=== block 1 ===
File: config.mk
export PLATFORM = sky130hd
export DESIGN_NAME = segment_display_scheduler
export DESIGN_NICKNAME = d
export VERILOG_FILES = /design/src/rtl/segment_display_scheduler_pkg.sv /design/src/rtl/BCD7Segment.sv /design/src/rtl/segment_display_scheduler_scan_prescaler.sv /design/src/rtl/segment_display_scheduler.sv
export SDC_FILE = /design/constraint.sdc
export NUM_CORES = 1
export LEC_CHECK = 0
export CAP_MARGIN = 15
export CORE_AREA = 2 2 110 69
export DETAILED_ROUTE_END_ITERATION = 12
export DIE_AREA = 0 0 112 71
export HOLD_SLACK_MARGIN = 0.06
export MAX_ROUTING_LAYER = met4
export PLACE_DENSITY = 0.71
export SYNTH_ARGS = -nofsm -noshare
export SYNTH_HDL_FRONTEND = slang
export SYNTH_SLANG_ARGS = --single-unit
export TNS_END_PERCENT = 1
File: constraint.sdc
create_clock -name CLK -period 4 [get_ports CLK]
set_clock_uncertainty 0.15 [all_clocks]
set_input_delay 1.2 -clock CLK [delete_from_list [all_inputs] [get_ports CLK]]
set_output_delay 1.2 -clock CLK [all_outputs]
set_load 0.005 [all_outputs]
File: src/rtl/segment_display_scheduler_pkg.sv
`default_nettype none
// ============================================================================
// Module   : segment_display_scheduler_pkg
// Purpose  : Shared constants and types for the segment display scheduler.
//            Owner encoding seen on the Owner port, the scan phase meaning,
//            and the arbiter state type (encoded identically to Owner so the
//            state register can drive the port directly).
// Revision : 1.0 - initial release
// ============================================================================
package segment_display_scheduler_pkg;

   localparam logic [1:0] OWNER_IDLE = 2'd0;
   localparam logic [1:0] OWNER_A    = 2'd1;
   localparam logic [1:0] OWNER_B    = 2'd2;

   // Phase value during which the high digit of each pair is shown
   localparam logic PHASE_HIGH = 1'b1;

   typedef enum logic [1:0] {
      ARB_IDLE  = OWNER_IDLE,
      ARB_OWN_A = OWNER_A,
      ARB_OWN_B = OWNER_B
   } arb_state_t;

endpackage
`default_nettype wire

File: src/rtl/BCD7Segment.sv
`default_nettype none
// ============================================================================
// Module   : BCD7Segment
// Purpose  : Combinational BCD to 7-segment decoder, active-high segments.
// Ports    : Bcd [3:0] in  - BCD digit 0..9
//            Seg [6:0] out - {a,b,c,d,e,f,g}; non-BCD codes blank
// Revision : 1.0 - initial release
// ============================================================================
module BCD7Segment (
   input  logic [3:0] Bcd,
   output logic [6:0] Seg
);

   always_comb begin
      Seg = 7'b000_0000;
      case (Bcd)
         4'd0: Seg = 7'b111_1110;
         4'd1: Seg = 7'b011_0000;
         4'd2: Seg = 7'b110_1101;
         4'd3: Seg = 7'b111_1001;
         4'd4: Seg = 7'b011_0011;
         4'd5: Seg = 7'b101_1011;
         4'd6: Seg = 7'b101_1111;
         4'd7: Seg = 7'b111_0000;
         4'd8: Seg = 7'b111_1111;
         4'd9: Seg = 7'b111_1011;
         default: Seg = 7'b000_0000;
      endcase
   end

endmodule
`default_nettype wire

File: src/rtl/segment_display_scheduler_scan_prescaler.sv
`default_nettype none
// ============================================================================
// Module   : scan_prescaler
// Purpose  : Divides CLK into scan phases of SCAN_DIV cycles and flags the
//            frame boundary (the tick on which Phase returns to 0).
// Ports    : CLK      in  - system clock
//            RST_N    in  - synchronous active-low reset
//            Tick     out - last cycle of the current scan phase
//            Phase    out - registered scan phase, 1 = high digit
//            FrameEnd out - Tick while Phase is high
// Revision : 1.0 - initial release
// ============================================================================
module scan_prescaler
   import segment_display_scheduler_pkg::*;
#(
   parameter int SCAN_DIV = 50000
) (
   input  logic CLK,
   input  logic RST_N,
   output logic Tick,
   output logic Phase,
   output logic FrameEnd
);

   localparam int CNT_W = (SCAN_DIV > 1) ? $clog2(SCAN_DIV) : 1;
   localparam logic [CNT_W-1:0] CNT_MAX = CNT_W'(SCAN_DIV - 1);

   logic [CNT_W-1:0] cnt;
   logic             phase_q;

   always_ff @(posedge CLK) begin
      if (!RST_N) begin
         cnt     <= '0;
         phase_q <= 1'b0;
      end else if (Tick) begin
         cnt     <= '0;
         phase_q <= ~phase_q;
      end else begin
         cnt     <= cnt + CNT_W'(1);
      end
   end

   assign Tick     = (cnt == CNT_MAX);
   assign Phase    = phase_q;
   assign FrameEnd = Tick && (phase_q == PHASE_HIGH);

endmodule
`default_nettype wire

File: src/rtl/segment_display_scheduler.sv
`default_nettype none
// ============================================================================
// Module   : segment_display_scheduler
// Purpose  : Scan controller and frame-aligned arbiter sharing a two-pair
//            7-segment display between two 16-bit BCD requesters. Ownership
//            and the displayed value only change at frame boundaries, and an
//            owner keeps the display for HOLD_FRAMES frames while contested.
// Ports    : CLK, RST_N           - clock, synchronous active-low reset
//            ReqA/DataA, ReqB/DataB - requests with held BCD values
//            AckA, AckB           - one-cycle pulse when a value is latched
//            Owner                - 0 idle, 1 A, 2 B
//            Phase                - scan phase, 1 = high digit of each pair
//            Segment7_1/Segment7_0 - {decoded digit, Phase as DP}
// Revision : 1.0 - initial release
// ============================================================================
module segment_display_scheduler
   import segment_display_scheduler_pkg::*;
#(
   parameter int SCAN_DIV    = 50000,
   parameter int HOLD_FRAMES = 4
) (
   input  logic        CLK,
   input  logic        RST_N,
   input  logic        ReqA,
   input  logic [15:0] DataA,
   input  logic        ReqB,
   input  logic [15:0] DataB,
   output logic        AckA,
   output logic        AckB,
   output logic [1:0]  Owner,
   output logic        Phase,
   output logic [7:0]  Segment7_0,
   output logic [7:0]  Segment7_1
);

   localparam int HOLD_W = $clog2(HOLD_FRAMES + 1);
   localparam logic [HOLD_W-1:0] HOLD_MAX = HOLD_W'(HOLD_FRAMES);

   logic tick;
   logic phase;
   logic frame_end;
   logic frame_boundary;

   scan_prescaler #(
      .SCAN_DIV (SCAN_DIV)
   ) u_scan_prescaler (
      .CLK      (CLK),
      .RST_N    (RST_N),
      .Tick     (tick),
      .Phase    (phase),
      .FrameEnd (frame_end)
   );

   // FrameEnd already implies Tick; qualifying with both keeps the boundary
   // explicitly tied to the end of a scan phase.
   assign frame_boundary = tick && frame_end;

   arb_state_t        state,        state_nxt;
   logic [HOLD_W-1:0] hold_cnt,     hold_nxt;
   logic              last_owner_b, last_owner_b_nxt;
   logic [15:0]       latch,        latch_nxt;
   logic              ack_a_nxt,    ack_b_nxt;
   logic [HOLD_W-1:0] hold_inc;

   always_ff @(posedge CLK) begin
      if (!RST_N) begin
         state        <= ARB_IDLE;
         hold_cnt     <= '0;
         last_owner_b <= 1'b1;
         latch        <= 16'h0000;
         AckA         <= 1'b0;
         AckB         <= 1'b0;
      end else begin
         state        <= state_nxt;
         hold_cnt     <= hold_nxt;
         last_owner_b <= last_owner_b_nxt;
         latch        <= latch_nxt;
         AckA         <= ack_a_nxt;
         AckB         <= ack_b_nxt;
      end
   end

   always_comb begin
      state_nxt        = state;
      hold_nxt         = hold_cnt;
      last_owner_b_nxt = last_owner_b;
      latch_nxt        = latch;
      ack_a_nxt        = 1'b0;
      ack_b_nxt        = 1'b0;
      hold_inc         = (hold_cnt == HOLD_MAX) ? hold_cnt : hold_cnt + HOLD_W'(1);

      if (frame_boundary) begin
         case (state)
            ARB_OWN_A: begin
               if (ReqA && ((hold_cnt < HOLD_MAX) || !ReqB)) begin
                  state_nxt = ARB_OWN_A;
                  hold_nxt  = hold_inc;
               end else if (ReqB) begin
                  state_nxt = ARB_OWN_B;
                  hold_nxt  = HOLD_W'(1);
               end else begin
                  state_nxt = ARB_IDLE;
                  hold_nxt  = '0;
               end
            end
            ARB_OWN_B: begin
               if (ReqB && ((hold_cnt < HOLD_MAX) || !ReqA)) begin
                  state_nxt = ARB_OWN_B;
                  hold_nxt  = hold_inc;
               end else if (ReqA) begin
                  state_nxt = ARB_OWN_A;
                  hold_nxt  = HOLD_W'(1);
               end else begin
                  state_nxt = ARB_IDLE;
                  hold_nxt  = '0;
               end
            end
            default: begin
               // Tie goes to whichever source did not own the display last
               if (ReqA && ReqB) begin
                  state_nxt = last_owner_b ? ARB_OWN_A : ARB_OWN_B;
                  hold_nxt  = HOLD_W'(1);
               end else if (ReqA) begin
                  state_nxt = ARB_OWN_A;
                  hold_nxt  = HOLD_W'(1);
               end else if (ReqB) begin
                  state_nxt = ARB_OWN_B;
                  hold_nxt  = HOLD_W'(1);
               end else begin
                  state_nxt = ARB_IDLE;
               end
            end
         endcase

         // Every boundary that lands in an owned state re-latches and acks,
         // whether it is a fresh grant or a continuation.
         case (state_nxt)
            ARB_OWN_A: begin
               latch_nxt        = DataA;
               ack_a_nxt        = 1'b1;
               last_owner_b_nxt = 1'b0;
            end
            ARB_OWN_B: begin
               latch_nxt        = DataB;
               ack_b_nxt        = 1'b1;
               last_owner_b_nxt = 1'b1;
            end
            default: begin
            end
         endcase
      end
   end

   assign Owner = state;
   assign Phase = phase;

   logic [3:0] digit_hi;
   logic [3:0] digit_lo;
   logic [6:0] seg_hi;
   logic [6:0] seg_lo;

   assign digit_hi = (phase == PHASE_HIGH) ? latch[15:12] : latch[11:8];
   assign digit_lo = (phase == PHASE_HIGH) ? latch[7:4]   : latch[3:0];

   BCD7Segment u_dec_hi (
      .Bcd (digit_hi),
      .Seg (seg_hi)
   );

   BCD7Segment u_dec_lo (
      .Bcd (digit_lo),
      .Seg (seg_lo)
   );

   assign Segment7_1 = {seg_hi, phase};
   assign Segment7_0 = {seg_lo, phase};

endmodule
`default_nettype wire

=== block 2 ===
File: config.mk
export PLATFORM = sky130hd
export DESIGN_NAME = tt_byte_regbridge_flat
export DESIGN_NICKNAME = d
export VERILOG_FILES = /design/src/rtl/tt_byte_regbridge_if.sv /design/src/rtl/tt_byte_regbridge.sv /design/src/flat_wrapper.sv
export SDC_FILE = /design/constraint.sdc
export NUM_CORES = 1
export LEC_CHECK = 0
export CAP_MARGIN = 20
export CORE_MARGIN = 4
export CORE_UTILIZATION = 53
export DETAILED_ROUTE_END_ITERATION = 12
export GPL_TIMING_DRIVEN = 0
export PLACE_DENSITY = 0.91
export RECOVER_POWER = 25
export SETUP_SLACK_MARGIN = 0.15
export SLEW_MARGIN = 20
export SYNTH_ARGS = -nofsm -noshare
export SYNTH_HDL_FRONTEND = slang
export SYNTH_SLANG_ARGS = --single-unit
File: constraint.sdc
create_clock -name clk -period 2.9 [get_ports clk]
set_clock_uncertainty 0.1 [all_clocks]
set_input_delay 0.725 -clock clk [delete_from_list [all_inputs] [get_ports clk]]
set_output_delay 0.725 -clock clk [all_outputs]
set_load 0.03 [all_outputs]
File: src/rtl/tt_byte_regbridge_if.sv
// Pin bundle between a TinyTapeout-style top and the byte register bridge.
// The host side drives ena/ui_in/uio_in; the bridge drives uo_out/uio_out/uio_oe.
interface tt_byte_regbridge_if;
    logic       ena;
    logic [7:0] ui_in;
    logic [7:0] uio_in;
    logic [7:0] uo_out;
    logic [7:0] uio_out;
    logic [7:0] uio_oe;

    modport master (
        output ena, ui_in, uio_in,
        input  uo_out, uio_out, uio_oe
    );

    modport slave (
        input  ena, ui_in, uio_in,
        output uo_out, uio_out, uio_oe
    );
endinterface

File: src/rtl/tt_byte_regbridge.sv
// Byte-serial register bridge: a host toggles uio_in[0] to clock command and data
// bytes in on ui_in, writing or reading NREG registers of REGW bits.
module tt_byte_regbridge #(
    parameter int NREG = 4,
    parameter int REGW = 16
) (
    input  logic                   clk,
    input  logic                   rst_n,
    tt_byte_regbridge_if.slave     pins,
    output logic [NREG*REGW-1:0]   reg_o,
    output logic [NREG-1:0]        wr_pulse_o
);
    localparam int NB = REGW / 8;

    typedef enum logic [1:0] {
        ST_IDLE  = 2'd0,
        ST_WDATA = 2'd1,
        ST_RDATA = 2'd2
    } state_t;

    state_t          r_state, w_state_next;
    logic [7:0]      r_ui_s1, r_ui_s2;
    logic [1:0]      r_uio_s1, r_uio_s2;
    logic            r_stb_s3;
    logic [6:0]      r_addr, w_addr_next;
    logic [3:0]      r_idx, w_idx_next;
    logic            r_err, w_err_next;
    logic [REGW-1:0] r_stage, w_stage_next;
    logic [REGW-1:0] r_shift, w_shift_next;
    logic [REGW-1:0] w_rd_data;
    logic            w_commit;
    logic            w_frst, w_event;
    logic            w_cmd_ok, w_addr_ok;
    logic            w_unused;

    assign w_unused = ^pins.uio_in[7:2];

    // Strobe edge tracker runs regardless of ena so a dropped toggle never replays later.
    always_ff @(posedge clk or negedge rst_n) begin
        if (!rst_n) begin
            r_ui_s1  <= '0;
            r_ui_s2  <= '0;
            r_uio_s1 <= '0;
            r_uio_s2 <= '0;
            r_stb_s3 <= 1'b0;
        end else begin
            r_ui_s1  <= pins.ui_in;
            r_ui_s2  <= r_ui_s1;
            r_uio_s1 <= pins.uio_in[1:0];
            r_uio_s2 <= r_uio_s1;
            r_stb_s3 <= r_uio_s2[0];
        end
    end

    assign w_frst    = r_uio_s2[1];
    assign w_event   = pins.ena && (r_uio_s2[0] != r_stb_s3) && !w_frst;
    assign w_cmd_ok  = int'(r_ui_s2[6:0]) < NREG;
    assign w_addr_ok = int'(r_addr) < NREG;

    // Snapshot source for a read command, addressed by the incoming command byte.
    always_comb begin
        w_rd_data = '0;
        for (int k = 0; k < NREG; k++) begin
            if (int'(r_ui_s2[6:0]) == k) begin
                w_rd_data = reg_o[k*REGW +: REGW];
            end
        end
    end

    always_ff @(posedge clk or negedge rst_n) begin
        if (!rst_n) begin
            r_state <= ST_IDLE;
            r_addr  <= '0;
            r_idx   <= '0;
            r_err   <= 1'b0;
            r_stage <= '0;
            r_shift <= '0;
        end else begin
            r_state <= w_state_next;
            r_addr  <= w_addr_next;
            r_idx   <= w_idx_next;
            r_err   <= w_err_next;
            r_stage <= w_stage_next;
            r_shift <= w_shift_next;
        end
    end

    always_comb begin
        w_state_next = r_state;
        w_addr_next  = r_addr;
        w_idx_next   = r_idx;
        w_err_next   = r_err;
        w_stage_next = r_stage;
        w_shift_next = r_shift;
        w_commit     = 1'b0;
        if (w_frst) begin
            w_state_next = ST_IDLE;
            w_idx_next   = '0;
            w_err_next   = 1'b0;
            w_stage_next = '0;
            w_shift_next = '0;
        end else if (w_event) begin
            case (r_state)
                ST_IDLE: begin
                    w_addr_next = r_ui_s2[6:0];
                    w_idx_next  = '0;
                    if (!w_cmd_ok) begin
                        w_err_next = 1'b1;
                    end
                    if (r_ui_s2[7]) begin
                        w_state_next = ST_RDATA;
                        w_shift_next = w_cmd_ok ? w_rd_data : '0;
                    end else begin
                        w_state_next = ST_WDATA;
                    end
                end
                ST_WDATA: begin
                    w_stage_next[r_idx*8 +: 8] = r_ui_s2;
                    if (int'(r_idx) == NB - 1) begin
                        w_commit     = w_addr_ok;
                        w_state_next = ST_IDLE;
                        w_idx_next   = '0;
                    end else begin
                        w_idx_next = r_idx + 4'd1;
                    end
                end
                ST_RDATA: begin
                    if (int'(r_idx) == NB - 1) begin
                        w_state_next = ST_IDLE;
                        w_idx_next   = '0;
                        w_shift_next = '0;
                    end else begin
                        w_idx_next   = r_idx + 4'd1;
                        w_shift_next = r_shift >> 8;
                    end
                end
                default: begin
                    w_state_next = ST_IDLE;
                    w_idx_next   = '0;
                end
            endcase
        end
    end

    // Each register commits the full staged frame (including the final byte) in one edge.
    for (genvar gi = 0; gi < NREG; gi++) begin : g_reg
        logic [REGW-1:0] r_val;
        logic            r_pulse;
        logic            w_hit;

        assign w_hit = w_commit && (int'(r_addr) == gi);

        always_ff @(posedge clk or negedge rst_n) begin
            if (!rst_n) begin
                r_val   <= '0;
                r_pulse <= 1'b0;
            end else begin
                r_pulse <= w_hit;
                if (w_hit) begin
                    r_val <= w_stage_next;
                end
            end
        end

        assign reg_o[gi*REGW +: REGW] = r_val;
        assign wr_pulse_o[gi]         = r_pulse;
    end

    assign pins.uo_out  = r_shift[7:0];
    assign pins.uio_out = {r_idx, r_err, (r_state != ST_IDLE), 2'b00};
    assign pins.uio_oe  = 8'hFC;
endmodule

File: src/flat_wrapper.sv
// flat-port wrapper written by rule: the top's interface ports become plain ports
module tt_byte_regbridge_flat 
#(
    parameter int NREG = 4,
    parameter int REGW = 16
)
  (clk, rst_n, reg_o, wr_pulse_o, pins_ena, pins_ui_in, pins_uio_in, pins_uo_out, pins_uio_out, pins_uio_oe);
  tt_byte_regbridge_if pins_i ();
  input  logic clk;
  input  logic rst_n;
  output logic [NREG*REGW-1:0] reg_o;
  output logic [NREG-1:0] wr_pulse_o;
  input wire logic [$bits(pins_i.ena)-1:0] pins_ena;
  input wire logic [$bits(pins_i.ui_in)-1:0] pins_ui_in;
  input wire logic [$bits(pins_i.uio_in)-1:0] pins_uio_in;
  output wire logic [$bits(pins_i.uo_out)-1:0] pins_uo_out;
  output wire logic [$bits(pins_i.uio_out)-1:0] pins_uio_out;
  output wire logic [$bits(pins_i.uio_oe)-1:0] pins_uio_oe;
  assign pins_i.ena = pins_ena;
  assign pins_i.ui_in = pins_ui_in;
  assign pins_i.uio_in = pins_uio_in;
  assign pins_uo_out = pins_i.uo_out;
  assign pins_uio_out = pins_i.uio_out;
  assign pins_uio_oe = pins_i.uio_oe;
  tt_byte_regbridge #(.NREG(NREG), .REGW(REGW)) u_core (.clk(clk), .rst_n(rst_n), .pins(pins_i), .reg_o(reg_o), .wr_pulse_o(wr_pulse_o));
endmodule

## Gallery

Met2 routing.
image #1
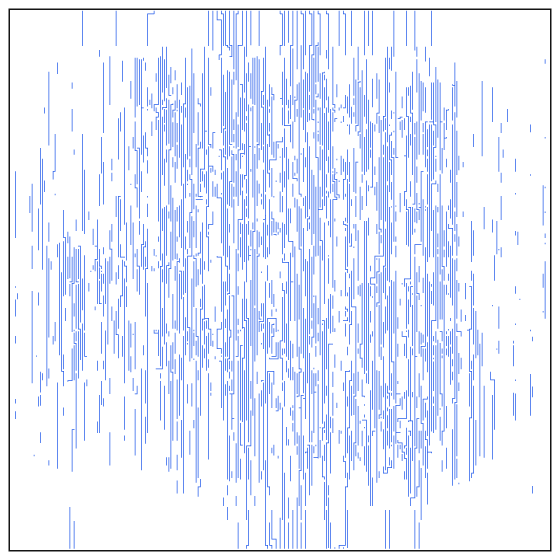
image #2
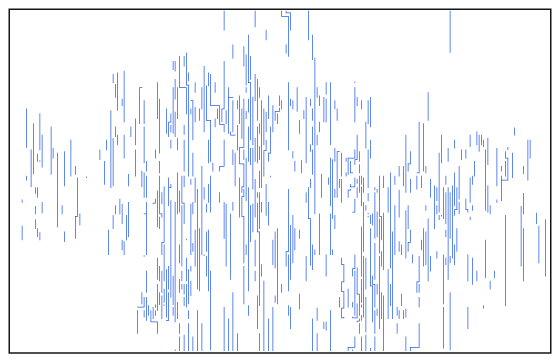
For block 2, see image #1.
For block 1, see image #2.

Key to image #1:
wire length on this layer	9,300 um
main direction	vertical
longest straight run	44.5 um
share of all routed wire	48%
nets with wire on the layer	625

Block 1, signal wires on met1:
Scale bar: 20 um.
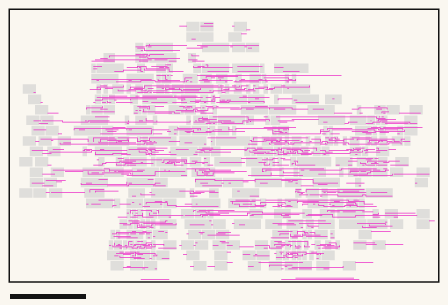
main direction	horizontal
longest straight run	37.7 um
nets with wire on the layer	359
share of all routed wire	48%
Detailed Route WL: 6.31 mm
vias: 2,408

==> Changelog: implementation, block 1 <==
## Flow update

- Main logic family: AND-OR/OR-AND gates
- Yosys simple share: a little under a fifth
- Top Ports: roughly 57
- Vias in the first global route: roughly 2.3k
- Max FO, Critical Path: 9
- Critical path origin: u_scan_prescaler.Phase$_SDFFE_PN0N_
- RSZ-0062 raised after global routing: false
- Sequential Power: 0.414 mW
- Synthesized area: 2700 um^2
- Synth cell types: 46
- H-tree depth: 2
- Hold Crit Depth: 1
- CP Capture Type: primary output
- Die X: around 110 um
- Clock slew at reported path FFs: 50 ps
- Latency at later pin: approximately 280 ps
- Die Size: between 7000 and 8000 um^2
- Share of layout cells above drive strength 1: ~9.0%
- Final setup violation count: 0
- Core area: ~7000 um^2
- Status: finished clean
- Hpwl dp: 4.80 mm
- Post-layout min period: 3850 ps
- Max_cap viols: 0
- Startpoint of the worst hold path: u_scan_prescaler.cnt[0]$_SDFF_PP0_
- Mux frac, synth: 10.9%
- First DRT Iteration DRCs: between 100 and 150
- Tot Pwr: 0.880 mW
- Slew HR: between 30% and 40%
- Tool warnings: 39
- Overflow after GRT: 0
- AO/OA Area Share: between 20% and 30%
- CP arrival: 2500 ps
- Worst hold-check path type: flip-flop to flip-flop
- Startpoint types: flip-flop
- Clk network pwr share: 42.8%
- Most common cell in the netlist: dfxtp_1
- Post-route setup slack: 145 ps
- Cells after synthesis: ~310
==> block 1: critical path, stage by stage (launching register included) <==
cell,delay [ps]
dfxtp_2,480
mux2i_1,480
inv_1,180
ha_1,220
nor2_1,150
a21oi_1,50
o21ai_0,150
clkdlybuf4s50_1,520
==> block 1: per-layer routing <==
metal,track usage (%),vias to the layer above,wire length (um),part of all wire (%)
li1,-,1206,-,-
met1,22.4,1122,3020,48
met2,25.5,67,2770,44
met3,3.08,13,408,6.5
met4,5.69,0,113,1.8
met5,-,-,0,0
==> block 1: final cells by class <==
class	instances	area (um^2)
Fill cell	663	3570
Multi-Input combinational cell	227	1700
Sequential cell	41	822
Timing Repair Buffer	61	611
Clock buffer	8	136
Tap cell	91	114
Inverter	20	75.1
==> block 1: state kept, by name, summed over array words and instances (netlist names) <==
| name | cells |
|---|---|
| latch | 16 |
| hold_cnt | 3 |
| AckA | 1 |
| Owner | 2 |
| u_scan_prescaler.Phase | 1 |
| last_owner_b | 1 |
| u_scan_prescaler.cnt | 16 |
| AckB | 1 |
==> block 1: timing repair <==
action	4_1_cts	5_1_grt
hold buffers	0	0
setup endpoints to repair	0	9
setup buffers	0	0
resized	0	2
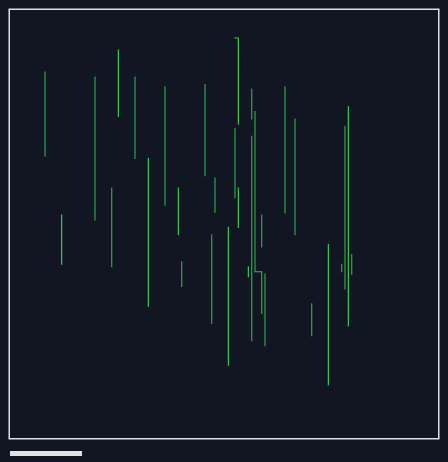
Block 2: M4 wires
Scale bar: 20 um.
nets with wire on the layer	23
main direction	vertical
wire length on this layer	765 um
longest straight run	60.5 um
Detailed Route WL: 19.3 mm
vias: 5,473

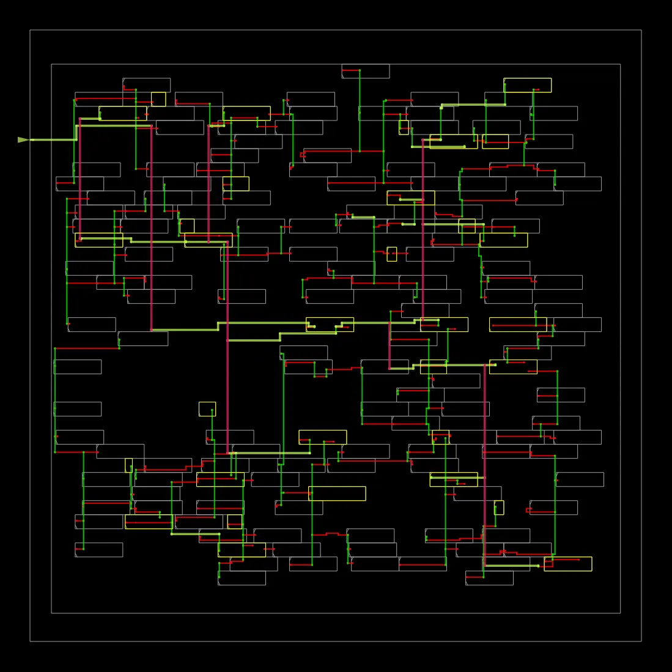
Block 2: clock nets
CTS buffer count: 17
clock sinks: 135
clock buf count: 21
sequential cell count: 135
Latency at later pin: 440 ps

==> Changelog: implementation, block 2 <==
## Flow update

- Status: finished clean
- Largest area contributor in the netlist: dfrtp_1
- H-tree depth: 4
- Die Height: 118 um
- Main logic family: AND-OR/OR-AND gates
- WL met3: approximately 2 mm
- Clk network pwr share: 45.7%
- Top Ports: 111
- Seq share, synth: between 50% and 60%
- Die X: between 100 and 150 um
- WL met1: slightly above 7 mm
- Final hold vios: 0
- Startpoint types: flip-flop
- Clock slew at reported path FFs: 60 ps
- Main power group: clock
- Pre-Place Util: a little under three fifths
- DRC violations left: 0
- Area delta synth->final: 29.2%
- Ys async rst share: 100%
- Mean Syn Cell Area: 11.7 um^2
- # port buffers: 94
- Synth cell types: between 50 and 60
- Final setup violation count: 0
- Routed WL per cell: about 23 um
- NumNets Final: between 700 and 800
- Sw Pwr: 1.29 mW
- Row Count: 39
- Overflow after GRT: 0
- Vias in the first global route: ~5.5k
- CTS resizes: 23
- Core area: ~12,000 um^2
- Root Driver: clkbuf_16
- Remaining antenna violation count: 0
- Busiest metal layer after global routing: met2
- Top sig layer: met4
- Critical Path RT: slightly above 3000 ps
- Post-CTS setup buffer count: 3
- Mux frac, synth: just under 6%
- First DRT Iteration DRCs: about 800
- Worst hold-check path type: flip-flop to flip-flop
- Comb pwr: 0.596 mW
- Internal power: 3.45 mW
- Dpl cell area: about 7600 um^2
- Placement Setup Slack: -276 ps
- Yosys simple share: between 10% and 20%
- Yosys chip area: 6430 um^2
- Vias per cell: between 6 and 7
- XOR/XNOR Area Share: 0.273%
- Global-route track usage on met1: 35.5%
- Flop-to-flop setup slack: ~230 ps
- CP Capture Type: flip-flop
- AO/OA Area Share: about a fifth
- Tot GR Track Use: between 20% and 30%
block 2: placed cells by master (no fill, tap or decap), types with 11 or more instances in the layout:
master and n:
buf_4 28, clkdlybuf4s50_1 82, clkbuf_8 17, dfrtp_1 134
clkbuf_16 17, a31oi_1 63, nand4_1 18, a21oi_1 90
nor2_1 11
block 2: layout make-up:
class | count | area (um^2) | share of cell area (%)
plain buffers | 61 | 505 | 6.09
clock buffers | 21 | 470 | 5.66
clock inverters | 11 | 124 | 1.49
inverters | 10 | 37.5 | 0.452
multi-input cells | 350 | 2600 | 31.3
flip-flops and latches | 135 | 3380 | 40.7
well taps | 143 | 179 | 2.15
repair buffers | 100 | 1010 | 12.1
block 2: state kept, by name, indices dropped and copies added (netlist names):
name              cells
u_core.r_uio_s2       2
u_core.g.r_val       64
u_core.r_ui_s2        8
u_core.r_stage       16
u_core.r_ui_s1        8
u_core.r_state        2
u_core.g.r_pulse      4
u_core.r_stb_s3       1
u_core.r_idx          4
u_core.r_addr         7
u_core.r_uio_s1       2
u_core.r_shift       16
u_core.r_err          1
block 2: critical path, cell delays in order (launching register included):
cell	delay, ps
dfrtp_1	370
or4_1	620
or4b_4	610
nor4_4	600
a31oi_1	210

=== block 3 ===
--- src/rtl/refclk_freq_monitor.sv ---
// Reference clock frequency monitor: counts edges of a divided refclk toggle
// over a fixed window of system clocks and qualifies the refclk after a run
// of consecutive in-range windows.
module refclk_freq_monitor #(
  parameter int unsigned WINDOW       = 1024,
  parameter int unsigned CNT_W        = 12,
  parameter int unsigned MIN_CNT      = 480,
  parameter int unsigned MAX_CNT      = 544,
  parameter int unsigned GOOD_WINDOWS = 4
) (
  input  logic             CLK,
  input  logic             RST,
  input  logic             EN,
  input  logic             REFTGL,
  output logic             REFCLK_OK,
  output logic             LOSS,
  output logic             CNT_VALID,
  output logic [CNT_W-1:0] LAST_CNT
);

  localparam int unsigned WC_W = $clog2(WINDOW);
  localparam int unsigned GC_W = $clog2(GOOD_WINDOWS + 1);

  typedef enum logic [1:0] {
    IDLE = 2'd0,
    QUAL = 2'd1,
    UP   = 2'd2
  } state_t;

  state_t            state, state_nxt;
  logic              s1, s2, s3;
  logic              tgl_edge;
  logic [WC_W-1:0]   wc;
  logic [CNT_W-1:0]  ec;
  logic [CNT_W-1:0]  ec_plus;
  logic [GC_W-1:0]   gc, gc_nxt;
  logic              tc;
  logic              good;
  logic              ok_nxt;
  logic              loss_nxt;
  logic              valid_nxt;

  assign tgl_edge = s2 ^ s3;
  assign tc       = (state != IDLE) && (wc == WC_W'(WINDOW - 1));
  // Saturating add: a too-fast refclk must never wrap back into range.
  assign ec_plus  = (ec == '1) ? ec : ec + CNT_W'(tgl_edge);
  assign good     = (32'(ec_plus) >= MIN_CNT) && (32'(ec_plus) <= MAX_CNT);

  // State register.
  always_ff @(posedge CLK) begin
    if (RST) state <= IDLE;
    else     state <= state_nxt;
  end

  // Next-state and registered-output decode; EN=0 overrides a coincident TC.
  always_comb begin
    state_nxt = state;
    gc_nxt    = gc;
    ok_nxt    = REFCLK_OK;
    loss_nxt  = 1'b0;
    valid_nxt = 1'b0;
    if (!EN) begin
      state_nxt = IDLE;
      gc_nxt    = '0;
      ok_nxt    = 1'b0;
      loss_nxt  = (state == UP);
    end else begin
      case (state)
        IDLE: begin
          state_nxt = QUAL;
          gc_nxt    = '0;
        end
        QUAL: begin
          if (tc) begin
            valid_nxt = 1'b1;
            if (good) begin
              if (gc == GC_W'(GOOD_WINDOWS - 1)) begin
                state_nxt = UP;
                ok_nxt    = 1'b1;
                gc_nxt    = '0;
              end else begin
                gc_nxt = gc + GC_W'(1);
              end
            end else begin
              gc_nxt = '0;
            end
          end
        end
        UP: begin
          if (tc) begin
            valid_nxt = 1'b1;
            if (!good) begin
              state_nxt = QUAL;
              gc_nxt    = '0;
              ok_nxt    = 1'b0;
              loss_nxt  = 1'b1;
            end
          end
        end
        default: begin
          state_nxt = IDLE;
          gc_nxt    = '0;
          ok_nxt    = 1'b0;
        end
      endcase
    end
  end

  // Synchronizer, window/edge counters and registered outputs.
  always_ff @(posedge CLK) begin
    if (RST) begin
      s1        <= 1'b0;
      s2        <= 1'b0;
      s3        <= 1'b0;
      wc        <= '0;
      ec        <= '0;
      gc        <= '0;
      REFCLK_OK <= 1'b0;
      LOSS      <= 1'b0;
      CNT_VALID <= 1'b0;
      LAST_CNT  <= '0;
    end else begin
      s1        <= REFTGL;
      s2        <= s1;
      s3        <= s2;
      gc        <= gc_nxt;
      REFCLK_OK <= ok_nxt;
      LOSS      <= loss_nxt;
      CNT_VALID <= valid_nxt;
      if (!EN || state == IDLE) begin
        wc <= '0;
        ec <= '0;
      end else if (tc) begin
        wc       <= '0;
        ec       <= '0;
        LAST_CNT <= ec_plus;
      end else begin
        wc <= wc + WC_W'(1);
        ec <= ec_plus;
      end
    end
  end

endmodule

--- config.mk ---
export PLATFORM = sky130hd
export DESIGN_NAME = refclk_freq_monitor
export DESIGN_NICKNAME = d
export VERILOG_FILES = /design/src/rtl/refclk_freq_monitor.sv
export SDC_FILE = /design/constraint.sdc
export NUM_CORES = 1
export LEC_CHECK = 0
export CAP_MARGIN = 0
export CORE_ASPECT_RATIO = 1.25
export CORE_MARGIN = 2
export CORE_UTILIZATION = 49
export CTS_CLUSTER_DIAMETER = 50
export CTS_CLUSTER_SIZE = 10
export DETAILED_ROUTE_END_ITERATION = 6
export PLACE_DENSITY = 0.7
export SYNTH_ARGS = -nofsm -noshare
export SYNTH_HDL_FRONTEND = slang
export SYNTH_SLANG_ARGS = --single-unit
--- constraint.sdc ---
create_clock -name CLK -period 2.92 [get_ports CLK]
set_input_delay 0.584 -clock CLK [delete_from_list [all_inputs] [get_ports CLK]]
set_output_delay 0.584 -clock CLK [all_outputs]
set_load 0.03 [all_outputs]
=== block 4 ===
`config.mk`:
```
export PLATFORM = sky130hd
export DESIGN_NAME = boot_ram_loader
export DESIGN_NICKNAME = d
export VERILOG_FILES = /design/src/rtl/boot_loader_pkg.sv /design/src/rtl/boot_ram_loader.sv
export SDC_FILE = /design/constraint.sdc
export NUM_CORES = 1
export LEC_CHECK = 0
export CORE_UTILIZATION = 57
export CTS_CLUSTER_DIAMETER = 80
export DETAILED_ROUTE_END_ITERATION = 6
export HOLD_SLACK_MARGIN = 0.02
export PLACE_DENSITY = 0.79
export SLEW_MARGIN = 20
export SYNTH_ARGS = -nofsm -noshare
export SYNTH_HDL_FRONTEND = slang
export SYNTH_SLANG_ARGS = --single-unit
```
`constraint.sdc`:
```
create_clock -name clk_i -period 3.25 [get_ports clk_i]
set_input_delay 0.4875 -clock clk_i [delete_from_list [all_inputs] [get_ports clk_i]]
set_output_delay 0.4875 -clock clk_i [all_outputs]
set_load 0.01 [all_outputs]
```
`src/rtl/boot_loader_pkg.sv`:
```
// boot_loader_pkg: shared FSM states, sync byte and error codes for the boot RAM loader
package boot_loader_pkg;

    typedef enum logic [2:0] {
        IDLE,
        LEN_LO,
        LEN_HI,
        PAYLOAD,
        CHECK
    } state_t;

    localparam logic [7:0] SYNC_BYTE   = 8'h5A;

    localparam logic [1:0] ERR_NONE    = 2'd0;
    localparam logic [1:0] ERR_LEN     = 2'd1;
    localparam logic [1:0] ERR_SUM     = 2'd2;
    localparam logic [1:0] ERR_TIMEOUT = 2'd3;

endpackage

```
`src/rtl/boot_ram_loader.sv`:
```
// boot_ram_loader: framed byte stream to little-endian word writes into the CPU boot memory
module boot_ram_loader
    import boot_loader_pkg::*;
#(
    parameter int addr_width     = 10,
    parameter int data_width     = 32,
    parameter int timeout_cycles = 1_000_000
) (
    input  logic                  clk_i,
    input  logic                  rst_i,
    input  logic                  byte_valid_i,
    input  logic [7:0]            byte_i,
    output logic                  we_o,
    output logic [addr_width-1:0] waddr_o,
    output logic [data_width-1:0] wdata_o,
    output logic                  cpu_hold_o,
    output logic                  done_o,
    output logic                  err_o,
    output logic [1:0]            err_code_o
);

    localparam int CW = $clog2(timeout_cycles + 1);

    state_t                  state, state_next;
    logic [7:0]              len_lo;
    logic [addr_width:0]     word_count;
    logic [addr_width:0]     word_idx;
    logic [1:0]              byte_idx;
    logic [7:0]              sum;
    logic [data_width-9:0]   lanes;
    logic [CW-1:0]           idle_cnt;
    logic [15:0]             count;
    logic                    len_bad;
    logic                    timed_out;
    logic                    wr;
    logic                    ok;
    logic                    fail;
    logic                    hold_next;
    logic [1:0]              code_next;

    // Count field from the two length bytes; word index is one bit wider so a full-memory image fits
    assign count     = {byte_i, len_lo};
    assign len_bad   = (count == 16'd0) || ({16'd0, count} > 32'(1 << addr_width));
    assign timed_out = (state != IDLE) && !byte_valid_i && (idle_cnt == CW'(timeout_cycles - 1));

    // State register
    always_ff @(posedge clk_i) begin
        state <= rst_i ? IDLE : state_next;
    end

    // Next state and the one-cycle decisions that feed the registered outputs
    always_comb begin
        state_next = state;
        wr         = 1'b0;
        ok         = 1'b0;
        fail       = 1'b0;
        hold_next  = cpu_hold_o;
        code_next  = err_code_o;
        case (state)
            IDLE: if (byte_valid_i && byte_i == SYNC_BYTE) begin
                state_next = LEN_LO;
                hold_next  = 1'b1;
                code_next  = ERR_NONE;
            end
            LEN_LO: if (byte_valid_i) state_next = LEN_HI;
            LEN_HI: if (byte_valid_i) begin
                state_next = len_bad ? IDLE : PAYLOAD;
                fail       = len_bad;
                code_next  = len_bad ? ERR_LEN : code_next;
            end
            PAYLOAD: if (byte_valid_i && byte_idx == 2'd3) begin
                wr         = 1'b1;
                state_next = (word_idx + 1'b1 == word_count) ? CHECK : PAYLOAD;
            end
            CHECK: if (byte_valid_i) begin
                state_next = IDLE;
                ok         = (sum + byte_i) == 8'd0;
                fail       = !ok;
                hold_next  = ok ? 1'b0 : hold_next;
                code_next  = ok ? code_next : ERR_SUM;
            end
            default: state_next = IDLE;
        endcase
        if (timed_out) begin
            state_next = IDLE;
            fail       = 1'b1;
            code_next  = ERR_TIMEOUT;
        end
    end

    // Inter-byte idle counter; a byte arriving on the limit cycle still resets it
    always_ff @(posedge clk_i) begin
        if (rst_i || state == IDLE || byte_valid_i || timed_out)
            idle_cnt <= '0;
        else
            idle_cnt <= idle_cnt + 1'b1;
    end

    // Frame datapath: length latch, byte lanes, running checksum and word index
    always_ff @(posedge clk_i) begin
        if (rst_i) begin
            len_lo     <= '0;
            word_count <= '0;
            word_idx   <= '0;
            byte_idx   <= '0;
            sum        <= '0;
            lanes      <= '0;
        end else if (byte_valid_i) begin
            if (state == LEN_LO)
                len_lo <= byte_i;
            if (state == LEN_HI) begin
                word_count <= (addr_width + 1)'(count);
                word_idx   <= '0;
                byte_idx   <= '0;
                sum        <= '0;
            end
            if (state == PAYLOAD) begin
                lanes    <= {byte_i, lanes[data_width-9:8]};
                sum      <= sum + byte_i;
                byte_idx <= byte_idx + 1'b1;
                word_idx <= (byte_idx == 2'd3) ? word_idx + 1'b1 : word_idx;
            end
        end
    end

    // Registered outputs; write address and data hold their last value between pulses
    always_ff @(posedge clk_i) begin
        if (rst_i) begin
            we_o       <= 1'b0;
            waddr_o    <= '0;
            wdata_o    <= '0;
            cpu_hold_o <= 1'b0;
            done_o     <= 1'b0;
            err_o      <= 1'b0;
            err_code_o <= ERR_NONE;
        end else begin
            we_o       <= wr;
            done_o     <= ok;
            err_o      <= fail;
            cpu_hold_o <= hold_next;
            err_code_o <= code_next;
            if (wr) begin
                waddr_o <= word_idx[addr_width-1:0];
                wdata_o <= {byte_i, lanes};
            end
        end
    end

endmodule

```

## Gallery

Met3 routing.
Scale bar: 20 um.
panel A
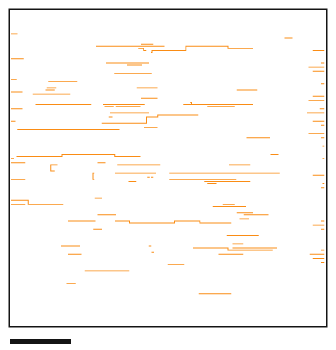
panel B
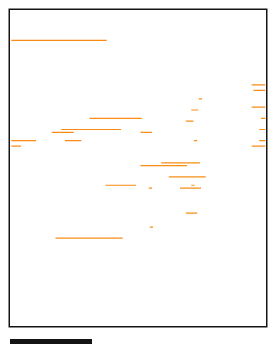
- largest die: panel A
For block 3, see panel B.
For block 4, see panel A.

Block 4, clock nets:
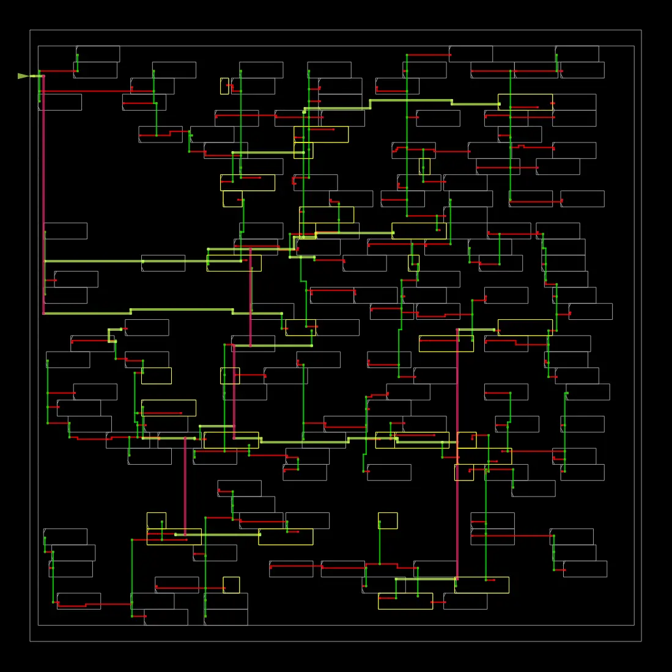
clock sinks: 135
Power Clock: 1.70 mW
clock skew: 8.25 ps
sequential cell count: 135

==> Changelog: implementation, block 4 <==
## Flow update

- CTS resizes: 0
- Status: finished clean
- Critical path class: input port to flip-flop
- NumNets Final: between 800 and 900
- RSZ-0062 raised after global routing: false
- FF/Latch Area: 2700 um^2
- Inst Count DP: slightly below 900
- Yosys chip area: around 5900 um^2
- Layout fillers: around 760
- Vias: about 5.2k
- CTS tree: built
- Post-CTS setup buffer count: 0
- Final Max Slew Viols: 0
- DR pass1 iterations: 5
- Area delta synth->final: 20.7%
- CP Capture Type: flip-flop
- Global-route track usage on met1: between 30 and 40%
- Root Driver: clkbuf_8
- Final setup violation count: 0
- Hpwl dp: 9.01 mm
- Vias per cell: 5.61
- Busiest metal layer after global routing: met2
## block 4: sequential cells by signal (all words and copies together), names as in the netlist, 2 cells and up
register,flops
byte_idx,2
state,3
wdata_o,32
waddr_o,10
word_count,11
len_lo,8
err_code_o,2
word_idx,11
lanes,24
idle_cnt,20
sum,8
## block 4: cell families after synthesis
kind of cell,count (synthesis),share of synthesized area (%)
buf+inv,51,3.51
simple gates,336,25.6
mux,9,1.56
xor+xnor,39,5.84
flops,135,46.2
fa+ha+maj,11,2.48
compound gates,148,14.9
## block 4: final cells by class
| type | instances | area share [%] |
|---|---|---|
| timing repair buffer | 72 | 9.64 |
| tap | 133 | 2.36 |
| clock buffer | 19 | 6.11 |
| sequential | 135 | 38.3 |
| multi-input combinational | 543 | 41.7 |
| clock inverter | 12 | 1.35 |
| inverter | 11 | 0.602 |
## block 4: metal layers
layer / wire length [um] / vias up / part of all wire (%)
met3: 770 / 18 / 5.8
met1: 5870 / 2425 / 44
met5: 0 / - / 0
met2: 6520 / 168 / 49
met4: 187 / 0 / 1.4
li1: - / 2582 / -
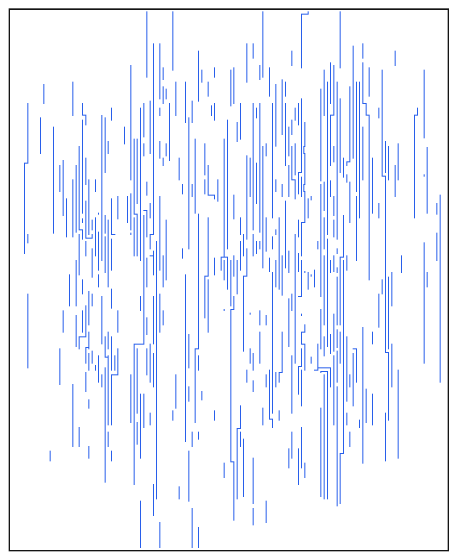
Block 3: met2 routing
nets with wire on the layer	231
longest straight run	36.7 um
share of all routed wire	50%
wire length on this layer	2,290 um
vias: 1,774
Detailed Route WL: 4.54 mm
routing usage on met2: 33.8%

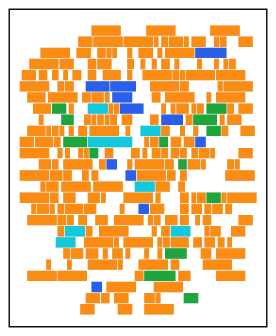
Block 3: cell sizes after repair
colour	size	cells
cyan	x6 and larger	7
green	x2	13
blue	x3 and x4	11
orange	x1 and smaller	237
Design Area, Final: 2520 um^2
area delta synth->final: 20.4%
post-route setup slack: 65.0 ps
buffers outside the clock class: 23

==> Changelog: implementation, block 3 <==
## Flow update

- Tool warnings: 30
- Critical Path Max Stage Delay: between 500 and 600 ps
- Final Max Slew Viols: 0
- Largest area contributor in the netlist: dfxtp_1
- Largest cell class by area: logic gates
- Final core utilization: around three fifths
- Clk network pwr share: a little over two fifths
- Gpl congestion: approximately 0.90
- Final hold slack: 437 ps
- Yosys chip area: approximately 2100 um^2
- Final worst path period share: a little over nine tenths
- Internal power: a little over 0.9 mW
- First-pass GRT wire length: 7.47 mm
- Remaining antenna violation count: 0
- NumNets Final: about 280
- Yosys simple share: roughly 31%
- Routed WL per cell: 14.0 um
- Yosys warning tally: 0
- Non-clock buffers, area share: around 8.6%
- CTS tree: built
- Crit. path cell count: 10
- Root Driver: clkbuf_8
- Synthesized area: 2090 um^2
- Mux frac, synth: under 10%
- Critical Path RT: between 3000 and 4000 ps
- #MultiIn Comb: 185
- Ys cells: ~240
- Fraction of area in multi-input gates: a little under half
- CP max stage cell: or4b_4
- Top Ports: 19
- Die Height: between 70 and 80 um
- Switch share: between 20% and 30%
- Critical path's top delay family: simple AND/OR/NAND/NOR gates
- Top cells by count: dfxtp_1 (45), nor2_1 (41), a21oi_1 (19), nand2_1 (19)
- Core area: 4100 um^2
- Status: finished clean
- Tot Pwr: around 1.1 mW
- Mean Syn Cell Area: between 8 and 9 um^2
- Inverters: 7
- Largest net degree at the start of global routing: 20
- XOR/XNOR Area Share: 3.35%
- PwrDens: 452 nW/um^2
- Initial antenna violation count: 0
- DR pass1 iterations: 4
- Latency at later pin: about 290 ps
- Crit-path cells: xor2_1 -> ha_2 -> nand4_1 -> nor4_4 -> mux2_4 -> or4b_4 -> o211ai_1 -> nand2_1 -> o21ai_2 -> o41ai_2
- R2R Path Start: s2$_SDFF_PP0_
- FF/Latch Area: around 900 um^2
- Setup Total Neg Slack: 0 ps
- Power share of the combinational group: slightly above 3%
- Critical path class: flip-flop to flip-flop
- Clock slew at reported path FFs: 80 ps
[block 3: power groups by stage]
stage	clock network, mW	logic [mW]	registers, mW
floorplan	0	0.0217	0.632
global placement	0	0.0330	0.633
detailed placement	0	0.0330	0.633
CTS	0.497	0.0333	0.618
global route	0.526	0.0392	0.619
finish	0.486	0.0350	0.618
[block 3: timing repair]
item                                    in CTS  in global routing
setup buffers                                0                  1
resized                                      0                 10
hold buffers                                 0                  0
endpoints found under the setup margin       0                  6
[block 3: state kept, by name, summed over array words and instances, names as in the netlist]
name	flops
s3	1
CNT_VALID	1
s2	1
LOSS	1
s1	1
REFCLK_OK	1
state	2
wc	10
ec	12
gc	3
LAST_CNT	12
[block 3: layer usage]
metal | track usage (%) | share of wire (%) | wire, um | up-vias
li1 | - | - | - | 910
met1 | 22.4 | 44 | 1990 | 813
met2 | 33.8 | 50 | 2290 | 40
met3 | 4.69 | 3.2 | 146 | 11
met4 | 10.0 | 2.5 | 113 | 0
met5 | 0 | 0 | 0 | -

=== block 5 ===
Block 5, met2 routing:
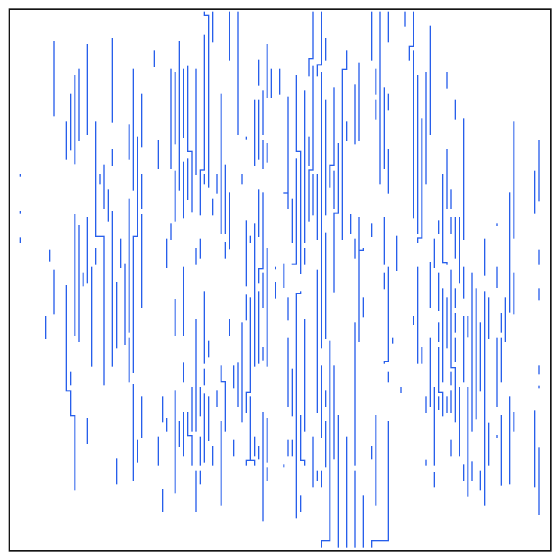

--- src/rtl/pipeline_hazard_ctrl.sv ---
// Stall/flush sequencer for the 5-stage pipeline: load-use bubbles, ID-stage
// branch/jump flushes and a freeze while the multi-cycle data memory is busy.
module pipeline_hazard_ctrl #(
    parameter int CNT_W   = 16,
    parameter int TIMEOUT = 64
) (
    input  logic             clk_i,
    input  logic             rst_i,
    input  logic             idex_memread_i,
    input  logic [4:0]       idex_rtaddr_i,
    input  logic [4:0]       ifid_rsaddr_i,
    input  logic [4:0]       ifid_rtaddr_i,
    input  logic             branch_taken_i,
    input  logic             jump_i,
    input  logic             mem_req_i,
    input  logic             mem_ack_i,
    output logic             pc_write_o,
    output logic             ifid_write_o,
    output logic             ifid_flush_o,
    output logic             idex_stall_o,
    output logic             idex_bubble_o,
    output logic             exmem_stall_o,
    output logic             mem_start_o,
    output logic [1:0]       state_o,
    output logic [CNT_W-1:0] stall_cnt_o,
    output logic             err_o
);

    localparam int WC_W = $clog2(TIMEOUT + 1);
    localparam logic [WC_W-1:0] WAIT_LAST = WC_W'(TIMEOUT - 1);

    typedef enum logic [1:0] {
        RUN  = 2'b00,
        WAIT = 2'b01,
        DONE = 2'b10
    } state_t;

    state_t            r_state;
    state_t            w_next_state;
    logic [WC_W-1:0]   r_wait_cnt;
    logic [WC_W-1:0]   w_wait_cnt_next;
    logic              r_err;
    logic              w_err_next;
    logic [CNT_W-1:0]  r_stall_cnt;
    logic              w_freeze;
    logic              w_hazard;
    logic              w_pc_write;
    logic              w_ifid_write;
    logic              w_ifid_flush;
    logic              w_idex_stall;
    logic              w_idex_bubble;
    logic              w_exmem_stall;

    // Memory handshake: mem_start_o pulses for the single RUN cycle that sees
    // mem_req_i; the FSM then waits in WAIT for a one-cycle mem_ack_i (or the
    // timeout) and spends one DONE cycle while the instruction leaves EX/MEM.
    assign w_freeze = ((r_state == RUN) && mem_req_i) || (r_state == WAIT);
    assign w_hazard = idex_memread_i && (idex_rtaddr_i != 5'd0) &&
                      ((idex_rtaddr_i == ifid_rsaddr_i) || (idex_rtaddr_i == ifid_rtaddr_i));

    always_ff @(posedge clk_i or negedge rst_i) begin
        if (!rst_i) begin
            r_state    <= RUN;
            r_wait_cnt <= '0;
            r_err      <= 1'b0;
        end else begin
            r_state    <= w_next_state;
            r_wait_cnt <= w_wait_cnt_next;
            r_err      <= w_err_next;
        end
    end

    always_comb begin
        w_next_state    = r_state;
        w_wait_cnt_next = r_wait_cnt;
        w_err_next      = r_err;
        case (r_state)
            RUN: begin
                if (mem_req_i) begin
                    w_next_state    = WAIT;
                    w_wait_cnt_next = '0;
                end
            end
            WAIT: begin
                // Ack beats a coincident timeout, so no error in that case.
                if (mem_ack_i) begin
                    w_next_state = DONE;
                end else if (r_wait_cnt == WAIT_LAST) begin
                    w_err_next   = 1'b1;
                    w_next_state = DONE;
                end else begin
                    w_wait_cnt_next = r_wait_cnt + WC_W'(1);
                end
            end
            DONE:    w_next_state = RUN;
            default: w_next_state = RUN;
        endcase
    end

    always_comb begin
        w_pc_write    = 1'b1;
        w_ifid_write  = 1'b1;
        w_ifid_flush  = 1'b0;
        w_idex_stall  = 1'b0;
        w_idex_bubble = 1'b0;
        w_exmem_stall = 1'b0;
        if (!rst_i) begin
            w_pc_write    = 1'b0;
            w_ifid_write  = 1'b0;
            w_ifid_flush  = 1'b1;
            w_idex_bubble = 1'b1;
        end else if (w_freeze) begin
            w_pc_write    = 1'b0;
            w_ifid_write  = 1'b0;
            w_idex_stall  = 1'b1;
            w_exmem_stall = 1'b1;
        end else if (w_hazard) begin
            // Branch/jump operands are not ready yet; ID retries next cycle.
            w_pc_write    = 1'b0;
            w_ifid_write  = 1'b0;
            w_idex_bubble = 1'b1;
        end else if (branch_taken_i || jump_i) begin
            w_ifid_flush = 1'b1;
        end
    end

    always_ff @(posedge clk_i or negedge rst_i) begin
        if (!rst_i) begin
            r_stall_cnt <= '0;
        end else if (!w_pc_write && (r_stall_cnt != '1)) begin
            r_stall_cnt <= r_stall_cnt + CNT_W'(1);
        end
    end

    assign pc_write_o    = w_pc_write;
    assign ifid_write_o  = w_ifid_write;
    assign ifid_flush_o  = w_ifid_flush;
    assign idex_stall_o  = w_idex_stall;
    assign idex_bubble_o = w_idex_bubble;
    assign exmem_stall_o = w_exmem_stall;
    assign mem_start_o   = rst_i && (r_state == RUN) && mem_req_i;
    assign state_o       = r_state;
    assign stall_cnt_o   = r_stall_cnt;
    assign err_o         = r_err;

endmodule

--- config.mk ---
export PLATFORM = sky130hd
export DESIGN_NAME = pipeline_hazard_ctrl
export DESIGN_NICKNAME = d
export VERILOG_FILES = /design/src/rtl/pipeline_hazard_ctrl.sv
export SDC_FILE = /design/constraint.sdc
export NUM_CORES = 1
export LEC_CHECK = 0
export CORE_MARGIN = 2
export CORE_UTILIZATION = 50
export DETAILED_ROUTE_END_ITERATION = 16
export GPL_ROUTABILITY_DRIVEN = 0
export HOLD_SLACK_MARGIN = 0.12
export PLACE_DENSITY = 0.85
export SLEW_MARGIN = 10
export SYNTH_ARGS = -nofsm -noshare
export SYNTH_HDL_FRONTEND = slang
export SYNTH_SLANG_ARGS = --single-unit
--- constraint.sdc ---
create_clock -name clk_i -period 2.8 [get_ports clk_i]
set_clock_uncertainty 0.05 [all_clocks]
set_input_delay 0.28 -clock clk_i [delete_from_list [all_inputs] [get_ports clk_i]]
set_output_delay 0.28 -clock clk_i [all_outputs]
set_load 0.05 [all_outputs]
=== block 6 ===
**config.mk**
```make
export PLATFORM = sky130hd
export DESIGN_NAME = im_loader
export DESIGN_NICKNAME = d
export VERILOG_FILES = /design/src/rtl/im_loader.sv
export SDC_FILE = /design/constraint.sdc
export NUM_CORES = 1
export LEC_CHECK = 0
export CAP_MARGIN = 20
export CELL_PAD_IN_SITES_DETAIL_PLACEMENT = 1
export CELL_PAD_IN_SITES_GLOBAL_PLACEMENT = 2
export CORE_MARGIN = 2
export CORE_UTILIZATION = 30
export CTS_CLUSTER_DIAMETER = 50
export DETAILED_ROUTE_END_ITERATION = 16
export GPL_ROUTABILITY_DRIVEN = 1
export PLACE_DENSITY = 0.73
export SYNTH_ARGS = -nofsm -noshare
export SYNTH_HDL_FRONTEND = slang
export SYNTH_SLANG_ARGS = --single-unit
```
**constraint.sdc**
```tcl
create_clock -name clk -period 2.7 [get_ports clk]
set_input_delay 0.54 -clock clk [delete_from_list [all_inputs] [get_ports clk]]
set_output_delay 0.54 -clock clk [all_outputs]
set_load 0.005 [all_outputs]
```
**src/rtl/im_loader.sv**
```systemverilog
// Instruction-memory loader: assembles a big-endian byte stream into 32-bit
// words, writes them to the IM write port and holds the CPU in reset meanwhile.
module im_loader #(
  parameter int WORDS  = 256,
  parameter int WIDX_W = 8
) (
  input  logic              clk,
  input  logic              rst,
  input  logic              start,
  input  logic [WIDX_W:0]   word_count,
  input  logic              byte_valid,
  input  logic [7:0]        byte_data,
  output logic              byte_ready,
  output logic              mem_we,
  output logic [31:0]       mem_addr,
  output logic [31:0]       mem_wdata,
  output logic              cpu_hold,
  output logic              busy,
  output logic              done,
  output logic              err_overflow
);

  typedef enum logic [1:0] {
    IDLE  = 2'd0,
    RECV  = 2'd1,
    WRITE = 2'd2,
    DONE  = 2'd3
  } state_t;

  localparam logic [WIDX_W:0] WORDS_L   = (WIDX_W+1)'(WORDS);
  localparam logic [WIDX_W:0] COUNT_ONE = (WIDX_W+1)'(1);

  state_t            state;
  state_t            next_state;
  logic [WIDX_W-1:0] widx;
  logic [1:0]        bidx;
  logic [WIDX_W:0]   count;
  logic [31:0]       word;

  logic byte_fire;
  logic last_word;
  logic start_zero;
  logic start_ovf;

  assign byte_fire  = byte_valid && byte_ready;
  assign last_word  = ({1'b0, widx} + COUNT_ONE) == count;
  assign start_zero = (word_count == '0);
  assign start_ovf  = (word_count > WORDS_L);

  // NOTE: sequential state uses non-blocking assignments so every register
  // samples pre-edge values regardless of statement order.
  always_ff @(posedge clk or posedge rst) begin
    if (rst) state <= IDLE;
    else     state <= next_state;
  end

  // NOTE: every output and next_state gets a default first, so no branch can
  // leave one unassigned and infer a latch.
  always_comb begin
    next_state = state;
    byte_ready = 1'b0;
    mem_we     = 1'b0;
    done       = 1'b0;
    busy       = 1'b0;
    cpu_hold   = 1'b0;
    unique case (state)
      IDLE: begin
        if (start) begin
          if (start_zero || start_ovf) next_state = DONE;
          else                         next_state = RECV;
        end
      end
      RECV: begin
        byte_ready = 1'b1;
        busy       = 1'b1;
        cpu_hold   = 1'b1;
        if (byte_fire && bidx == 2'd3) next_state = WRITE;
      end
      WRITE: begin
        mem_we     = 1'b1;
        busy       = 1'b1;
        cpu_hold   = 1'b1;
        next_state = last_word ? DONE : RECV;
      end
      DONE: begin
        done       = 1'b1;
        next_state = IDLE;
      end
      default: next_state = IDLE;
    endcase
  end

  // Datapath. start is only honoured in IDLE, so a pulse mid-load cannot
  // disturb the latched count or the indices.
  always_ff @(posedge clk or posedge rst) begin
    if (rst) begin
      widx         <= '0;
      bidx         <= '0;
      count        <= '0;
      word         <= '0;
      mem_addr     <= '0;
      mem_wdata    <= '0;
      err_overflow <= 1'b0;
    end else begin
      if (state == IDLE && start) begin
        count        <= word_count;
        err_overflow <= start_ovf;
        widx         <= '0;
        bidx         <= '0;
      end

      if (byte_fire) begin
        word <= {word[23:0], byte_data};
        bidx <= bidx + 2'd1;
        // Write port is loaded here so address and data are stable for the
        // whole WRITE cycle and hold afterwards.
        if (bidx == 2'd3) begin
          mem_wdata <= {word[23:0], byte_data};
          mem_addr  <= {{(30-WIDX_W){1'b0}}, widx, 2'b00};
        end
      end

      if (state == WRITE) begin
        bidx <= '0;
        if (!last_word) widx <= widx + WIDX_W'(1);
      end
    end
  end

endmodule
```
Block 5, clock nets:
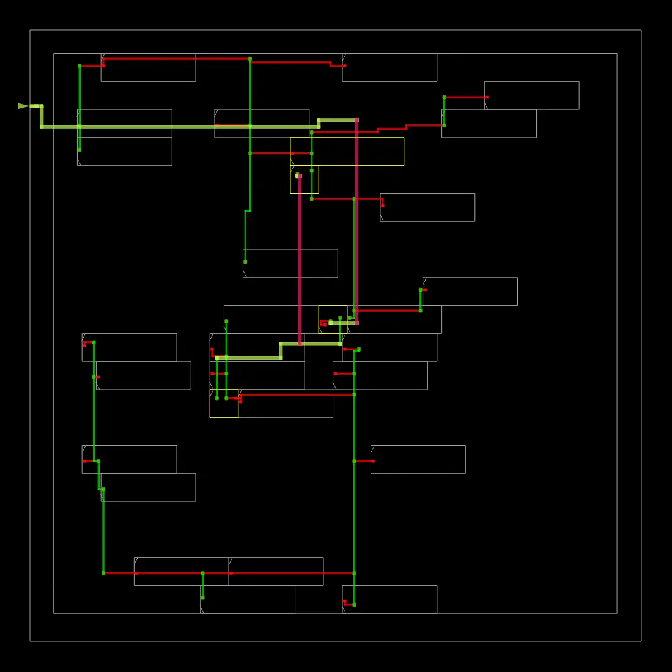
Latency at later pin: 330 ps
clock buf count: 3
CTS buffer count: 3
Power Clock: 0.260 mW
clock sinks: 26

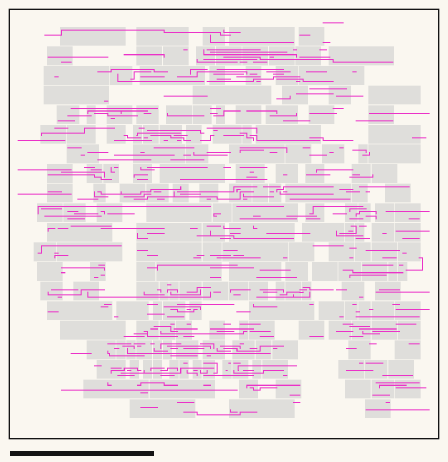
Block 5: signal wires on met1
Scale bar: 20 um.
main direction	horizontal
wire length on this layer	1,400 um
share of all routed wire	40%
nets with wire on the layer	186
longest straight run	24.4 um
vias: 1,251
global-route track usage on met1: 25.5%
Detailed Route WL: 3.48 mm

Notes on 'met2 routing' of block 5 above:
main direction	vertical
wire length on this layer	1,820 um
share of all routed wire	52%
longest straight run	30.3 um
routing usage on met2: 38.6%

==> Changelog: implementation, block 5 <==
## Flow update

- FF/Latch Area: between 600 and 700 um^2
- Syn_nets: roughly 170
- Clock slew at reported path FFs: 150 ps
- Post-layout min period: approximately 2500 ps
- Die Height: around 60 um
- Critical Path RT: between 2000 and 2500 ps
- Die X: between 50 and 60 um
- Design Area, Final: between 2000 and 2500 um^2
- Top sig layer: met4
- Area delta synth->final: 38.5%
- Status: finished clean
- XOR/XNOR Area Share: roughly 17%
- Post-synth EDFFs: 0
- RSZ-0062 raised after global routing: false
- Synth cell types: 37
- Mean Syn Cell Area: about 11 um^2
- Routed met2 length: 1.82 mm
- Number of diodes: 0
- WL met1: approximately 1.4 mm
- Share of layout cells above drive strength 1: between 10% and 20%
- Core area: between 2000 and 3000 um^2
- Post-CTS setup buffer count: 0
- Final setup violation count: 0
- CP Capture Point: ifid_write_o
- Startpoint types: input port
- Fa+ha+maj area frac: under 10%
- CTS resizes: 0
- CP arrival: 2180 ps
- Seq share, synth: between 40% and 50%
[block 5: routing by layer]
| metal | vias up | global-route usage [%] |
|---|---|---|
| li1 | 602 | - |
| met1 | 609 | 25.5 |
| met2 | 36 | 38.6 |
| met3 | 4 | 5.68 |
| met4 | 0 | 6.17 |
| met5 | - | 0 |
[block 5: registers in the layout (all words and copies together) (netlist names)]
| signal | count |
|---|---|
| stall_cnt_o | 16 |
| r_wait_cnt | 7 |
| state_o | 2 |
| err_o | 1 |
[block 5: critical path, cell delays in order]
cell             delay (ps)
clkdlybuf4s50_1         470
or4_1                   540
o21ai_1                 150
inv_1                    80
a21bo_4                 310
inv_1                   190
buf_12                  160
[block 5: layout make-up]
class | instances | area share, %
multi-input combinational | 111 | 38.7
sequential | 26 | 30.6
timing repair buffer | 49 | 25.5
tap | 33 | 1.94
clock inverter | 1 | 1.41
clock buffer | 3 | 1.06
inverter | 4 | 0.706
[block 5: report_power, final]
part | switching, mW | total, mW | leakage (nW) | internal (mW)
sequential | 0.0953 | 0.549 | 0.346 | 0.453
clock | 0.115 | 0.260 | 0.0279 | 0.145
combinational | 0.561 | 0.947 | 0.519 | 0.387
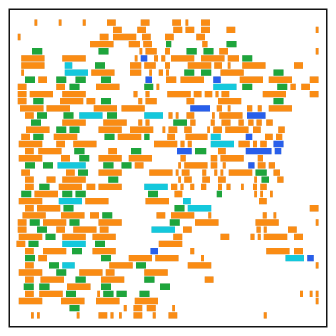
Block 6: cell sizes after repair
colour	size	cells
orange	x1 and smaller	283
cyan	x6 and larger	16
green	x2	77
blue	x3 and x4	13
post-route setup slack: 248 ps
buffers outside the clock class: 73

==> Changelog: implementation, block 6 <==
## Flow update

- Sequential cell count: between 80 and 90
- Main power group: sequential cells
- Sw Pwr: between 1.5 and 2 mW
- Detailed Route WL: about 9.0 mm
- Sequential Power: 2.07 mW
- Inst Count DP: roughly 550
- Largest net degree at the start of global routing: just under 90
- #MultiIn Comb: 204
- Max Root-Sink Buffers: 2
- Crit. path cell count: 6
- Routed WL per cell: about 16 um
- Status: finished clean
- Root Driver: clkbuf_16
- Setup Total Neg Slack: 0 ps
- Top cells by count: dfrtp_1 (86), mux2_2 (69), buf_4 (26)
- Area delta synth->final: 27.5%
- Die Height: 120 um
- Routing usage on met2: a little over a fifth
- Placement Setup Slack: 268 ps
- Latency at later pin: about 340 ps
- DR pass1 iterations: 4
- Top sig layer: met4
- Top reg by flops: mem_wdata
- Global-route track usage on met1: roughly 16%
- Final setup violation count: 0
- Startpoint types: flip-flop
- FF/Latch Area: around 2200 um^2
- CTS buffer count: 9
- WL met1: between 3 and 4 mm
- Gpl congestion: 0.780
- First DRT Iteration DRCs: about 58
- CP max stage cell: or4_4
- Vias per cell: 4.67
- PwrDens: a little under 1000 nW/um^2
- Top Ports: roughly 91
- Seq share, synth: 52.9%
- Critical Path Max Stage Delay: 570 ps
- CTS tree: built
- Busiest metal layer after global routing: met2
- Largest cell class by area: sequential cells
- Pre-Place Util: approximately 30%
==> block 6: cell usage in the layout, fill, tap and decap left out, types with 3 or more instances in the layout <==
cell type        netlist  final
o221ai_1               5      5
nor4_1                 3      3
clkbuf_16              0      9
conb_1                 1     24
mux2i_1                3      3
xor2_1                 3      3
a21oi_1                3      3
nand2_1               15     15
o21ai_0               10     10
clkdlybuf4s50_1        0     66
inv_1                 10      9
nor2_1                 5      5
buf_4                 26      5
nand3_1                8      7
nor3_1                 3      3
ha_1                   8      8
o211ai_1               5      5
nand2b_1               3      3
xnor2_1                5      5
dfrtp_1               86     86
mux2_2                69     69
==> block 6: logic make-up after synthesis <==
kind of cell               Yosys count  share of synthesized area, %
adders and majority gates            8                          2.46
AOI/OAI and AO/OA                   38                          7.81
muxes                               72                          19.8
other                                1                        0.0922
buffers and inverters               48                          7.11
and+or+nand+nor                     53                          7.48
xor gates and xnor gates             9                          2.31
DFF                                 86                          52.9
==> block 6: tightest hold or removal path: stages (launching register included) <==
cell	delay [ps]
dfrtp_1	340
nand2_1	50
o21ai_0	60

=== block 7 ===
Block 7, met2 routing:
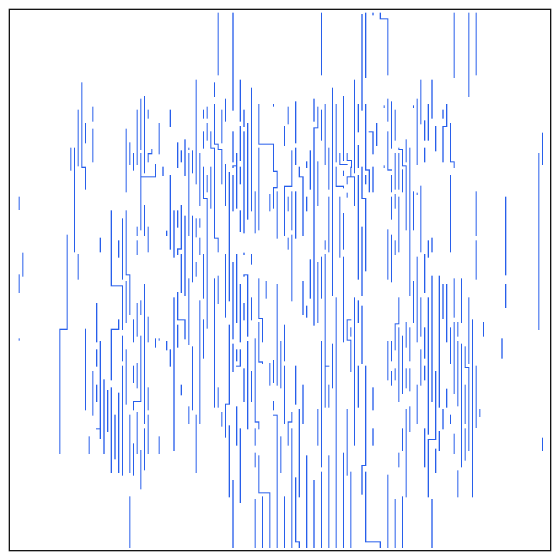

<file path="src/rtl/hazard_pkg.sv">
// Shared constants for the pipeline hazard controller: controller state
// encoding and the hard-wired zero register number.
package hazard_pkg;

  localparam logic [1:0] ST_RUN    = 2'd0;
  localparam logic [1:0] ST_DSTALL = 2'd1;
  localparam logic [1:0] ST_FREEZE = 2'd2;

  typedef enum logic [1:0] {
    RUN    = ST_RUN,
    DSTALL = ST_DSTALL,
    FREEZE = ST_FREEZE
  } hz_state_e;

  // Register $0 is hard-wired to zero, so it never carries a dependency.
  localparam int unsigned ZERO_REG = 0;

endpackage

</file>
<file path="src/rtl/hazard_reg_match.sv">
// Compares one producer destination against the source operands of the
// instruction in ID. Writes to $0 never create a dependency, and rt only
// matters when the ID instruction actually reads it.
module hazard_reg_match
  import hazard_pkg::*;
#(
  parameter int REG_AW = 5
) (
  input  logic [REG_AW-1:0] dst,
  input  logic              valid,
  input  logic [REG_AW-1:0] rs,
  input  logic [REG_AW-1:0] rt,
  input  logic              use_rt,
  output logic              hit
);

  logic dst_nonzero;
  logic rs_match;
  logic rt_match;

  assign dst_nonzero = (dst != REG_AW'(ZERO_REG));
  assign rs_match    = (dst == rs);
  assign rt_match    = use_rt & (dst == rt);
  assign hit         = valid & dst_nonzero & (rs_match | rt_match);

endmodule

</file>
<file path="src/rtl/hazard_ctrl_unit.sv">
// Hazard controller for the 5-stage pipeline. Detects load-use and
// branch-in-ID operand hazards, sequences multi-cycle load stalls, freezes
// the pipe on cache misses and counts cycles in which the PC was held.
module hazard_ctrl_unit
  import hazard_pkg::*;
#(
  parameter int REG_AW   = 5,
  parameter int LOAD_LAT = 1,
  parameter int BR_IN_ID = 1,
  parameter int CNT_W    = 16
) (
  input  logic              clk,
  input  logic              rst_n,
  input  logic              idex_memread,
  input  logic              idex_regwrite,
  input  logic [REG_AW-1:0] idex_dst,
  input  logic              exmem_memread,
  input  logic [REG_AW-1:0] exmem_dst,
  input  logic [REG_AW-1:0] ifid_rs,
  input  logic [REG_AW-1:0] ifid_rt,
  input  logic              ifid_use_rt,
  input  logic              ifid_branch,
  input  logic              pc_redirect,
  input  logic              mem_stall,
  output logic              pc_write,
  output logic              ifid_write,
  output logic              ifid_flush,
  output logic              idex_bubble,
  output logic              pipe_freeze,
  output logic [CNT_W-1:0]  stall_cycles
);

  localparam int RW = $clog2(LOAD_LAT + 2);
  localparam logic BR_EN = (BR_IN_ID != 0);

  // Index 0 watches the EX stage producer, index 1 the MEM stage load.
  logic [REG_AW-1:0] src_dst   [2];
  logic              src_valid [2];
  logic              src_hit   [2];

  assign src_dst[0]   = idex_dst;
  assign src_valid[0] = idex_memread | idex_regwrite;
  assign src_dst[1]   = exmem_dst;
  assign src_valid[1] = exmem_memread;

  genvar gi;
  generate
    for (gi = 0; gi < 2; gi++) begin : g_match
      hazard_reg_match #(
        .REG_AW (REG_AW)
      ) u_match (
        .dst    (src_dst[gi]),
        .valid  (src_valid[gi]),
        .rs     (ifid_rs),
        .rt     (ifid_rt),
        .use_rt (ifid_use_rt),
        .hit    (src_hit[gi])
      );
    end
  endgenerate

  logic lu_haz;
  logic br_haz;
  logic br_extra;

  assign lu_haz   = idex_memread & src_hit[0];
  assign br_haz   = BR_EN & ifid_branch & ((idex_regwrite & src_hit[0]) | src_hit[1]);
  assign br_extra = BR_EN & ifid_branch;

  // Stall cycles owed after the detection cycle of a load-use hazard; a
  // branch consuming a load needs one more because it reads in ID.
  logic [RW-1:0] lu_extra;
  assign lu_extra = RW'(LOAD_LAT - 1) + RW'(br_extra);

  hz_state_e        state_reg;
  logic [RW-1:0]    remain_reg;   // DSTALL cycles still owed, minus one
  logic             resume_reg;   // 1: leave FREEZE into DSTALL, 0: into RUN
  logic [CNT_W-1:0] cnt_reg;

  logic freeze_now;
  logic stall_now;

  assign freeze_now = (state_reg == FREEZE) | mem_stall;
  assign stall_now  = (state_reg == DSTALL) | ((state_reg == RUN) & (lu_haz | br_haz));

  // Pipeline enables: reset forcing, then freeze > data stall > redirect.
  always_comb begin
    pc_write    = 1'b1;
    ifid_write  = 1'b1;
    ifid_flush  = pc_redirect;
    idex_bubble = 1'b0;
    pipe_freeze = 1'b0;
    if (!rst_n) begin
      pc_write    = 1'b0;
      ifid_write  = 1'b0;
      ifid_flush  = 1'b1;
      idex_bubble = 1'b1;
    end else if (freeze_now) begin
      pc_write    = 1'b0;
      ifid_write  = 1'b0;
      ifid_flush  = 1'b0;
      pipe_freeze = 1'b1;
    end else if (stall_now) begin
      pc_write    = 1'b0;
      ifid_write  = 1'b0;
      ifid_flush  = 1'b0;
      idex_bubble = 1'b1;
    end
  end

  // Stall sequencer and saturating held-PC counter.
  always_ff @(posedge clk) begin
    if (!rst_n) begin
      state_reg  <= RUN;
      remain_reg <= '0;
      resume_reg <= 1'b0;
      cnt_reg    <= '0;
    end else begin
      if (!pc_write && (cnt_reg != {CNT_W{1'b1}})) begin
        cnt_reg <= cnt_reg + 1'b1;
      end
      case (state_reg)
        RUN: begin
          if (mem_stall) begin
            state_reg  <= FREEZE;
            resume_reg <= 1'b0;
          end else if (lu_haz && (lu_extra != '0)) begin
            // The detection cycle is itself a bubble, so only the
            // remaining cycles are sequenced from DSTALL.
            state_reg  <= DSTALL;
            remain_reg <= lu_extra - RW'(1);
          end
        end
        DSTALL: begin
          if (mem_stall) begin
            state_reg  <= FREEZE;
            resume_reg <= 1'b1;
          end else if (remain_reg == '0) begin
            state_reg <= RUN;
          end else begin
            remain_reg <= remain_reg - RW'(1);
          end
        end
        FREEZE: begin
          if (!mem_stall) begin
            state_reg <= resume_reg ? DSTALL : RUN;
          end
        end
        default: state_reg <= RUN;
      endcase
    end
  end

  assign stall_cycles = cnt_reg;

endmodule

</file>
<file path="config.mk">
export PLATFORM = sky130hd
export DESIGN_NAME = hazard_ctrl_unit
export DESIGN_NICKNAME = d
export VERILOG_FILES = /design/src/rtl/hazard_pkg.sv /design/src/rtl/hazard_reg_match.sv /design/src/rtl/hazard_ctrl_unit.sv
export SDC_FILE = /design/constraint.sdc
export NUM_CORES = 1
export LEC_CHECK = 0
export CAP_MARGIN = 20
export CORE_MARGIN = 5
export CORE_UTILIZATION = 45
export CTS_CLUSTER_SIZE = 30
export DETAILED_ROUTE_END_ITERATION = 8
export PLACE_DENSITY_LB_ADDON = 0.08
export SLEW_MARGIN = 20
export SYNTH_ARGS = -nofsm -noshare
export SYNTH_HDL_FRONTEND = slang
export SYNTH_SLANG_ARGS = --single-unit
</file>
<file path="constraint.sdc">
create_clock -name clk -period 3.1 [get_ports clk]
set_input_delay 0.62 -clock clk [delete_from_list [all_inputs] [get_ports clk]]
set_output_delay 0.62 -clock clk [all_outputs]
set_load 0.01 [all_outputs]
</file>
=== block 8 ===
File: src/rtl/crc32_frame_checker_bit_engine.sv
// Bit-serial CRC32 register: loads an initial value and advances one message bit per step.
module crc32_bit_engine (
    input  logic        clk,
    input  logic        rst_n,
    input  logic        load_i,
    input  logic [31:0] initVal_i,
    input  logic        step_i,
    input  logic        bit_i,
    input  logic [31:0] poly_i,
    output logic [31:0] crc_o
);

    logic [31:0] crcReg_q;
    logic        feedback;

    assign feedback = crcReg_q[31] ^ bit_i;
    assign crc_o    = crcReg_q;

    // CRC register: load wins over step, one polynomial division step per enabled cycle.
    always_ff @(posedge clk) begin
        if (!rst_n) begin
            crcReg_q <= '0;
        end else if (load_i) begin
            crcReg_q <= initVal_i;
        end else if (step_i) begin
            crcReg_q <= {crcReg_q[30:0], 1'b0} ^ (feedback ? poly_i : 32'h0);
        end
    end

endmodule

File: config.mk
export PLATFORM = sky130hd
export DESIGN_NAME = crc32_bit_engine
export DESIGN_NICKNAME = d
export VERILOG_FILES = /design/src/rtl/crc32_frame_checker_bit_engine.sv
export SDC_FILE = /design/constraint.sdc
export NUM_CORES = 1
export LEC_CHECK = 0
export CORE_MARGIN = 3
export CORE_UTILIZATION = 40
export DETAILED_ROUTE_END_ITERATION = 8
export GPL_TIMING_DRIVEN = 0
export PLACE_DENSITY = 0.8
export SLEW_MARGIN = 40
export SYNTH_ARGS = -nofsm -noshare
export SYNTH_HDL_FRONTEND = slang
export SYNTH_SLANG_ARGS = --single-unit
File: constraint.sdc
create_clock -name clk -period 3 [get_ports clk]
set_clock_uncertainty 0.05 [all_clocks]
set_input_delay 0.6 -clock clk [delete_from_list [all_inputs] [get_ports clk]]
set_output_delay 0.6 -clock clk [all_outputs]
set_load 0.005 [all_outputs]
Block 8, clock nets:
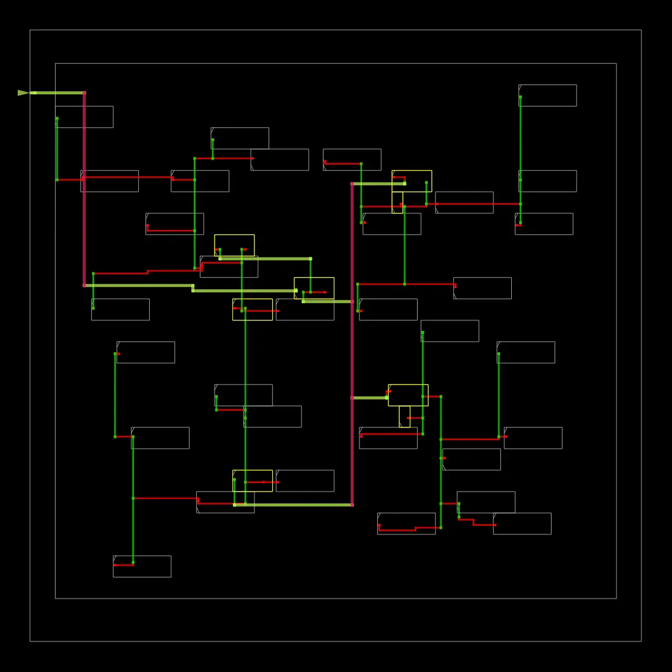
CTS buffer count: 5
Power Clock: 0.353 mW
clock sinks: 32
sequential cell count: 32
Latency at later pin: 290 ps

==> Changelog: implementation, block 8 <==
## Flow update

- Area delta synth->final: 56.7%
- Final core utilization: 66.4%
- Vias per cell: ~5.7
- Remaining antenna violation count: 0
- Routed met2 length: 3.50 mm
- FF/Latch Area: about 640 um^2
- Post-CTS setup buffer count: 0
- Switch share: ~28%
- Status: finished clean
- Top-area cell share: between 30% and 40%
- DR pass1 iterations: 5
- Max FO, Critical Path: 10
- Largest cells by area after synthesis: dfxtp_1 (31%), nand4b_1 (14%), o221ai_1 (13%)
- Initial antenna violation count: 0
- Tool warnings: 26
- Share of layout cells above drive strength 1: 5.85%
- Peak supply drop: slightly below 0.2 mV
- Largest net degree at the start of global routing: 11
- Post-route setup slack: 949 ps
- # port buffers: around 99
- WL met1: between 3 and 4 mm
- Routing usage on met2: between 30% and 40%
- Overflow after GRT: 0
- PwrDens: 372 nW/um^2
- Busiest metal layer after global routing: met2
- Placement Setup Slack: roughly 670 ps
- CP arrival: around 2200 ps
- Max Root-Sink Buffers: 2
- Most common cell in the netlist: a21oi_1
-- block 8: power by group through the flow --
stage	logic (mW)	registers, mW	clock network (mW)
4_1_cts	0.355	0.490	0.359
5_1_grt	0.384	0.496	0.374
6_report	0.354	0.491	0.353
3_3_place_gp	0.349	0.499	0
2_1_floorplan	0.149	0.495	0
3_5_place_dp	0.354	0.499	0
-- block 8: worst paths after layout --
path,start,endpoint,cells after the start
setup / recovery,bit_i,crc_o[13]$_SDFFE_PN0P_,5
hold / removal,crc_o[27]$_SDFFE_PN0P_,crc_o[28]$_SDFFE_PN0P_,2
setup reg to reg,crc_o[31]$_SDFFE_PN0P_,crc_o[13]$_SDFFE_PN0P_,4
hold reg to reg,crc_o[27]$_SDFFE_PN0P_,crc_o[28]$_SDFFE_PN0P_,2
-- block 8: critical path, cell delays in order --
cell	delay, ps
clkdlybuf4s50_1	510
xor2_2	340
clkbuf_1	480
nand4b_1	170
o221ai_1	100
-- block 8: area by class of cell --
class	instances	area share, %
multi-input cells	192	40.1
repair buffers	99	30.8
flip-flops and latches	32	19.9
plain buffers	27	3.69
clock buffers	8	2.80
well taps	67	2.60
inverters	1	0.117
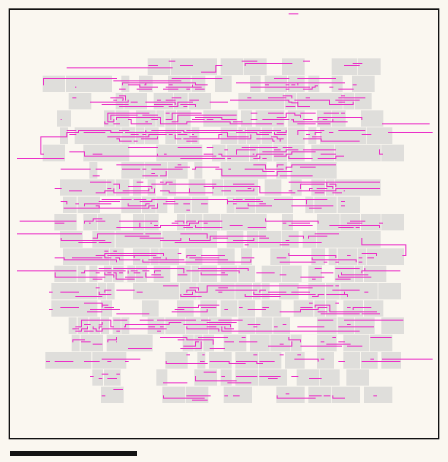
Block 7: signal wires on met1
Scale bar: 20 um.
nets with wire on the layer	262
wire length on this layer	1,790 um
Detailed Route WL: 4.33 mm
vias: 1,623
global-route track usage on met1: 24.1%

Notes on 'met2 routing' of block 7 above:
nets with wire on the layer	256
main direction	vertical
wire length on this layer	2,240 um
longest straight run	31.1 um
share of all routed wire	52%
routing usage on met2: 35.6%

==> Changelog: implementation, block 7 <==
## Flow update

- Clock sinks: 21
- Layout fillers: 253
- Number of flip-flops in the largest register: 16
- Clock slew at reported path FFs: roughly 110 ps
- Power Clock: ~0.14 mW
- Critical path class: input port to primary output
- Internal power: 0.423 mW
- Max FO, Critical Path: 4
- Yosys warning tally: 0
- Hold_buf cts: 0
- Worst hold-check path type: flip-flop to flip-flop
- Top cell excl fill/tap: clkdlybuf4s50_1
- Flop-to-flop setup slack: 600 ps
- Share of layout cells above drive strength 1: 19.4%
- Syn_nets: between 200 and 250
- Main logic family: simple AND/OR/NAND/NOR gates
- CTS buffer count: 3
- Worst Tran Pin Value: 384 ps
- Status: finished clean
- Seq share, synth: 28.4%
- CP max stage cell: or3_4
- Cells after synthesis: 181
- Final worst path period share: ~97%
- Leak pwr: roughly 0.89 nW
- Tool warnings: 26
- AO/OA Area Share: 15.2%
- First DRT Iteration DRCs: around 120
- Gpl congestion: a little under 0.8
- Startpoint types: input port
- Yosys simple share: between 30% and 40%
- Synthesized area: roughly 1500 um^2
- Main power group: sequential cells
- Tot GR Track Use: roughly a fifth
- Final setup violation count: 0
- NumNets Final: around 280
- RSZ-0062 raised after global routing: false
- Fa+ha+maj area frac: less than 1%
- Pre-Place Util: around 48%
- FF/Latch Area: about 420 um^2
- # port buffers: around 50
- CP Capture Type: primary output
- Critical Path RT: 2480 ps
- Core area: 3100 um^2
- Hpwl dp: approximately 3.3 mm
- Vias per cell: about 5.5
- Tot Pwr: between 0.5 and 0.6 mW
- Die Size: roughly 4500 um^2
- Slew HR: between 70% and 80%
- Critical path's top delay family: simple AND/OR/NAND/NOR gates
- Critical Path Max Stage Delay: between 300 and 400 ps
- Switch share: between 20 and 30%
- Die X: approximately 67 um
[block 7: final cells by class]
class                   count  area share (%)
multi-input cells         144            45.3
repair buffers             77            31.1
flip-flops and latches     21            18.6
well taps                  44            2.44
inverters                   7            1.28
clock buffers               3           0.999
clock inverters             1           0.222
[block 7: path summary, 6_finish.rpt]
path / from / to / cells after the start
setup reg to reg: state_reg[0]$_SDFFE_PN0P_ / stall_cycles[2]$_SDFFE_PN0P_ / 13
hold reg to reg: remain_reg[1]$_SDFFE_PN0P_ / remain_reg[1]$_SDFFE_PN0P_ / 2
hold / removal: remain_reg[1]$_SDFFE_PN0P_ / remain_reg[1]$_SDFFE_PN0P_ / 2
setup / recovery: exmem_dst[3] / pc_write / 9
[block 7: worst reg2reg max path, delay by kind of cell (launching register included)]
kind	cells	cell delay, ps
buffers and inverters	8	1060
AOI/OAI and AO/OA	3	540
DFF	1	530
and+or+nand+nor	2	350
[block 7: metrics by stage]
step	instance area (um^2)	cells	TNS [ps]	worst slack, ps
global route	2250	297	0	3.08
finish	2250	297	0	79.4
global placement	2140	286	-1850	-484
detailed placement	2140	286	-2150	-516
floorplan	1480	181	0	313
CTS	2210	297	0	23.7

=== block 9 ===
Block 9, M4 wires:
Scale bar: 50 um.
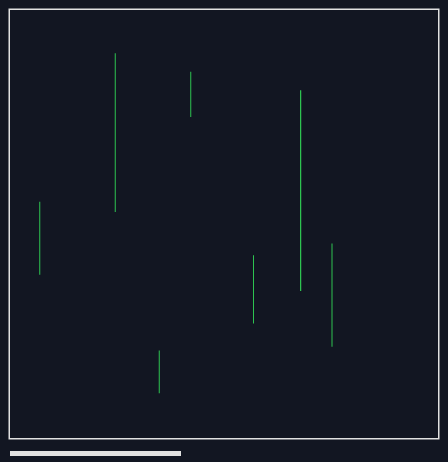

===== src/rtl/scan_ctrl.sv =====
// Frame-scan sequencer: clears addr_gen, issues (ag_dim+1)^2 column-major reads, buffers read data
// in a credit-gated output FIFO. Optional macro SCAN_CTRL_STALL_CNT_EN adds the stall_cnt port.
//
// state   | meaning
// S_IDLE  | waiting for start
// S_CLR   | addr_gen sync clear, frame dimension already latched
// S_RUN   | issuing reads, credit-gated
// S_DRAIN | all reads issued, waiting for the last pop
module scan_ctrl #(
    parameter int DW      = 8,
    parameter int RD_LAT  = 2,
    parameter int FIFO_AW = 3
) (
    input  logic          clk,
    input  logic          rst_n,
    input  logic          start,
    input  logic [8:0]    img_dim,
    output logic          ag_en,
    output logic          ag_sclr,
    output logic [8:0]    ag_dim,
    input  logic [8:0]    x_cnt,
    input  logic [8:0]    y_cnt,
    input  logic [DW-1:0] rd_data,
    output logic [DW-1:0] out_data,
    output logic          out_valid,
    input  logic          out_ready,
    output logic          busy,
    output logic          done
`ifdef SCAN_CTRL_STALL_CNT_EN
    ,
    output logic [15:0]   stall_cnt
`endif
);

    localparam int DEPTH = 1 << FIFO_AW;
    localparam int CW    = FIFO_AW + 1;

    typedef enum logic [1:0] {S_IDLE, S_CLR, S_RUN, S_DRAIN} state_t;

    state_t              state_q, state_d;
    logic [8:0]          dim_q, dim_d;
    logic [17:0]         last_idx_q, last_idx_d;
    logic [17:0]         pop_cnt_q, pop_cnt_d;
    logic [CW-1:0]       credit_q, credit_d;
    logic [RD_LAT-1:0]   vld_q, vld_d;
    logic [DW-1:0]       mem_q [DEPTH];
    logic [FIFO_AW-1:0]  wr_ptr_q, wr_ptr_d;
    logic [FIFO_AW-1:0]  rd_ptr_q, rd_ptr_d;
    logic [CW-1:0]       fcnt_q, fcnt_d;
    logic                done_q, done_d;

    logic                issue;
    logic                last_issue;
    logic                push;
    logic                pop;
    logic                last_pop;
    logic [9:0]          dim_p1;
    logic [19:0]         sq;

    // addr_gen clears y at column end whether or not en is high, so that cycle
    // may use the last credit; every other cycle keeps one credit in reserve.
    always_comb begin
        issue = 1'b0;
        if (state_q == S_RUN) begin
            if (y_cnt == dim_q) begin
                issue = (credit_q >= CW'(1));
            end else begin
                issue = (credit_q >= CW'(2));
            end
        end
    end

    assign last_issue = issue && (x_cnt == dim_q) && (y_cnt == dim_q);
    assign push       = vld_q[RD_LAT-1];
    assign pop        = out_valid && out_ready;
    assign last_pop   = pop && (state_q == S_DRAIN) && (pop_cnt_q == last_idx_q);

    assign dim_p1 = {1'b0, dim_q} + 10'd1;
    assign sq     = {10'd0, dim_p1} * {10'd0, dim_p1};

    always_comb begin
        state_d    = state_q;
        dim_d      = dim_q;
        last_idx_d = last_idx_q;
        done_d     = 1'b0;
        case (state_q)
            S_IDLE: begin
                if (start) begin
                    state_d = S_CLR;
                    dim_d   = img_dim;
                end
            end
            S_CLR: begin
                state_d    = S_RUN;
                last_idx_d = 18'(sq - 20'd1);
            end
            S_RUN: begin
                if (last_issue) begin
                    state_d = S_DRAIN;
                end
            end
            S_DRAIN: begin
                if (last_pop) begin
                    state_d = S_IDLE;
                    done_d  = 1'b1;
                end
            end
            default: state_d = S_IDLE;
        endcase
    end

    always_comb begin
        pop_cnt_d = pop ? pop_cnt_q + 18'd1 : pop_cnt_q;
        if (state_q == S_CLR) begin
            pop_cnt_d = 18'd0;
        end
        credit_d = credit_q - CW'(issue) + CW'(pop);
        vld_d    = RD_LAT'({vld_q, issue});
        wr_ptr_d = push ? wr_ptr_q + FIFO_AW'(1) : wr_ptr_q;
        rd_ptr_d = pop ? rd_ptr_q + FIFO_AW'(1) : rd_ptr_q;
        fcnt_d   = fcnt_q + CW'(push) - CW'(pop);
    end

    always_ff @(posedge clk or negedge rst_n) begin
        if (!rst_n) begin
            state_q    <= S_IDLE;
            dim_q      <= 9'd0;
            last_idx_q <= 18'd0;
            pop_cnt_q  <= 18'd0;
            credit_q   <= CW'(DEPTH);
            vld_q      <= '0;
            wr_ptr_q   <= '0;
            rd_ptr_q   <= '0;
            fcnt_q     <= '0;
            done_q     <= 1'b0;
        end else begin
            state_q    <= state_d;
            dim_q      <= dim_d;
            last_idx_q <= last_idx_d;
            pop_cnt_q  <= pop_cnt_d;
            credit_q   <= credit_d;
            vld_q      <= vld_d;
            wr_ptr_q   <= wr_ptr_d;
            rd_ptr_q   <= rd_ptr_d;
            fcnt_q     <= fcnt_d;
            done_q     <= done_d;
        end
    end

    // Storage is reset so out_data reads zero out of reset.
    always_ff @(posedge clk or negedge rst_n) begin
        if (!rst_n) begin
            for (int i = 0; i < DEPTH; i++) begin
                mem_q[i] <= '0;
            end
        end else if (push) begin
            mem_q[wr_ptr_q] <= rd_data;
        end
    end

`ifdef SCAN_CTRL_STALL_CNT_EN
    logic [15:0] stall_q, stall_d;

    always_comb begin
        stall_d = stall_q;
        if (state_q == S_CLR) begin
            stall_d = 16'd0;
        end else if ((state_q == S_RUN) && !issue && (stall_q != 16'hFFFF)) begin
            stall_d = stall_q + 16'd1;
        end
    end

    always_ff @(posedge clk or negedge rst_n) begin
        if (!rst_n) begin
            stall_q <= 16'd0;
        end else begin
            stall_q <= stall_d;
        end
    end

    assign stall_cnt = stall_q;
`endif

    assign ag_en     = issue;
    assign ag_sclr   = (state_q == S_CLR);
    assign ag_dim    = dim_q;
    assign out_valid = (fcnt_q != '0);
    assign out_data  = mem_q[rd_ptr_q];
    assign busy      = (state_q != S_IDLE);
    assign done      = done_q;

endmodule


===== config.mk =====
export PLATFORM = sky130hd
export DESIGN_NAME = scan_ctrl
export DESIGN_NICKNAME = d
export VERILOG_FILES = /design/src/rtl/scan_ctrl.sv
export SDC_FILE = /design/constraint.sdc
export NUM_CORES = 1
export LEC_CHECK = 0
export CORE_UTILIZATION = 60
export DETAILED_ROUTE_END_ITERATION = 8
export PLACE_DENSITY_LB_ADDON = 0.15
export SLEW_MARGIN = 10
export SYNTH_ARGS = -nofsm -noshare
export SYNTH_HDL_FRONTEND = slang
export SYNTH_SLANG_ARGS = --single-unit

===== constraint.sdc =====
create_clock -name clk -period 15 [get_ports clk]
set_input_delay 3 -clock clk [delete_from_list [all_inputs] [get_ports clk]]
set_output_delay 3 -clock clk [all_outputs]
set_load 0.02 [all_outputs]

=== block 10 ===
`src/rtl/video_pixel_fifo.sv`:
```
// Circular pixel FIFO between the frame-memory reader and the VGA timing generator.
// Optional underrun counter enabled by defining VIDEO_PIXEL_FIFO_UNDERRUN_CNT_EN.
module video_pixel_fifo #(
  parameter int PIX_W     = 8,
  parameter int LOAD_PIX  = 2,
  parameter int DEPTH     = 16,
  parameter int LOW_WM    = 4,
  parameter int START_LVL = 8
) (
  input  logic                      clk25MHz,
  input  logic                      rst,
  input  logic                      en,
  input  logic                      flush,
  input  logic [LOAD_PIX*PIX_W-1:0] data,
  input  logic                      load,
  output logic                      load_ready,
  input  logic                      need_pixel,
  output logic [PIX_W-1:0]          video,
  output logic                      video_valid,
  output logic [$clog2(DEPTH):0]    level,
  output logic                      empty,
  output logic                      full,
  output logic                      low_watermark,
  output logic                      underflow,
  output logic [15:0]               underrun_count
);

  localparam int AW = $clog2(DEPTH);
  localparam int LW = AW + 1;

  localparam logic [LW-1:0] DEPTH_L    = LW'(DEPTH);
  localparam logic [LW-1:0] LOAD_L     = LW'(LOAD_PIX);
  localparam logic [LW-1:0] LOW_L      = LW'(LOW_WM);
  localparam logic [LW-1:0] START_L    = LW'(START_LVL);
  localparam logic [LW-1:0] LOAD_MAX_L = LW'(DEPTH - LOAD_PIX);
  localparam logic [AW-1:0] LOAD_STEP  = AW'(LOAD_PIX);

  typedef enum logic {
    PRIME,
    RUN
  } state_t;

  state_t state, state_next;

  logic [PIX_W-1:0] mem [DEPTH];
  logic [AW-1:0]    wr_ptr;
  logic [AW-1:0]    rd_ptr;
  logic             do_load;
  logic             do_pop;
  logic             do_underrun;

  assign load_ready    = (level <= LOAD_MAX_L);
  assign empty         = (level == '0);
  assign full          = (level == DEPTH_L);
  assign low_watermark = (level <= LOW_L);

  always_ff @(posedge clk25MHz or negedge rst) begin
    if (!rst) begin
      state <= PRIME;
    end else begin
      state <= state_next;
    end
  end

  // A request on an empty FIFO is never satisfied by a same-cycle load.
  always_comb begin
    state_next  = state;
    do_load     = 1'b0;
    do_pop      = 1'b0;
    do_underrun = 1'b0;
    if (en) begin
      if (flush) begin
        state_next = PRIME;
      end else begin
        do_load = load && load_ready;
        case (state)
          PRIME: begin
            if (level >= START_L) state_next = RUN;
          end
          RUN: begin
            if (need_pixel) begin
              if (level != '0) begin
                do_pop = 1'b1;
              end else begin
                do_underrun = 1'b1;
                state_next  = PRIME;
              end
            end
          end
          default: state_next = PRIME;
        endcase
      end
    end
  end

  always_ff @(posedge clk25MHz) begin
    if (do_load) begin
      for (int i = 0; i < LOAD_PIX; i++) begin
        mem[wr_ptr + AW'(i)] <= data[(LOAD_PIX-1-i)*PIX_W +: PIX_W];
      end
    end
  end

  always_ff @(posedge clk25MHz or negedge rst) begin
    if (!rst) begin
      wr_ptr      <= '0;
      rd_ptr      <= '0;
      level       <= '0;
      video       <= '0;
      video_valid <= 1'b0;
      underflow   <= 1'b0;
    end else if (en) begin
      if (flush) begin
        wr_ptr      <= '0;
        rd_ptr      <= '0;
        level       <= '0;
        video       <= '0;
        video_valid <= 1'b0;
        underflow   <= 1'b0;
      end else begin
        if (do_load) wr_ptr <= wr_ptr + LOAD_STEP;
        if (do_pop)  rd_ptr <= rd_ptr + AW'(1);
        level     <= level + (do_load ? LOAD_L : '0) - (do_pop ? LW'(1) : '0);
        underflow <= do_underrun;
        // Unserved requests (PRIME or underrun) blank the pixel; no request keeps it.
        if (do_pop) begin
          video       <= mem[rd_ptr];
          video_valid <= 1'b1;
        end else begin
          video_valid <= 1'b0;
          if (need_pixel) video <= '0;
        end
      end
    end
  end

`ifdef VIDEO_PIXEL_FIFO_UNDERRUN_CNT_EN
  logic [15:0] underrun_cnt;

  always_ff @(posedge clk25MHz or negedge rst) begin
    if (!rst) begin
      underrun_cnt <= '0;
    end else if (do_underrun && (underrun_cnt != 16'hFFFF)) begin
      underrun_cnt <= underrun_cnt + 16'd1;
    end
  end

  assign underrun_count = underrun_cnt;
`else
  assign underrun_count = '0;
`endif

endmodule

```
`config.mk`:
```
export PLATFORM = sky130hd
export DESIGN_NAME = video_pixel_fifo
export DESIGN_NICKNAME = d
export VERILOG_FILES = /design/src/rtl/video_pixel_fifo.sv
export SDC_FILE = /design/constraint.sdc
export NUM_CORES = 1
export LEC_CHECK = 0
export ABC_AREA = 0
export CORE_ASPECT_RATIO = 1.75
export CORE_MARGIN = 3
export CORE_UTILIZATION = 55
export CTS_CLUSTER_DIAMETER = 40
export CTS_CLUSTER_SIZE = 10
export DETAILED_ROUTE_END_ITERATION = 8
export PLACE_DENSITY = 0.83
export SLEW_MARGIN = 0
export SYNTH_ARGS = -nofsm -noshare
export SYNTH_HDL_FRONTEND = slang
export SYNTH_SLANG_ARGS = --single-unit
export TNS_END_PERCENT = 10
```
`constraint.sdc`:
```
create_clock -name clk25MHz -period 2.9 [get_ports clk25MHz]
set_clock_uncertainty 0.2 [all_clocks]
set_input_delay 0.87 -clock clk25MHz [delete_from_list [all_inputs] [get_ports clk25MHz]]
set_output_delay 0.87 -clock clk25MHz [all_outputs]
set_load 0.03 [all_outputs]
```
=== block 11 ===
**src/rtl/cmp_pipe_configurable_pkg.sv**
```systemverilog
// Shared types for the pipelined magnitude comparator: relational op encoding
// and the final op decode applied to the resolved {lt, eq} state.
package cmp_pipe_configurable_pkg;

  typedef enum logic [2:0] {
    OP_LT    = 3'd0,
    OP_LE    = 3'd1,
    OP_GT    = 3'd2,
    OP_GE    = 3'd3,
    OP_EQ    = 3'd4,
    OP_NE    = 3'd5,
    OP_RSVD6 = 3'd6,
    OP_RSVD7 = 3'd7
  } cmp_op_e;

  function automatic logic op_result(cmp_op_e op, logic lt, logic eq);
    case (op)
      OP_LT:   return lt;
      OP_LE:   return lt | eq;
      OP_GT:   return !lt && !eq;
      OP_GE:   return !lt;
      OP_EQ:   return eq;
      OP_NE:   return !eq;
      default: return 1'b0;
    endcase
  endfunction

endpackage

```
**src/rtl/cmp_pipe_configurable_if.sv**
```systemverilog
// Operand-issue and result-consumer handshake bundle for the comparator.
// slave is the comparator's view, master is the issuing/consuming side.
interface cmp_pipe_configurable_if #(
  parameter int WIDTH = 32
);
  logic             in_valid;
  logic             in_ready;
  logic [WIDTH-1:0] in_a;
  logic [WIDTH-1:0] in_b;
  logic             in_signed;
  logic [2:0]       in_op;
  logic             out_valid;
  logic             out_ready;
  logic             out_y;
  logic             out_lt;
  logic             out_eq;

  modport master (
    output in_valid, in_a, in_b, in_signed, in_op, out_ready,
    input  in_ready, out_valid, out_y, out_lt, out_eq
  );

  modport slave (
    input  in_valid, in_a, in_b, in_signed, in_op, out_ready,
    output in_ready, out_valid, out_y, out_lt, out_eq
  );
endinterface

```
**src/rtl/cmp_pipe_configurable_chunk_stage.sv**
```systemverilog
// One CHUNK-wide unsigned compare merged into the running {lt, eq} state.
// Once a higher chunk has differed, the earlier verdict is carried unchanged.
module cmp_pipe_configurable_chunk_stage #(
  parameter int CHUNK = 8
) (
  input  logic [CHUNK-1:0] i_a,
  input  logic [CHUNK-1:0] i_b,
  input  logic             i_lt,
  input  logic             i_eq,
  output logic             o_lt,
  output logic             o_eq
);

  assign o_lt = i_eq ? (i_a < i_b) : i_lt;
  assign o_eq = i_eq & (i_a == i_b);

endmodule

```
**src/rtl/cmp_pipe_configurable.sv**
```systemverilog
// Pipelined WIDTH-bit comparator resolving one CHUNK per stage, MSB chunk first,
// with bubble-collapsing valid/ready flow control and in-order results.
module cmp_pipe_configurable
  import cmp_pipe_configurable_pkg::*;
#(
  parameter int WIDTH = 32,
  parameter int CHUNK = 8
) (
  input  logic                  clk,
  input  logic                  rst,
  cmp_pipe_configurable_if.slave bus
);

  localparam int STAGES = WIDTH / CHUNK;
  // Flipping the sign bit maps two's-complement order onto unsigned order.
  localparam logic [CHUNK-1:0] MSB_MASK = CHUNK'(1) << (CHUNK - 1);

  if ((CHUNK < 1) || (WIDTH % CHUNK != 0)) begin : g_bad_cfg
    $error("cmp_pipe_configurable: WIDTH must be a positive multiple of CHUNK");
  end

  logic [STAGES-1:0] w_vld;
  logic [STAGES-1:0] w_load;

  // A stage may load when empty or when its content moves on this cycle.
  always_comb begin : p_load
    logic w_adv;
    w_adv  = w_vld[STAGES-1] & bus.out_ready;
    w_load = '0;
    for (int k = STAGES - 1; k >= 0; k--) begin
      w_load[k] = !w_vld[k] | w_adv;
      w_adv     = w_load[k];
    end
  end

  for (genvar k = 0; k < STAGES; k++) begin : g_st
    localparam int REM = WIDTH - (k + 1) * CHUNK;

    logic [CHUNK-1:0] w_ca;
    logic [CHUNK-1:0] w_cb;
    logic             w_lt_in;
    logic             w_eq_in;
    logic             w_vld_in;
    cmp_op_e          w_op_in;
    logic             w_lt;
    logic             w_eq;

    logic             r_vld;
    logic             r_lt;
    logic             r_eq;
    cmp_op_e          r_op;

    if (k == 0) begin : g_head
      assign w_ca     = bus.in_a[WIDTH-1 -: CHUNK] ^ (bus.in_signed ? MSB_MASK : '0);
      assign w_cb     = bus.in_b[WIDTH-1 -: CHUNK] ^ (bus.in_signed ? MSB_MASK : '0);
      assign w_lt_in  = 1'b0;
      assign w_eq_in  = 1'b1;
      assign w_vld_in = bus.in_valid;
      assign w_op_in  = cmp_op_e'(bus.in_op);
    end else begin : g_body
      assign w_ca     = g_st[k-1].g_rem.r_a[REM+CHUNK-1 -: CHUNK];
      assign w_cb     = g_st[k-1].g_rem.r_b[REM+CHUNK-1 -: CHUNK];
      assign w_lt_in  = g_st[k-1].r_lt;
      assign w_eq_in  = g_st[k-1].r_eq;
      assign w_vld_in = g_st[k-1].r_vld;
      assign w_op_in  = g_st[k-1].r_op;
    end

    cmp_pipe_configurable_chunk_stage #(
      .CHUNK (CHUNK)
    ) u_cmp (
      .i_a  (w_ca),
      .i_b  (w_cb),
      .i_lt (w_lt_in),
      .i_eq (w_eq_in),
      .o_lt (w_lt),
      .o_eq (w_eq)
    );

    // Stage k register boundary: only the valid bit sees reset.
    always_ff @(posedge clk or posedge rst) begin
      if (rst) begin
        r_vld <= 1'b0;
      end else if (w_load[k]) begin
        r_vld <= w_vld_in;
      end
    end

    always_ff @(posedge clk) begin
      if (w_load[k] && w_vld_in) begin
        r_op <= w_op_in;
        r_lt <= w_lt;
        r_eq <= w_eq;
      end
    end

    // Only the still-unresolved low bits travel further down the pipe.
    if (REM > 0) begin : g_rem
      logic [REM-1:0] r_a;
      logic [REM-1:0] r_b;
      if (k == 0) begin : g_src_in
        always_ff @(posedge clk) begin
          if (w_load[k] && w_vld_in) begin
            r_a <= bus.in_a[REM-1:0];
            r_b <= bus.in_b[REM-1:0];
          end
        end
      end else begin : g_src_prev
        always_ff @(posedge clk) begin
          if (w_load[k] && w_vld_in) begin
            r_a <= g_st[k-1].g_rem.r_a[REM-1:0];
            r_b <= g_st[k-1].g_rem.r_b[REM-1:0];
          end
        end
      end
    end

    assign w_vld[k] = r_vld;
  end

  // Data registers are not reset, so results are qualified by the last valid.
  assign bus.in_ready  = w_load[0];
  assign bus.out_valid = w_vld[STAGES-1];
  assign bus.out_lt    = w_vld[STAGES-1] & g_st[STAGES-1].r_lt;
  assign bus.out_eq    = w_vld[STAGES-1] & g_st[STAGES-1].r_eq;
  assign bus.out_y     = w_vld[STAGES-1] &
                         op_result(g_st[STAGES-1].r_op, g_st[STAGES-1].r_lt, g_st[STAGES-1].r_eq);

endmodule

```
**src/flat_wrapper.sv**
```systemverilog
// flat-port wrapper written by rule: the top's interface ports become plain ports
module cmp_pipe_configurable_flat import cmp_pipe_configurable_pkg::*;
#(
  parameter int WIDTH = 32,
  parameter int CHUNK = 8
)
  (clk, rst, bus_in_valid, bus_in_a, bus_in_b, bus_in_signed, bus_in_op, bus_out_ready, bus_in_ready, bus_out_valid, bus_out_y, bus_out_lt, bus_out_eq);
  cmp_pipe_configurable_if #(.WIDTH(WIDTH)) bus_i ();
  input  logic clk;
  input  logic rst;
  input wire logic [$bits(bus_i.in_valid)-1:0] bus_in_valid;
  input wire logic [$bits(bus_i.in_a)-1:0] bus_in_a;
  input wire logic [$bits(bus_i.in_b)-1:0] bus_in_b;
  input wire logic [$bits(bus_i.in_signed)-1:0] bus_in_signed;
  input wire logic [$bits(bus_i.in_op)-1:0] bus_in_op;
  input wire logic [$bits(bus_i.out_ready)-1:0] bus_out_ready;
  output wire logic [$bits(bus_i.in_ready)-1:0] bus_in_ready;
  output wire logic [$bits(bus_i.out_valid)-1:0] bus_out_valid;
  output wire logic [$bits(bus_i.out_y)-1:0] bus_out_y;
  output wire logic [$bits(bus_i.out_lt)-1:0] bus_out_lt;
  output wire logic [$bits(bus_i.out_eq)-1:0] bus_out_eq;
  assign bus_i.in_valid = bus_in_valid;
  assign bus_i.in_a = bus_in_a;
  assign bus_i.in_b = bus_in_b;
  assign bus_i.in_signed = bus_in_signed;
  assign bus_i.in_op = bus_in_op;
  assign bus_i.out_ready = bus_out_ready;
  assign bus_in_ready = bus_i.in_ready;
  assign bus_out_valid = bus_i.out_valid;
  assign bus_out_y = bus_i.out_y;
  assign bus_out_lt = bus_i.out_lt;
  assign bus_out_eq = bus_i.out_eq;
  cmp_pipe_configurable #(.WIDTH(WIDTH), .CHUNK(CHUNK)) u_core (.clk(clk), .rst(rst), .bus(bus_i));
endmodule
```
**config.mk**
```make
export PLATFORM = sky130hd
export DESIGN_NAME = cmp_pipe_configurable_flat
export DESIGN_NICKNAME = d
export VERILOG_FILES = /design/src/rtl/cmp_pipe_configurable_pkg.sv /design/src/rtl/cmp_pipe_configurable_if.sv /design/src/rtl/cmp_pipe_configurable_chunk_stage.sv /design/src/rtl/cmp_pipe_configurable.sv /design/src/flat_wrapper.sv
export SDC_FILE = /design/constraint.sdc
export NUM_CORES = 1
export LEC_CHECK = 0
export ABC_AREA = 1
export ABC_CLOCK_PERIOD_IN_PS = 3200
export CAP_MARGIN = 20
export CORE_ASPECT_RATIO = 1.25
export CORE_MARGIN = 2
export CORE_UTILIZATION = 48
export CTS_CLUSTER_SIZE = 28
export DETAILED_ROUTE_END_ITERATION = 6
export GPL_ROUTABILITY_DRIVEN = 1
export MAX_ROUTING_LAYER = met4
export PLACE_DENSITY = 0.86
export SETUP_SLACK_MARGIN = 0.2
export SYNTH_ARGS = -nofsm -noshare
export SYNTH_HDL_FRONTEND = slang
export SYNTH_SLANG_ARGS = --single-unit
```
**constraint.sdc**
```tcl
create_clock -name clk -period 3.2 [get_ports clk]
set_clock_uncertainty 0.1 [all_clocks]
set_input_delay 0.48 -clock clk [delete_from_list [all_inputs] [get_ports clk]]
set_output_delay 0.48 -clock clk [all_outputs]
set_load 0.1 [all_outputs]
```
Block 9, clock nets:
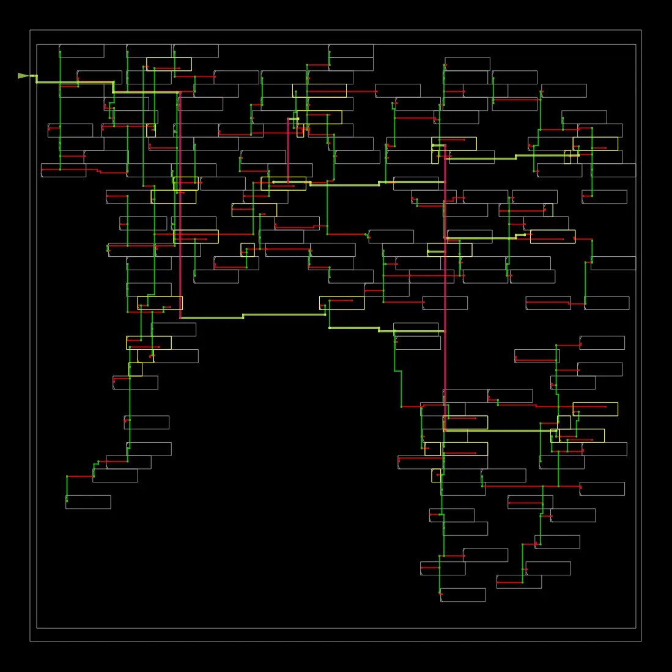
clock buf count: 21
CTS buffer count: 17
clock skew: 9.90 ps
sequential cell count: 127
clock sinks: 127

Notes on 'M4 wires' of block 9 above:
nets with wire on the layer	6
share of all routed wire	1.1%
main direction	vertical
longest straight run	58.5 um
wire length on this layer	201 um
vias: 5,998
Detailed Route WL: 18.2 mm

==> Changelog: implementation, block 9 <==
## Flow update

- Status: finished clean
- #FFs+latches synth: between 100 and 150
- Flop share of the area: between 30 and 40%
- Vias in the first global route: between 6k and 7k
- Slew HR: roughly a quarter
- Largest area contributor in the netlist: dfrtp_1
- Fmax: about 0.12 GHz
- Critical path buffer and inverter count: 2
- Most numerous logic cells after layout: dfrtp_1 (126), inv_1 (120), mux2_2 (91)
- First DRT Iteration DRCs: 398
- Final Max Slew Viols: 0
- Max_cap viols: 0
- Row Count: ~44
- Post-synth EDFFs: 0
- Core area: between 10,000 and 15,000 um^2
- Placement Setup Slack: 6880 ps
- First-pass GRT wire length: between 30 and 40 mm
- Routed WL per cell: between 15 and 20 um
- Mean Syn Cell Area: roughly 11 um^2
- Setup Total Neg Slack: 0 ps
- # port buffers: ~60
- Pre-Place Util: just over 60%
- TAP cells: ~180
- Top cells by count: dfrtp_1 (126), inv_1 (120), mux2_2 (91)
- Non-clock buffers, area share: 5.88%
- Inst Count DP: roughly 1.0k
- Initial antenna violation count: 0
- Die X: roughly 130 um
- Hold_buf cts: 0
- Top-area cell share: between 30% and 40%
- #MultiIn Comb: between 500 and 600
- Cells after synthesis: just over 800
- Worst Tran Pin Value: 1150 ps
- Clock slew at reported path FFs: approximately 50 ps
- Clk cell area share: under 10%
- Tot GR Track Use: about 26%
block 9: per-layer routing:
metal	up-vias	routed length, um	GRT usage, %
met5	-	0	0
met4	0	200	7.68
met3	19	659	4.84
met2	116	8780	41.6
met1	3025	8530	35.3
li1	2838	-	-
block 9: registers in the layout, summed over array words and instances (netlist names):
name and cells:
ag_dim 9, credit_q 4, done 1, fcnt_q 4, last_idx_q 17, mem_q 64, pop_cnt_q 18, rd_ptr_q 3
state_q 2, vld_q 2, wr_ptr_q 3
block 9: path summary, 6_finish.rpt:
path                                       start                          to  slack [ps]  depth (start not counted)
max                                     y_cnt[3]                       ag_en        6880                          8
max in group asynchronous                  rst_n       mem_q[62]$_DFFE_PN0P_       11030                          2
min in group asynchronous                  rst_n   pop_cnt_q[15]$_DFFE_PN0P_        2660                          1
min reg2reg                   vld_q[0]$_DFF_PN0_          vld_q[1]$_DFF_PN0_         390                          0
max reg2reg                ag_dim[0]$_DFFE_PN0P_  last_idx_q[14]$_DFFE_PN0P_        8530                         20
min                           vld_q[0]$_DFF_PN0_          vld_q[1]$_DFF_PN0_         390                          0
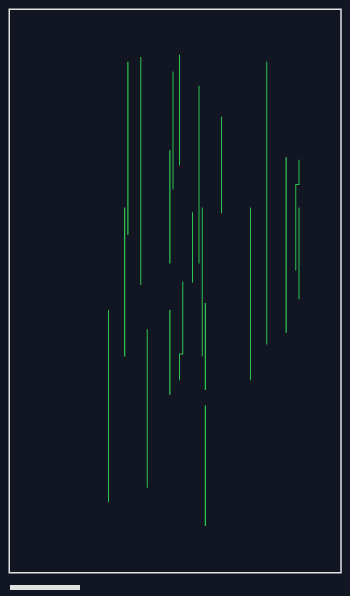
Block 10: M4 wires
Scale bar: 20 um.
main direction	vertical
share of all routed wire	5.1%
vias: 4,255
Detailed Route WL: 16.3 mm

==> Changelog: implementation, block 10 <==
## Flow update

- Status: finished clean
- Fa+ha+maj area frac: under 10%
- Reg2reg end: mem[3][2]$_DFFE_PP_
- Remaining antenna violation count: 0
- Final hold vios: 0
- DRC violations left: 0
- CTS resizes: 9
- Yosys chip area: between 7000 and 8000 um^2
- Flop-to-flop setup slack: 260 ps
- Row Count: between 50 and 60
- Clock slew at reported path FFs: approximately 70 ps
- Seq share, synth: 59.2%
- Hold_buf cts: 0
- RSZ-0062 raised after global routing: true
- Top cells by count: edfxtp_1 (128), clkbuf_1 (77), mux2_2 (58)
- Final core utilization: approximately two thirds
- R2R Path Start: level[3]$_DFFE_PN0P_
- Tot GR Track Use: 23.3%
- Number of diodes: 0
- Max Root-Sink Buffers: 2
- Post-synth EDFFs: ~130
- Slew HR: between 50 and 60%
- CP Capture Type: primary output
- First-pass GRT wire length: 25.7 mm
- Post-layout min period: 2840 ps
- Gpl congestion: 0.823
- Yosys simple share: between 4 and 5%
- Area delta synth->final: 17.7%
- Mux frac, synth: 21.8%
- Main logic family: multiplexers
- Die Size: between 15,000 and 20,000 um^2
- AO/OA Area Share: between 3 and 4%
- Logic area: 2540 um^2
==> block 10: sequential cells by signal, indices dropped and copies added (netlist names) <==
name	flops
rd_ptr	4
video	8
wr_ptr	3
underflow	1
level	5
state	1
video_valid	1
mem	128
==> block 10: cell type report <==
class                           count  share of cell area, %
Clock buffer                       17                   4.84
Sequential cell                   151                   50.3
Inverter                           26                   1.14
Tap cell                          171                   2.44
Clock inverter                     15                   1.51
Timing Repair Buffer              103                   10.8
Multi-Input combinational cell    232                   29.0
==> block 10: per-stage QoR <==
stage / setup WS [ps] / instances / setup TNS (ps) / cell area [um^2]
final: 57.2 / 715 / 0 / 8790
after global routing: -10.0 / 715 / -19.3 / 8790
after CTS: -56.9 / 713 / -56.9 / 8750
after detailed placement: -312 / 681 / -33890 / 8180
after global placement: -243 / 681 / -25270 / 8180
after floorplan: -72.0 / 514 / -699 / 7540
==> block 10: layer usage <==
metal	part of all wire (%)	vias to the layer above	track usage (%)
li1	-	1866	-
met1	34	2175	25.1
met2	57	166	40.9
met3	4.3	48	4.38
met4	5.1	0	14.7
met5	0	-	0
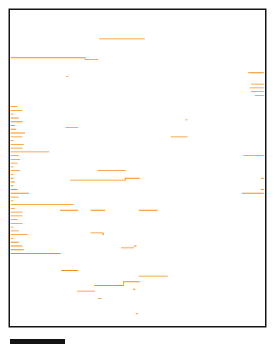
Block 11: met3 routing
Scale bar: 20 um.
wire length on this layer	349 um
longest straight run	26.7 um
share of all routed wire	4.7%
nets with wire on the layer	56
vias: 2,578
Detailed Route WL: 7.50 mm
met3 usage: 5.86%

==> Changelog: implementation, block 11 <==
## Flow update

- Status: finished clean
- Pre-Place Util: between 40% and 50%
- CP max stage cell: clkdlybuf4s50_1
- Cell mode on critical path: nor2_4
- Worst hold-check path type: input port to async pin
- CTS resizes: 0
- # port buffers: roughly 76
- CTS tree: built
- Hpwl dp: about 5.3 mm
- Mean Syn Cell Area: around 15 um^2
- First-pass GRT wire length: between 10 and 15 mm
- Final Max Slew Viols: 0
- Largest cell class by area: sequential cells
- Clock sinks: 120
- Critical Path RT: 2620 ps
- Root Driver: clkbuf_16
- Vias in the first global route: 2,847
- DRC violations left: 0
- Max Root-Sink Buffers: 2
- Routed met2 length: ~4.2 mm
- Seq share, synth: 76.9%
- Vias per cell: 4.71
- Gpl congestion: roughly 0.72
block 11: per-stage QoR:
stage | instance area, um^2 | instances | hold WS [ps] | util [%]
after global placement | 5600 | 515 | 302 | 58.9
after global routing | 6240 | 547 | 153 | 65.7
after CTS | 6240 | 547 | 149 | 65.7
after floorplan | 4670 | 311 | 146 | -
after detailed placement | 5600 | 515 | 305 | 58.9
final | 6240 | 547 | 159 | 65.7
block 11: cells by family (layout without fill, tap and decap cells):
logic type	count (synthesis)	count (layout)	synth area share, %
flip-flops	120	120	76.9
AND/OR/NAND/NOR	85	85	7.84
buffers and inverters	57	167	4.59
adder cells (fa/ha/maj)	32	32	8.60
AND-OR/OR-AND	15	15	1.67
XOR/XNOR	2	2	0.376
block 11: synthesized netlist by cell type (all sizes together):
library cell	n	share of area (%)
o21ai	2	0.21
dfrtp	4	2.1
nor3	3	0.32
xor2	1	0.19
inv	57	4.6
edfxtp	116	75
ha	32	8.6
o21bai	1	0.16
nand2	56	4.6
xnor2	1	0.19
nand4	3	0.40
nand3	4	0.70
a21oi	12	1.3
nor2	19	1.9

==> layout pictures side by side <==
Met2 routing.
shot_01.png
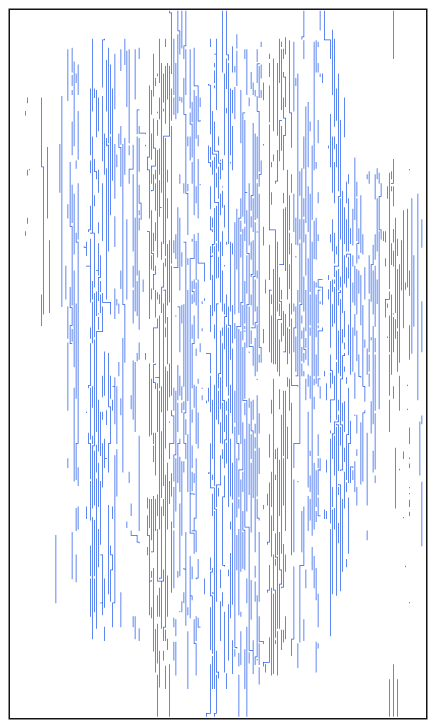
shot_02.png
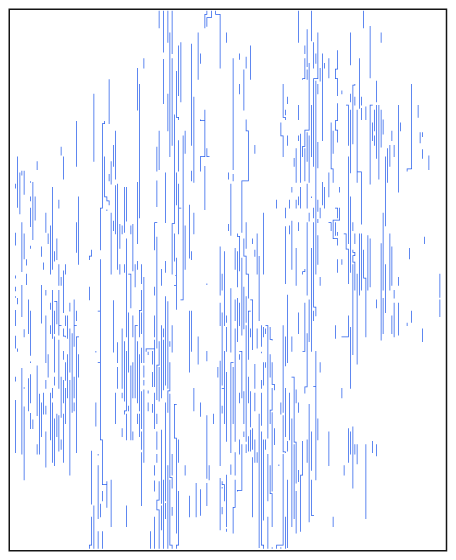
shot_03.png
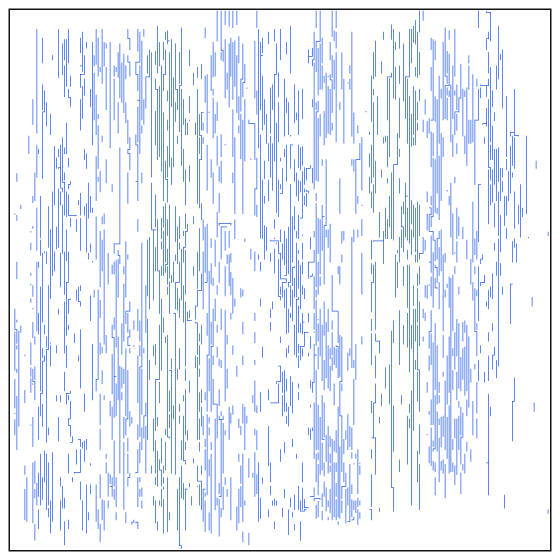
shot_01.png is block 10.
shot_02.png is block 11.
shot_03.png is block 9.



==> notes/layouts.md <==
Pictures saved along the way, in no particular order.

M4 wires.
Scale bar: 20 um.
(a)
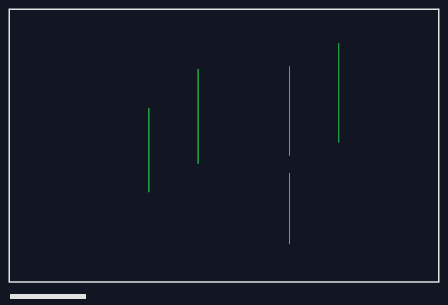
(b)
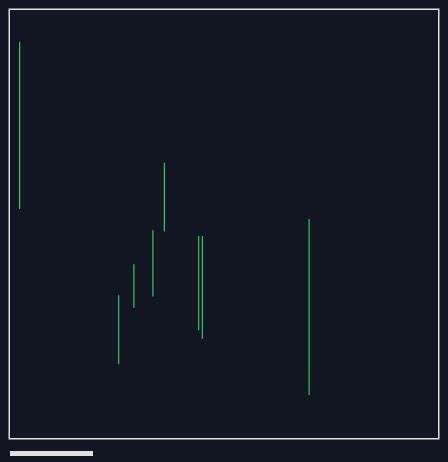
(c)
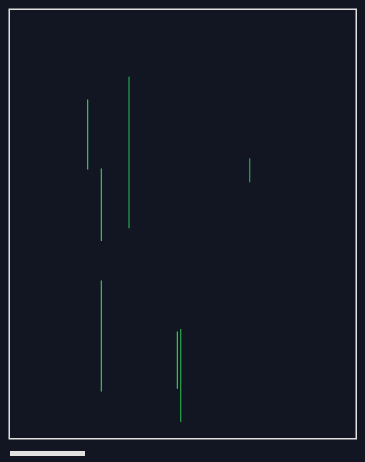
block 11: (c)
block 4: (b)
block 1: (a)
- smallest die: (a)


==> notes/layouts.md <==
Pictures saved along the way, in no particular order.

Cell sizes after repair.
picture 1
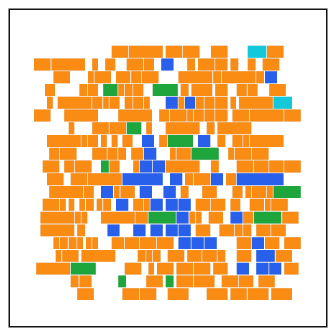
picture 2
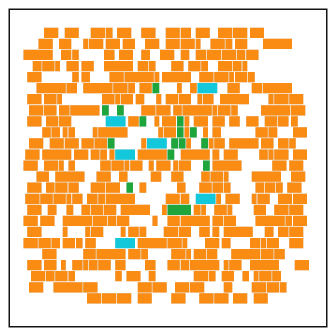
picture 3
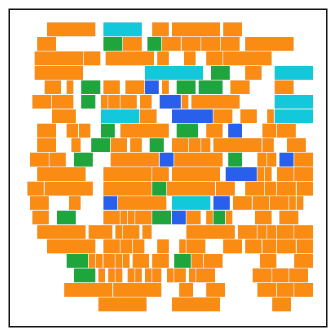
picture 3 -> block 5
picture 1 -> block 7
picture 2 -> block 8
- most cells: picture 2
- fewest cells: picture 3

Power is estimated from default activity; no workload was simulated.
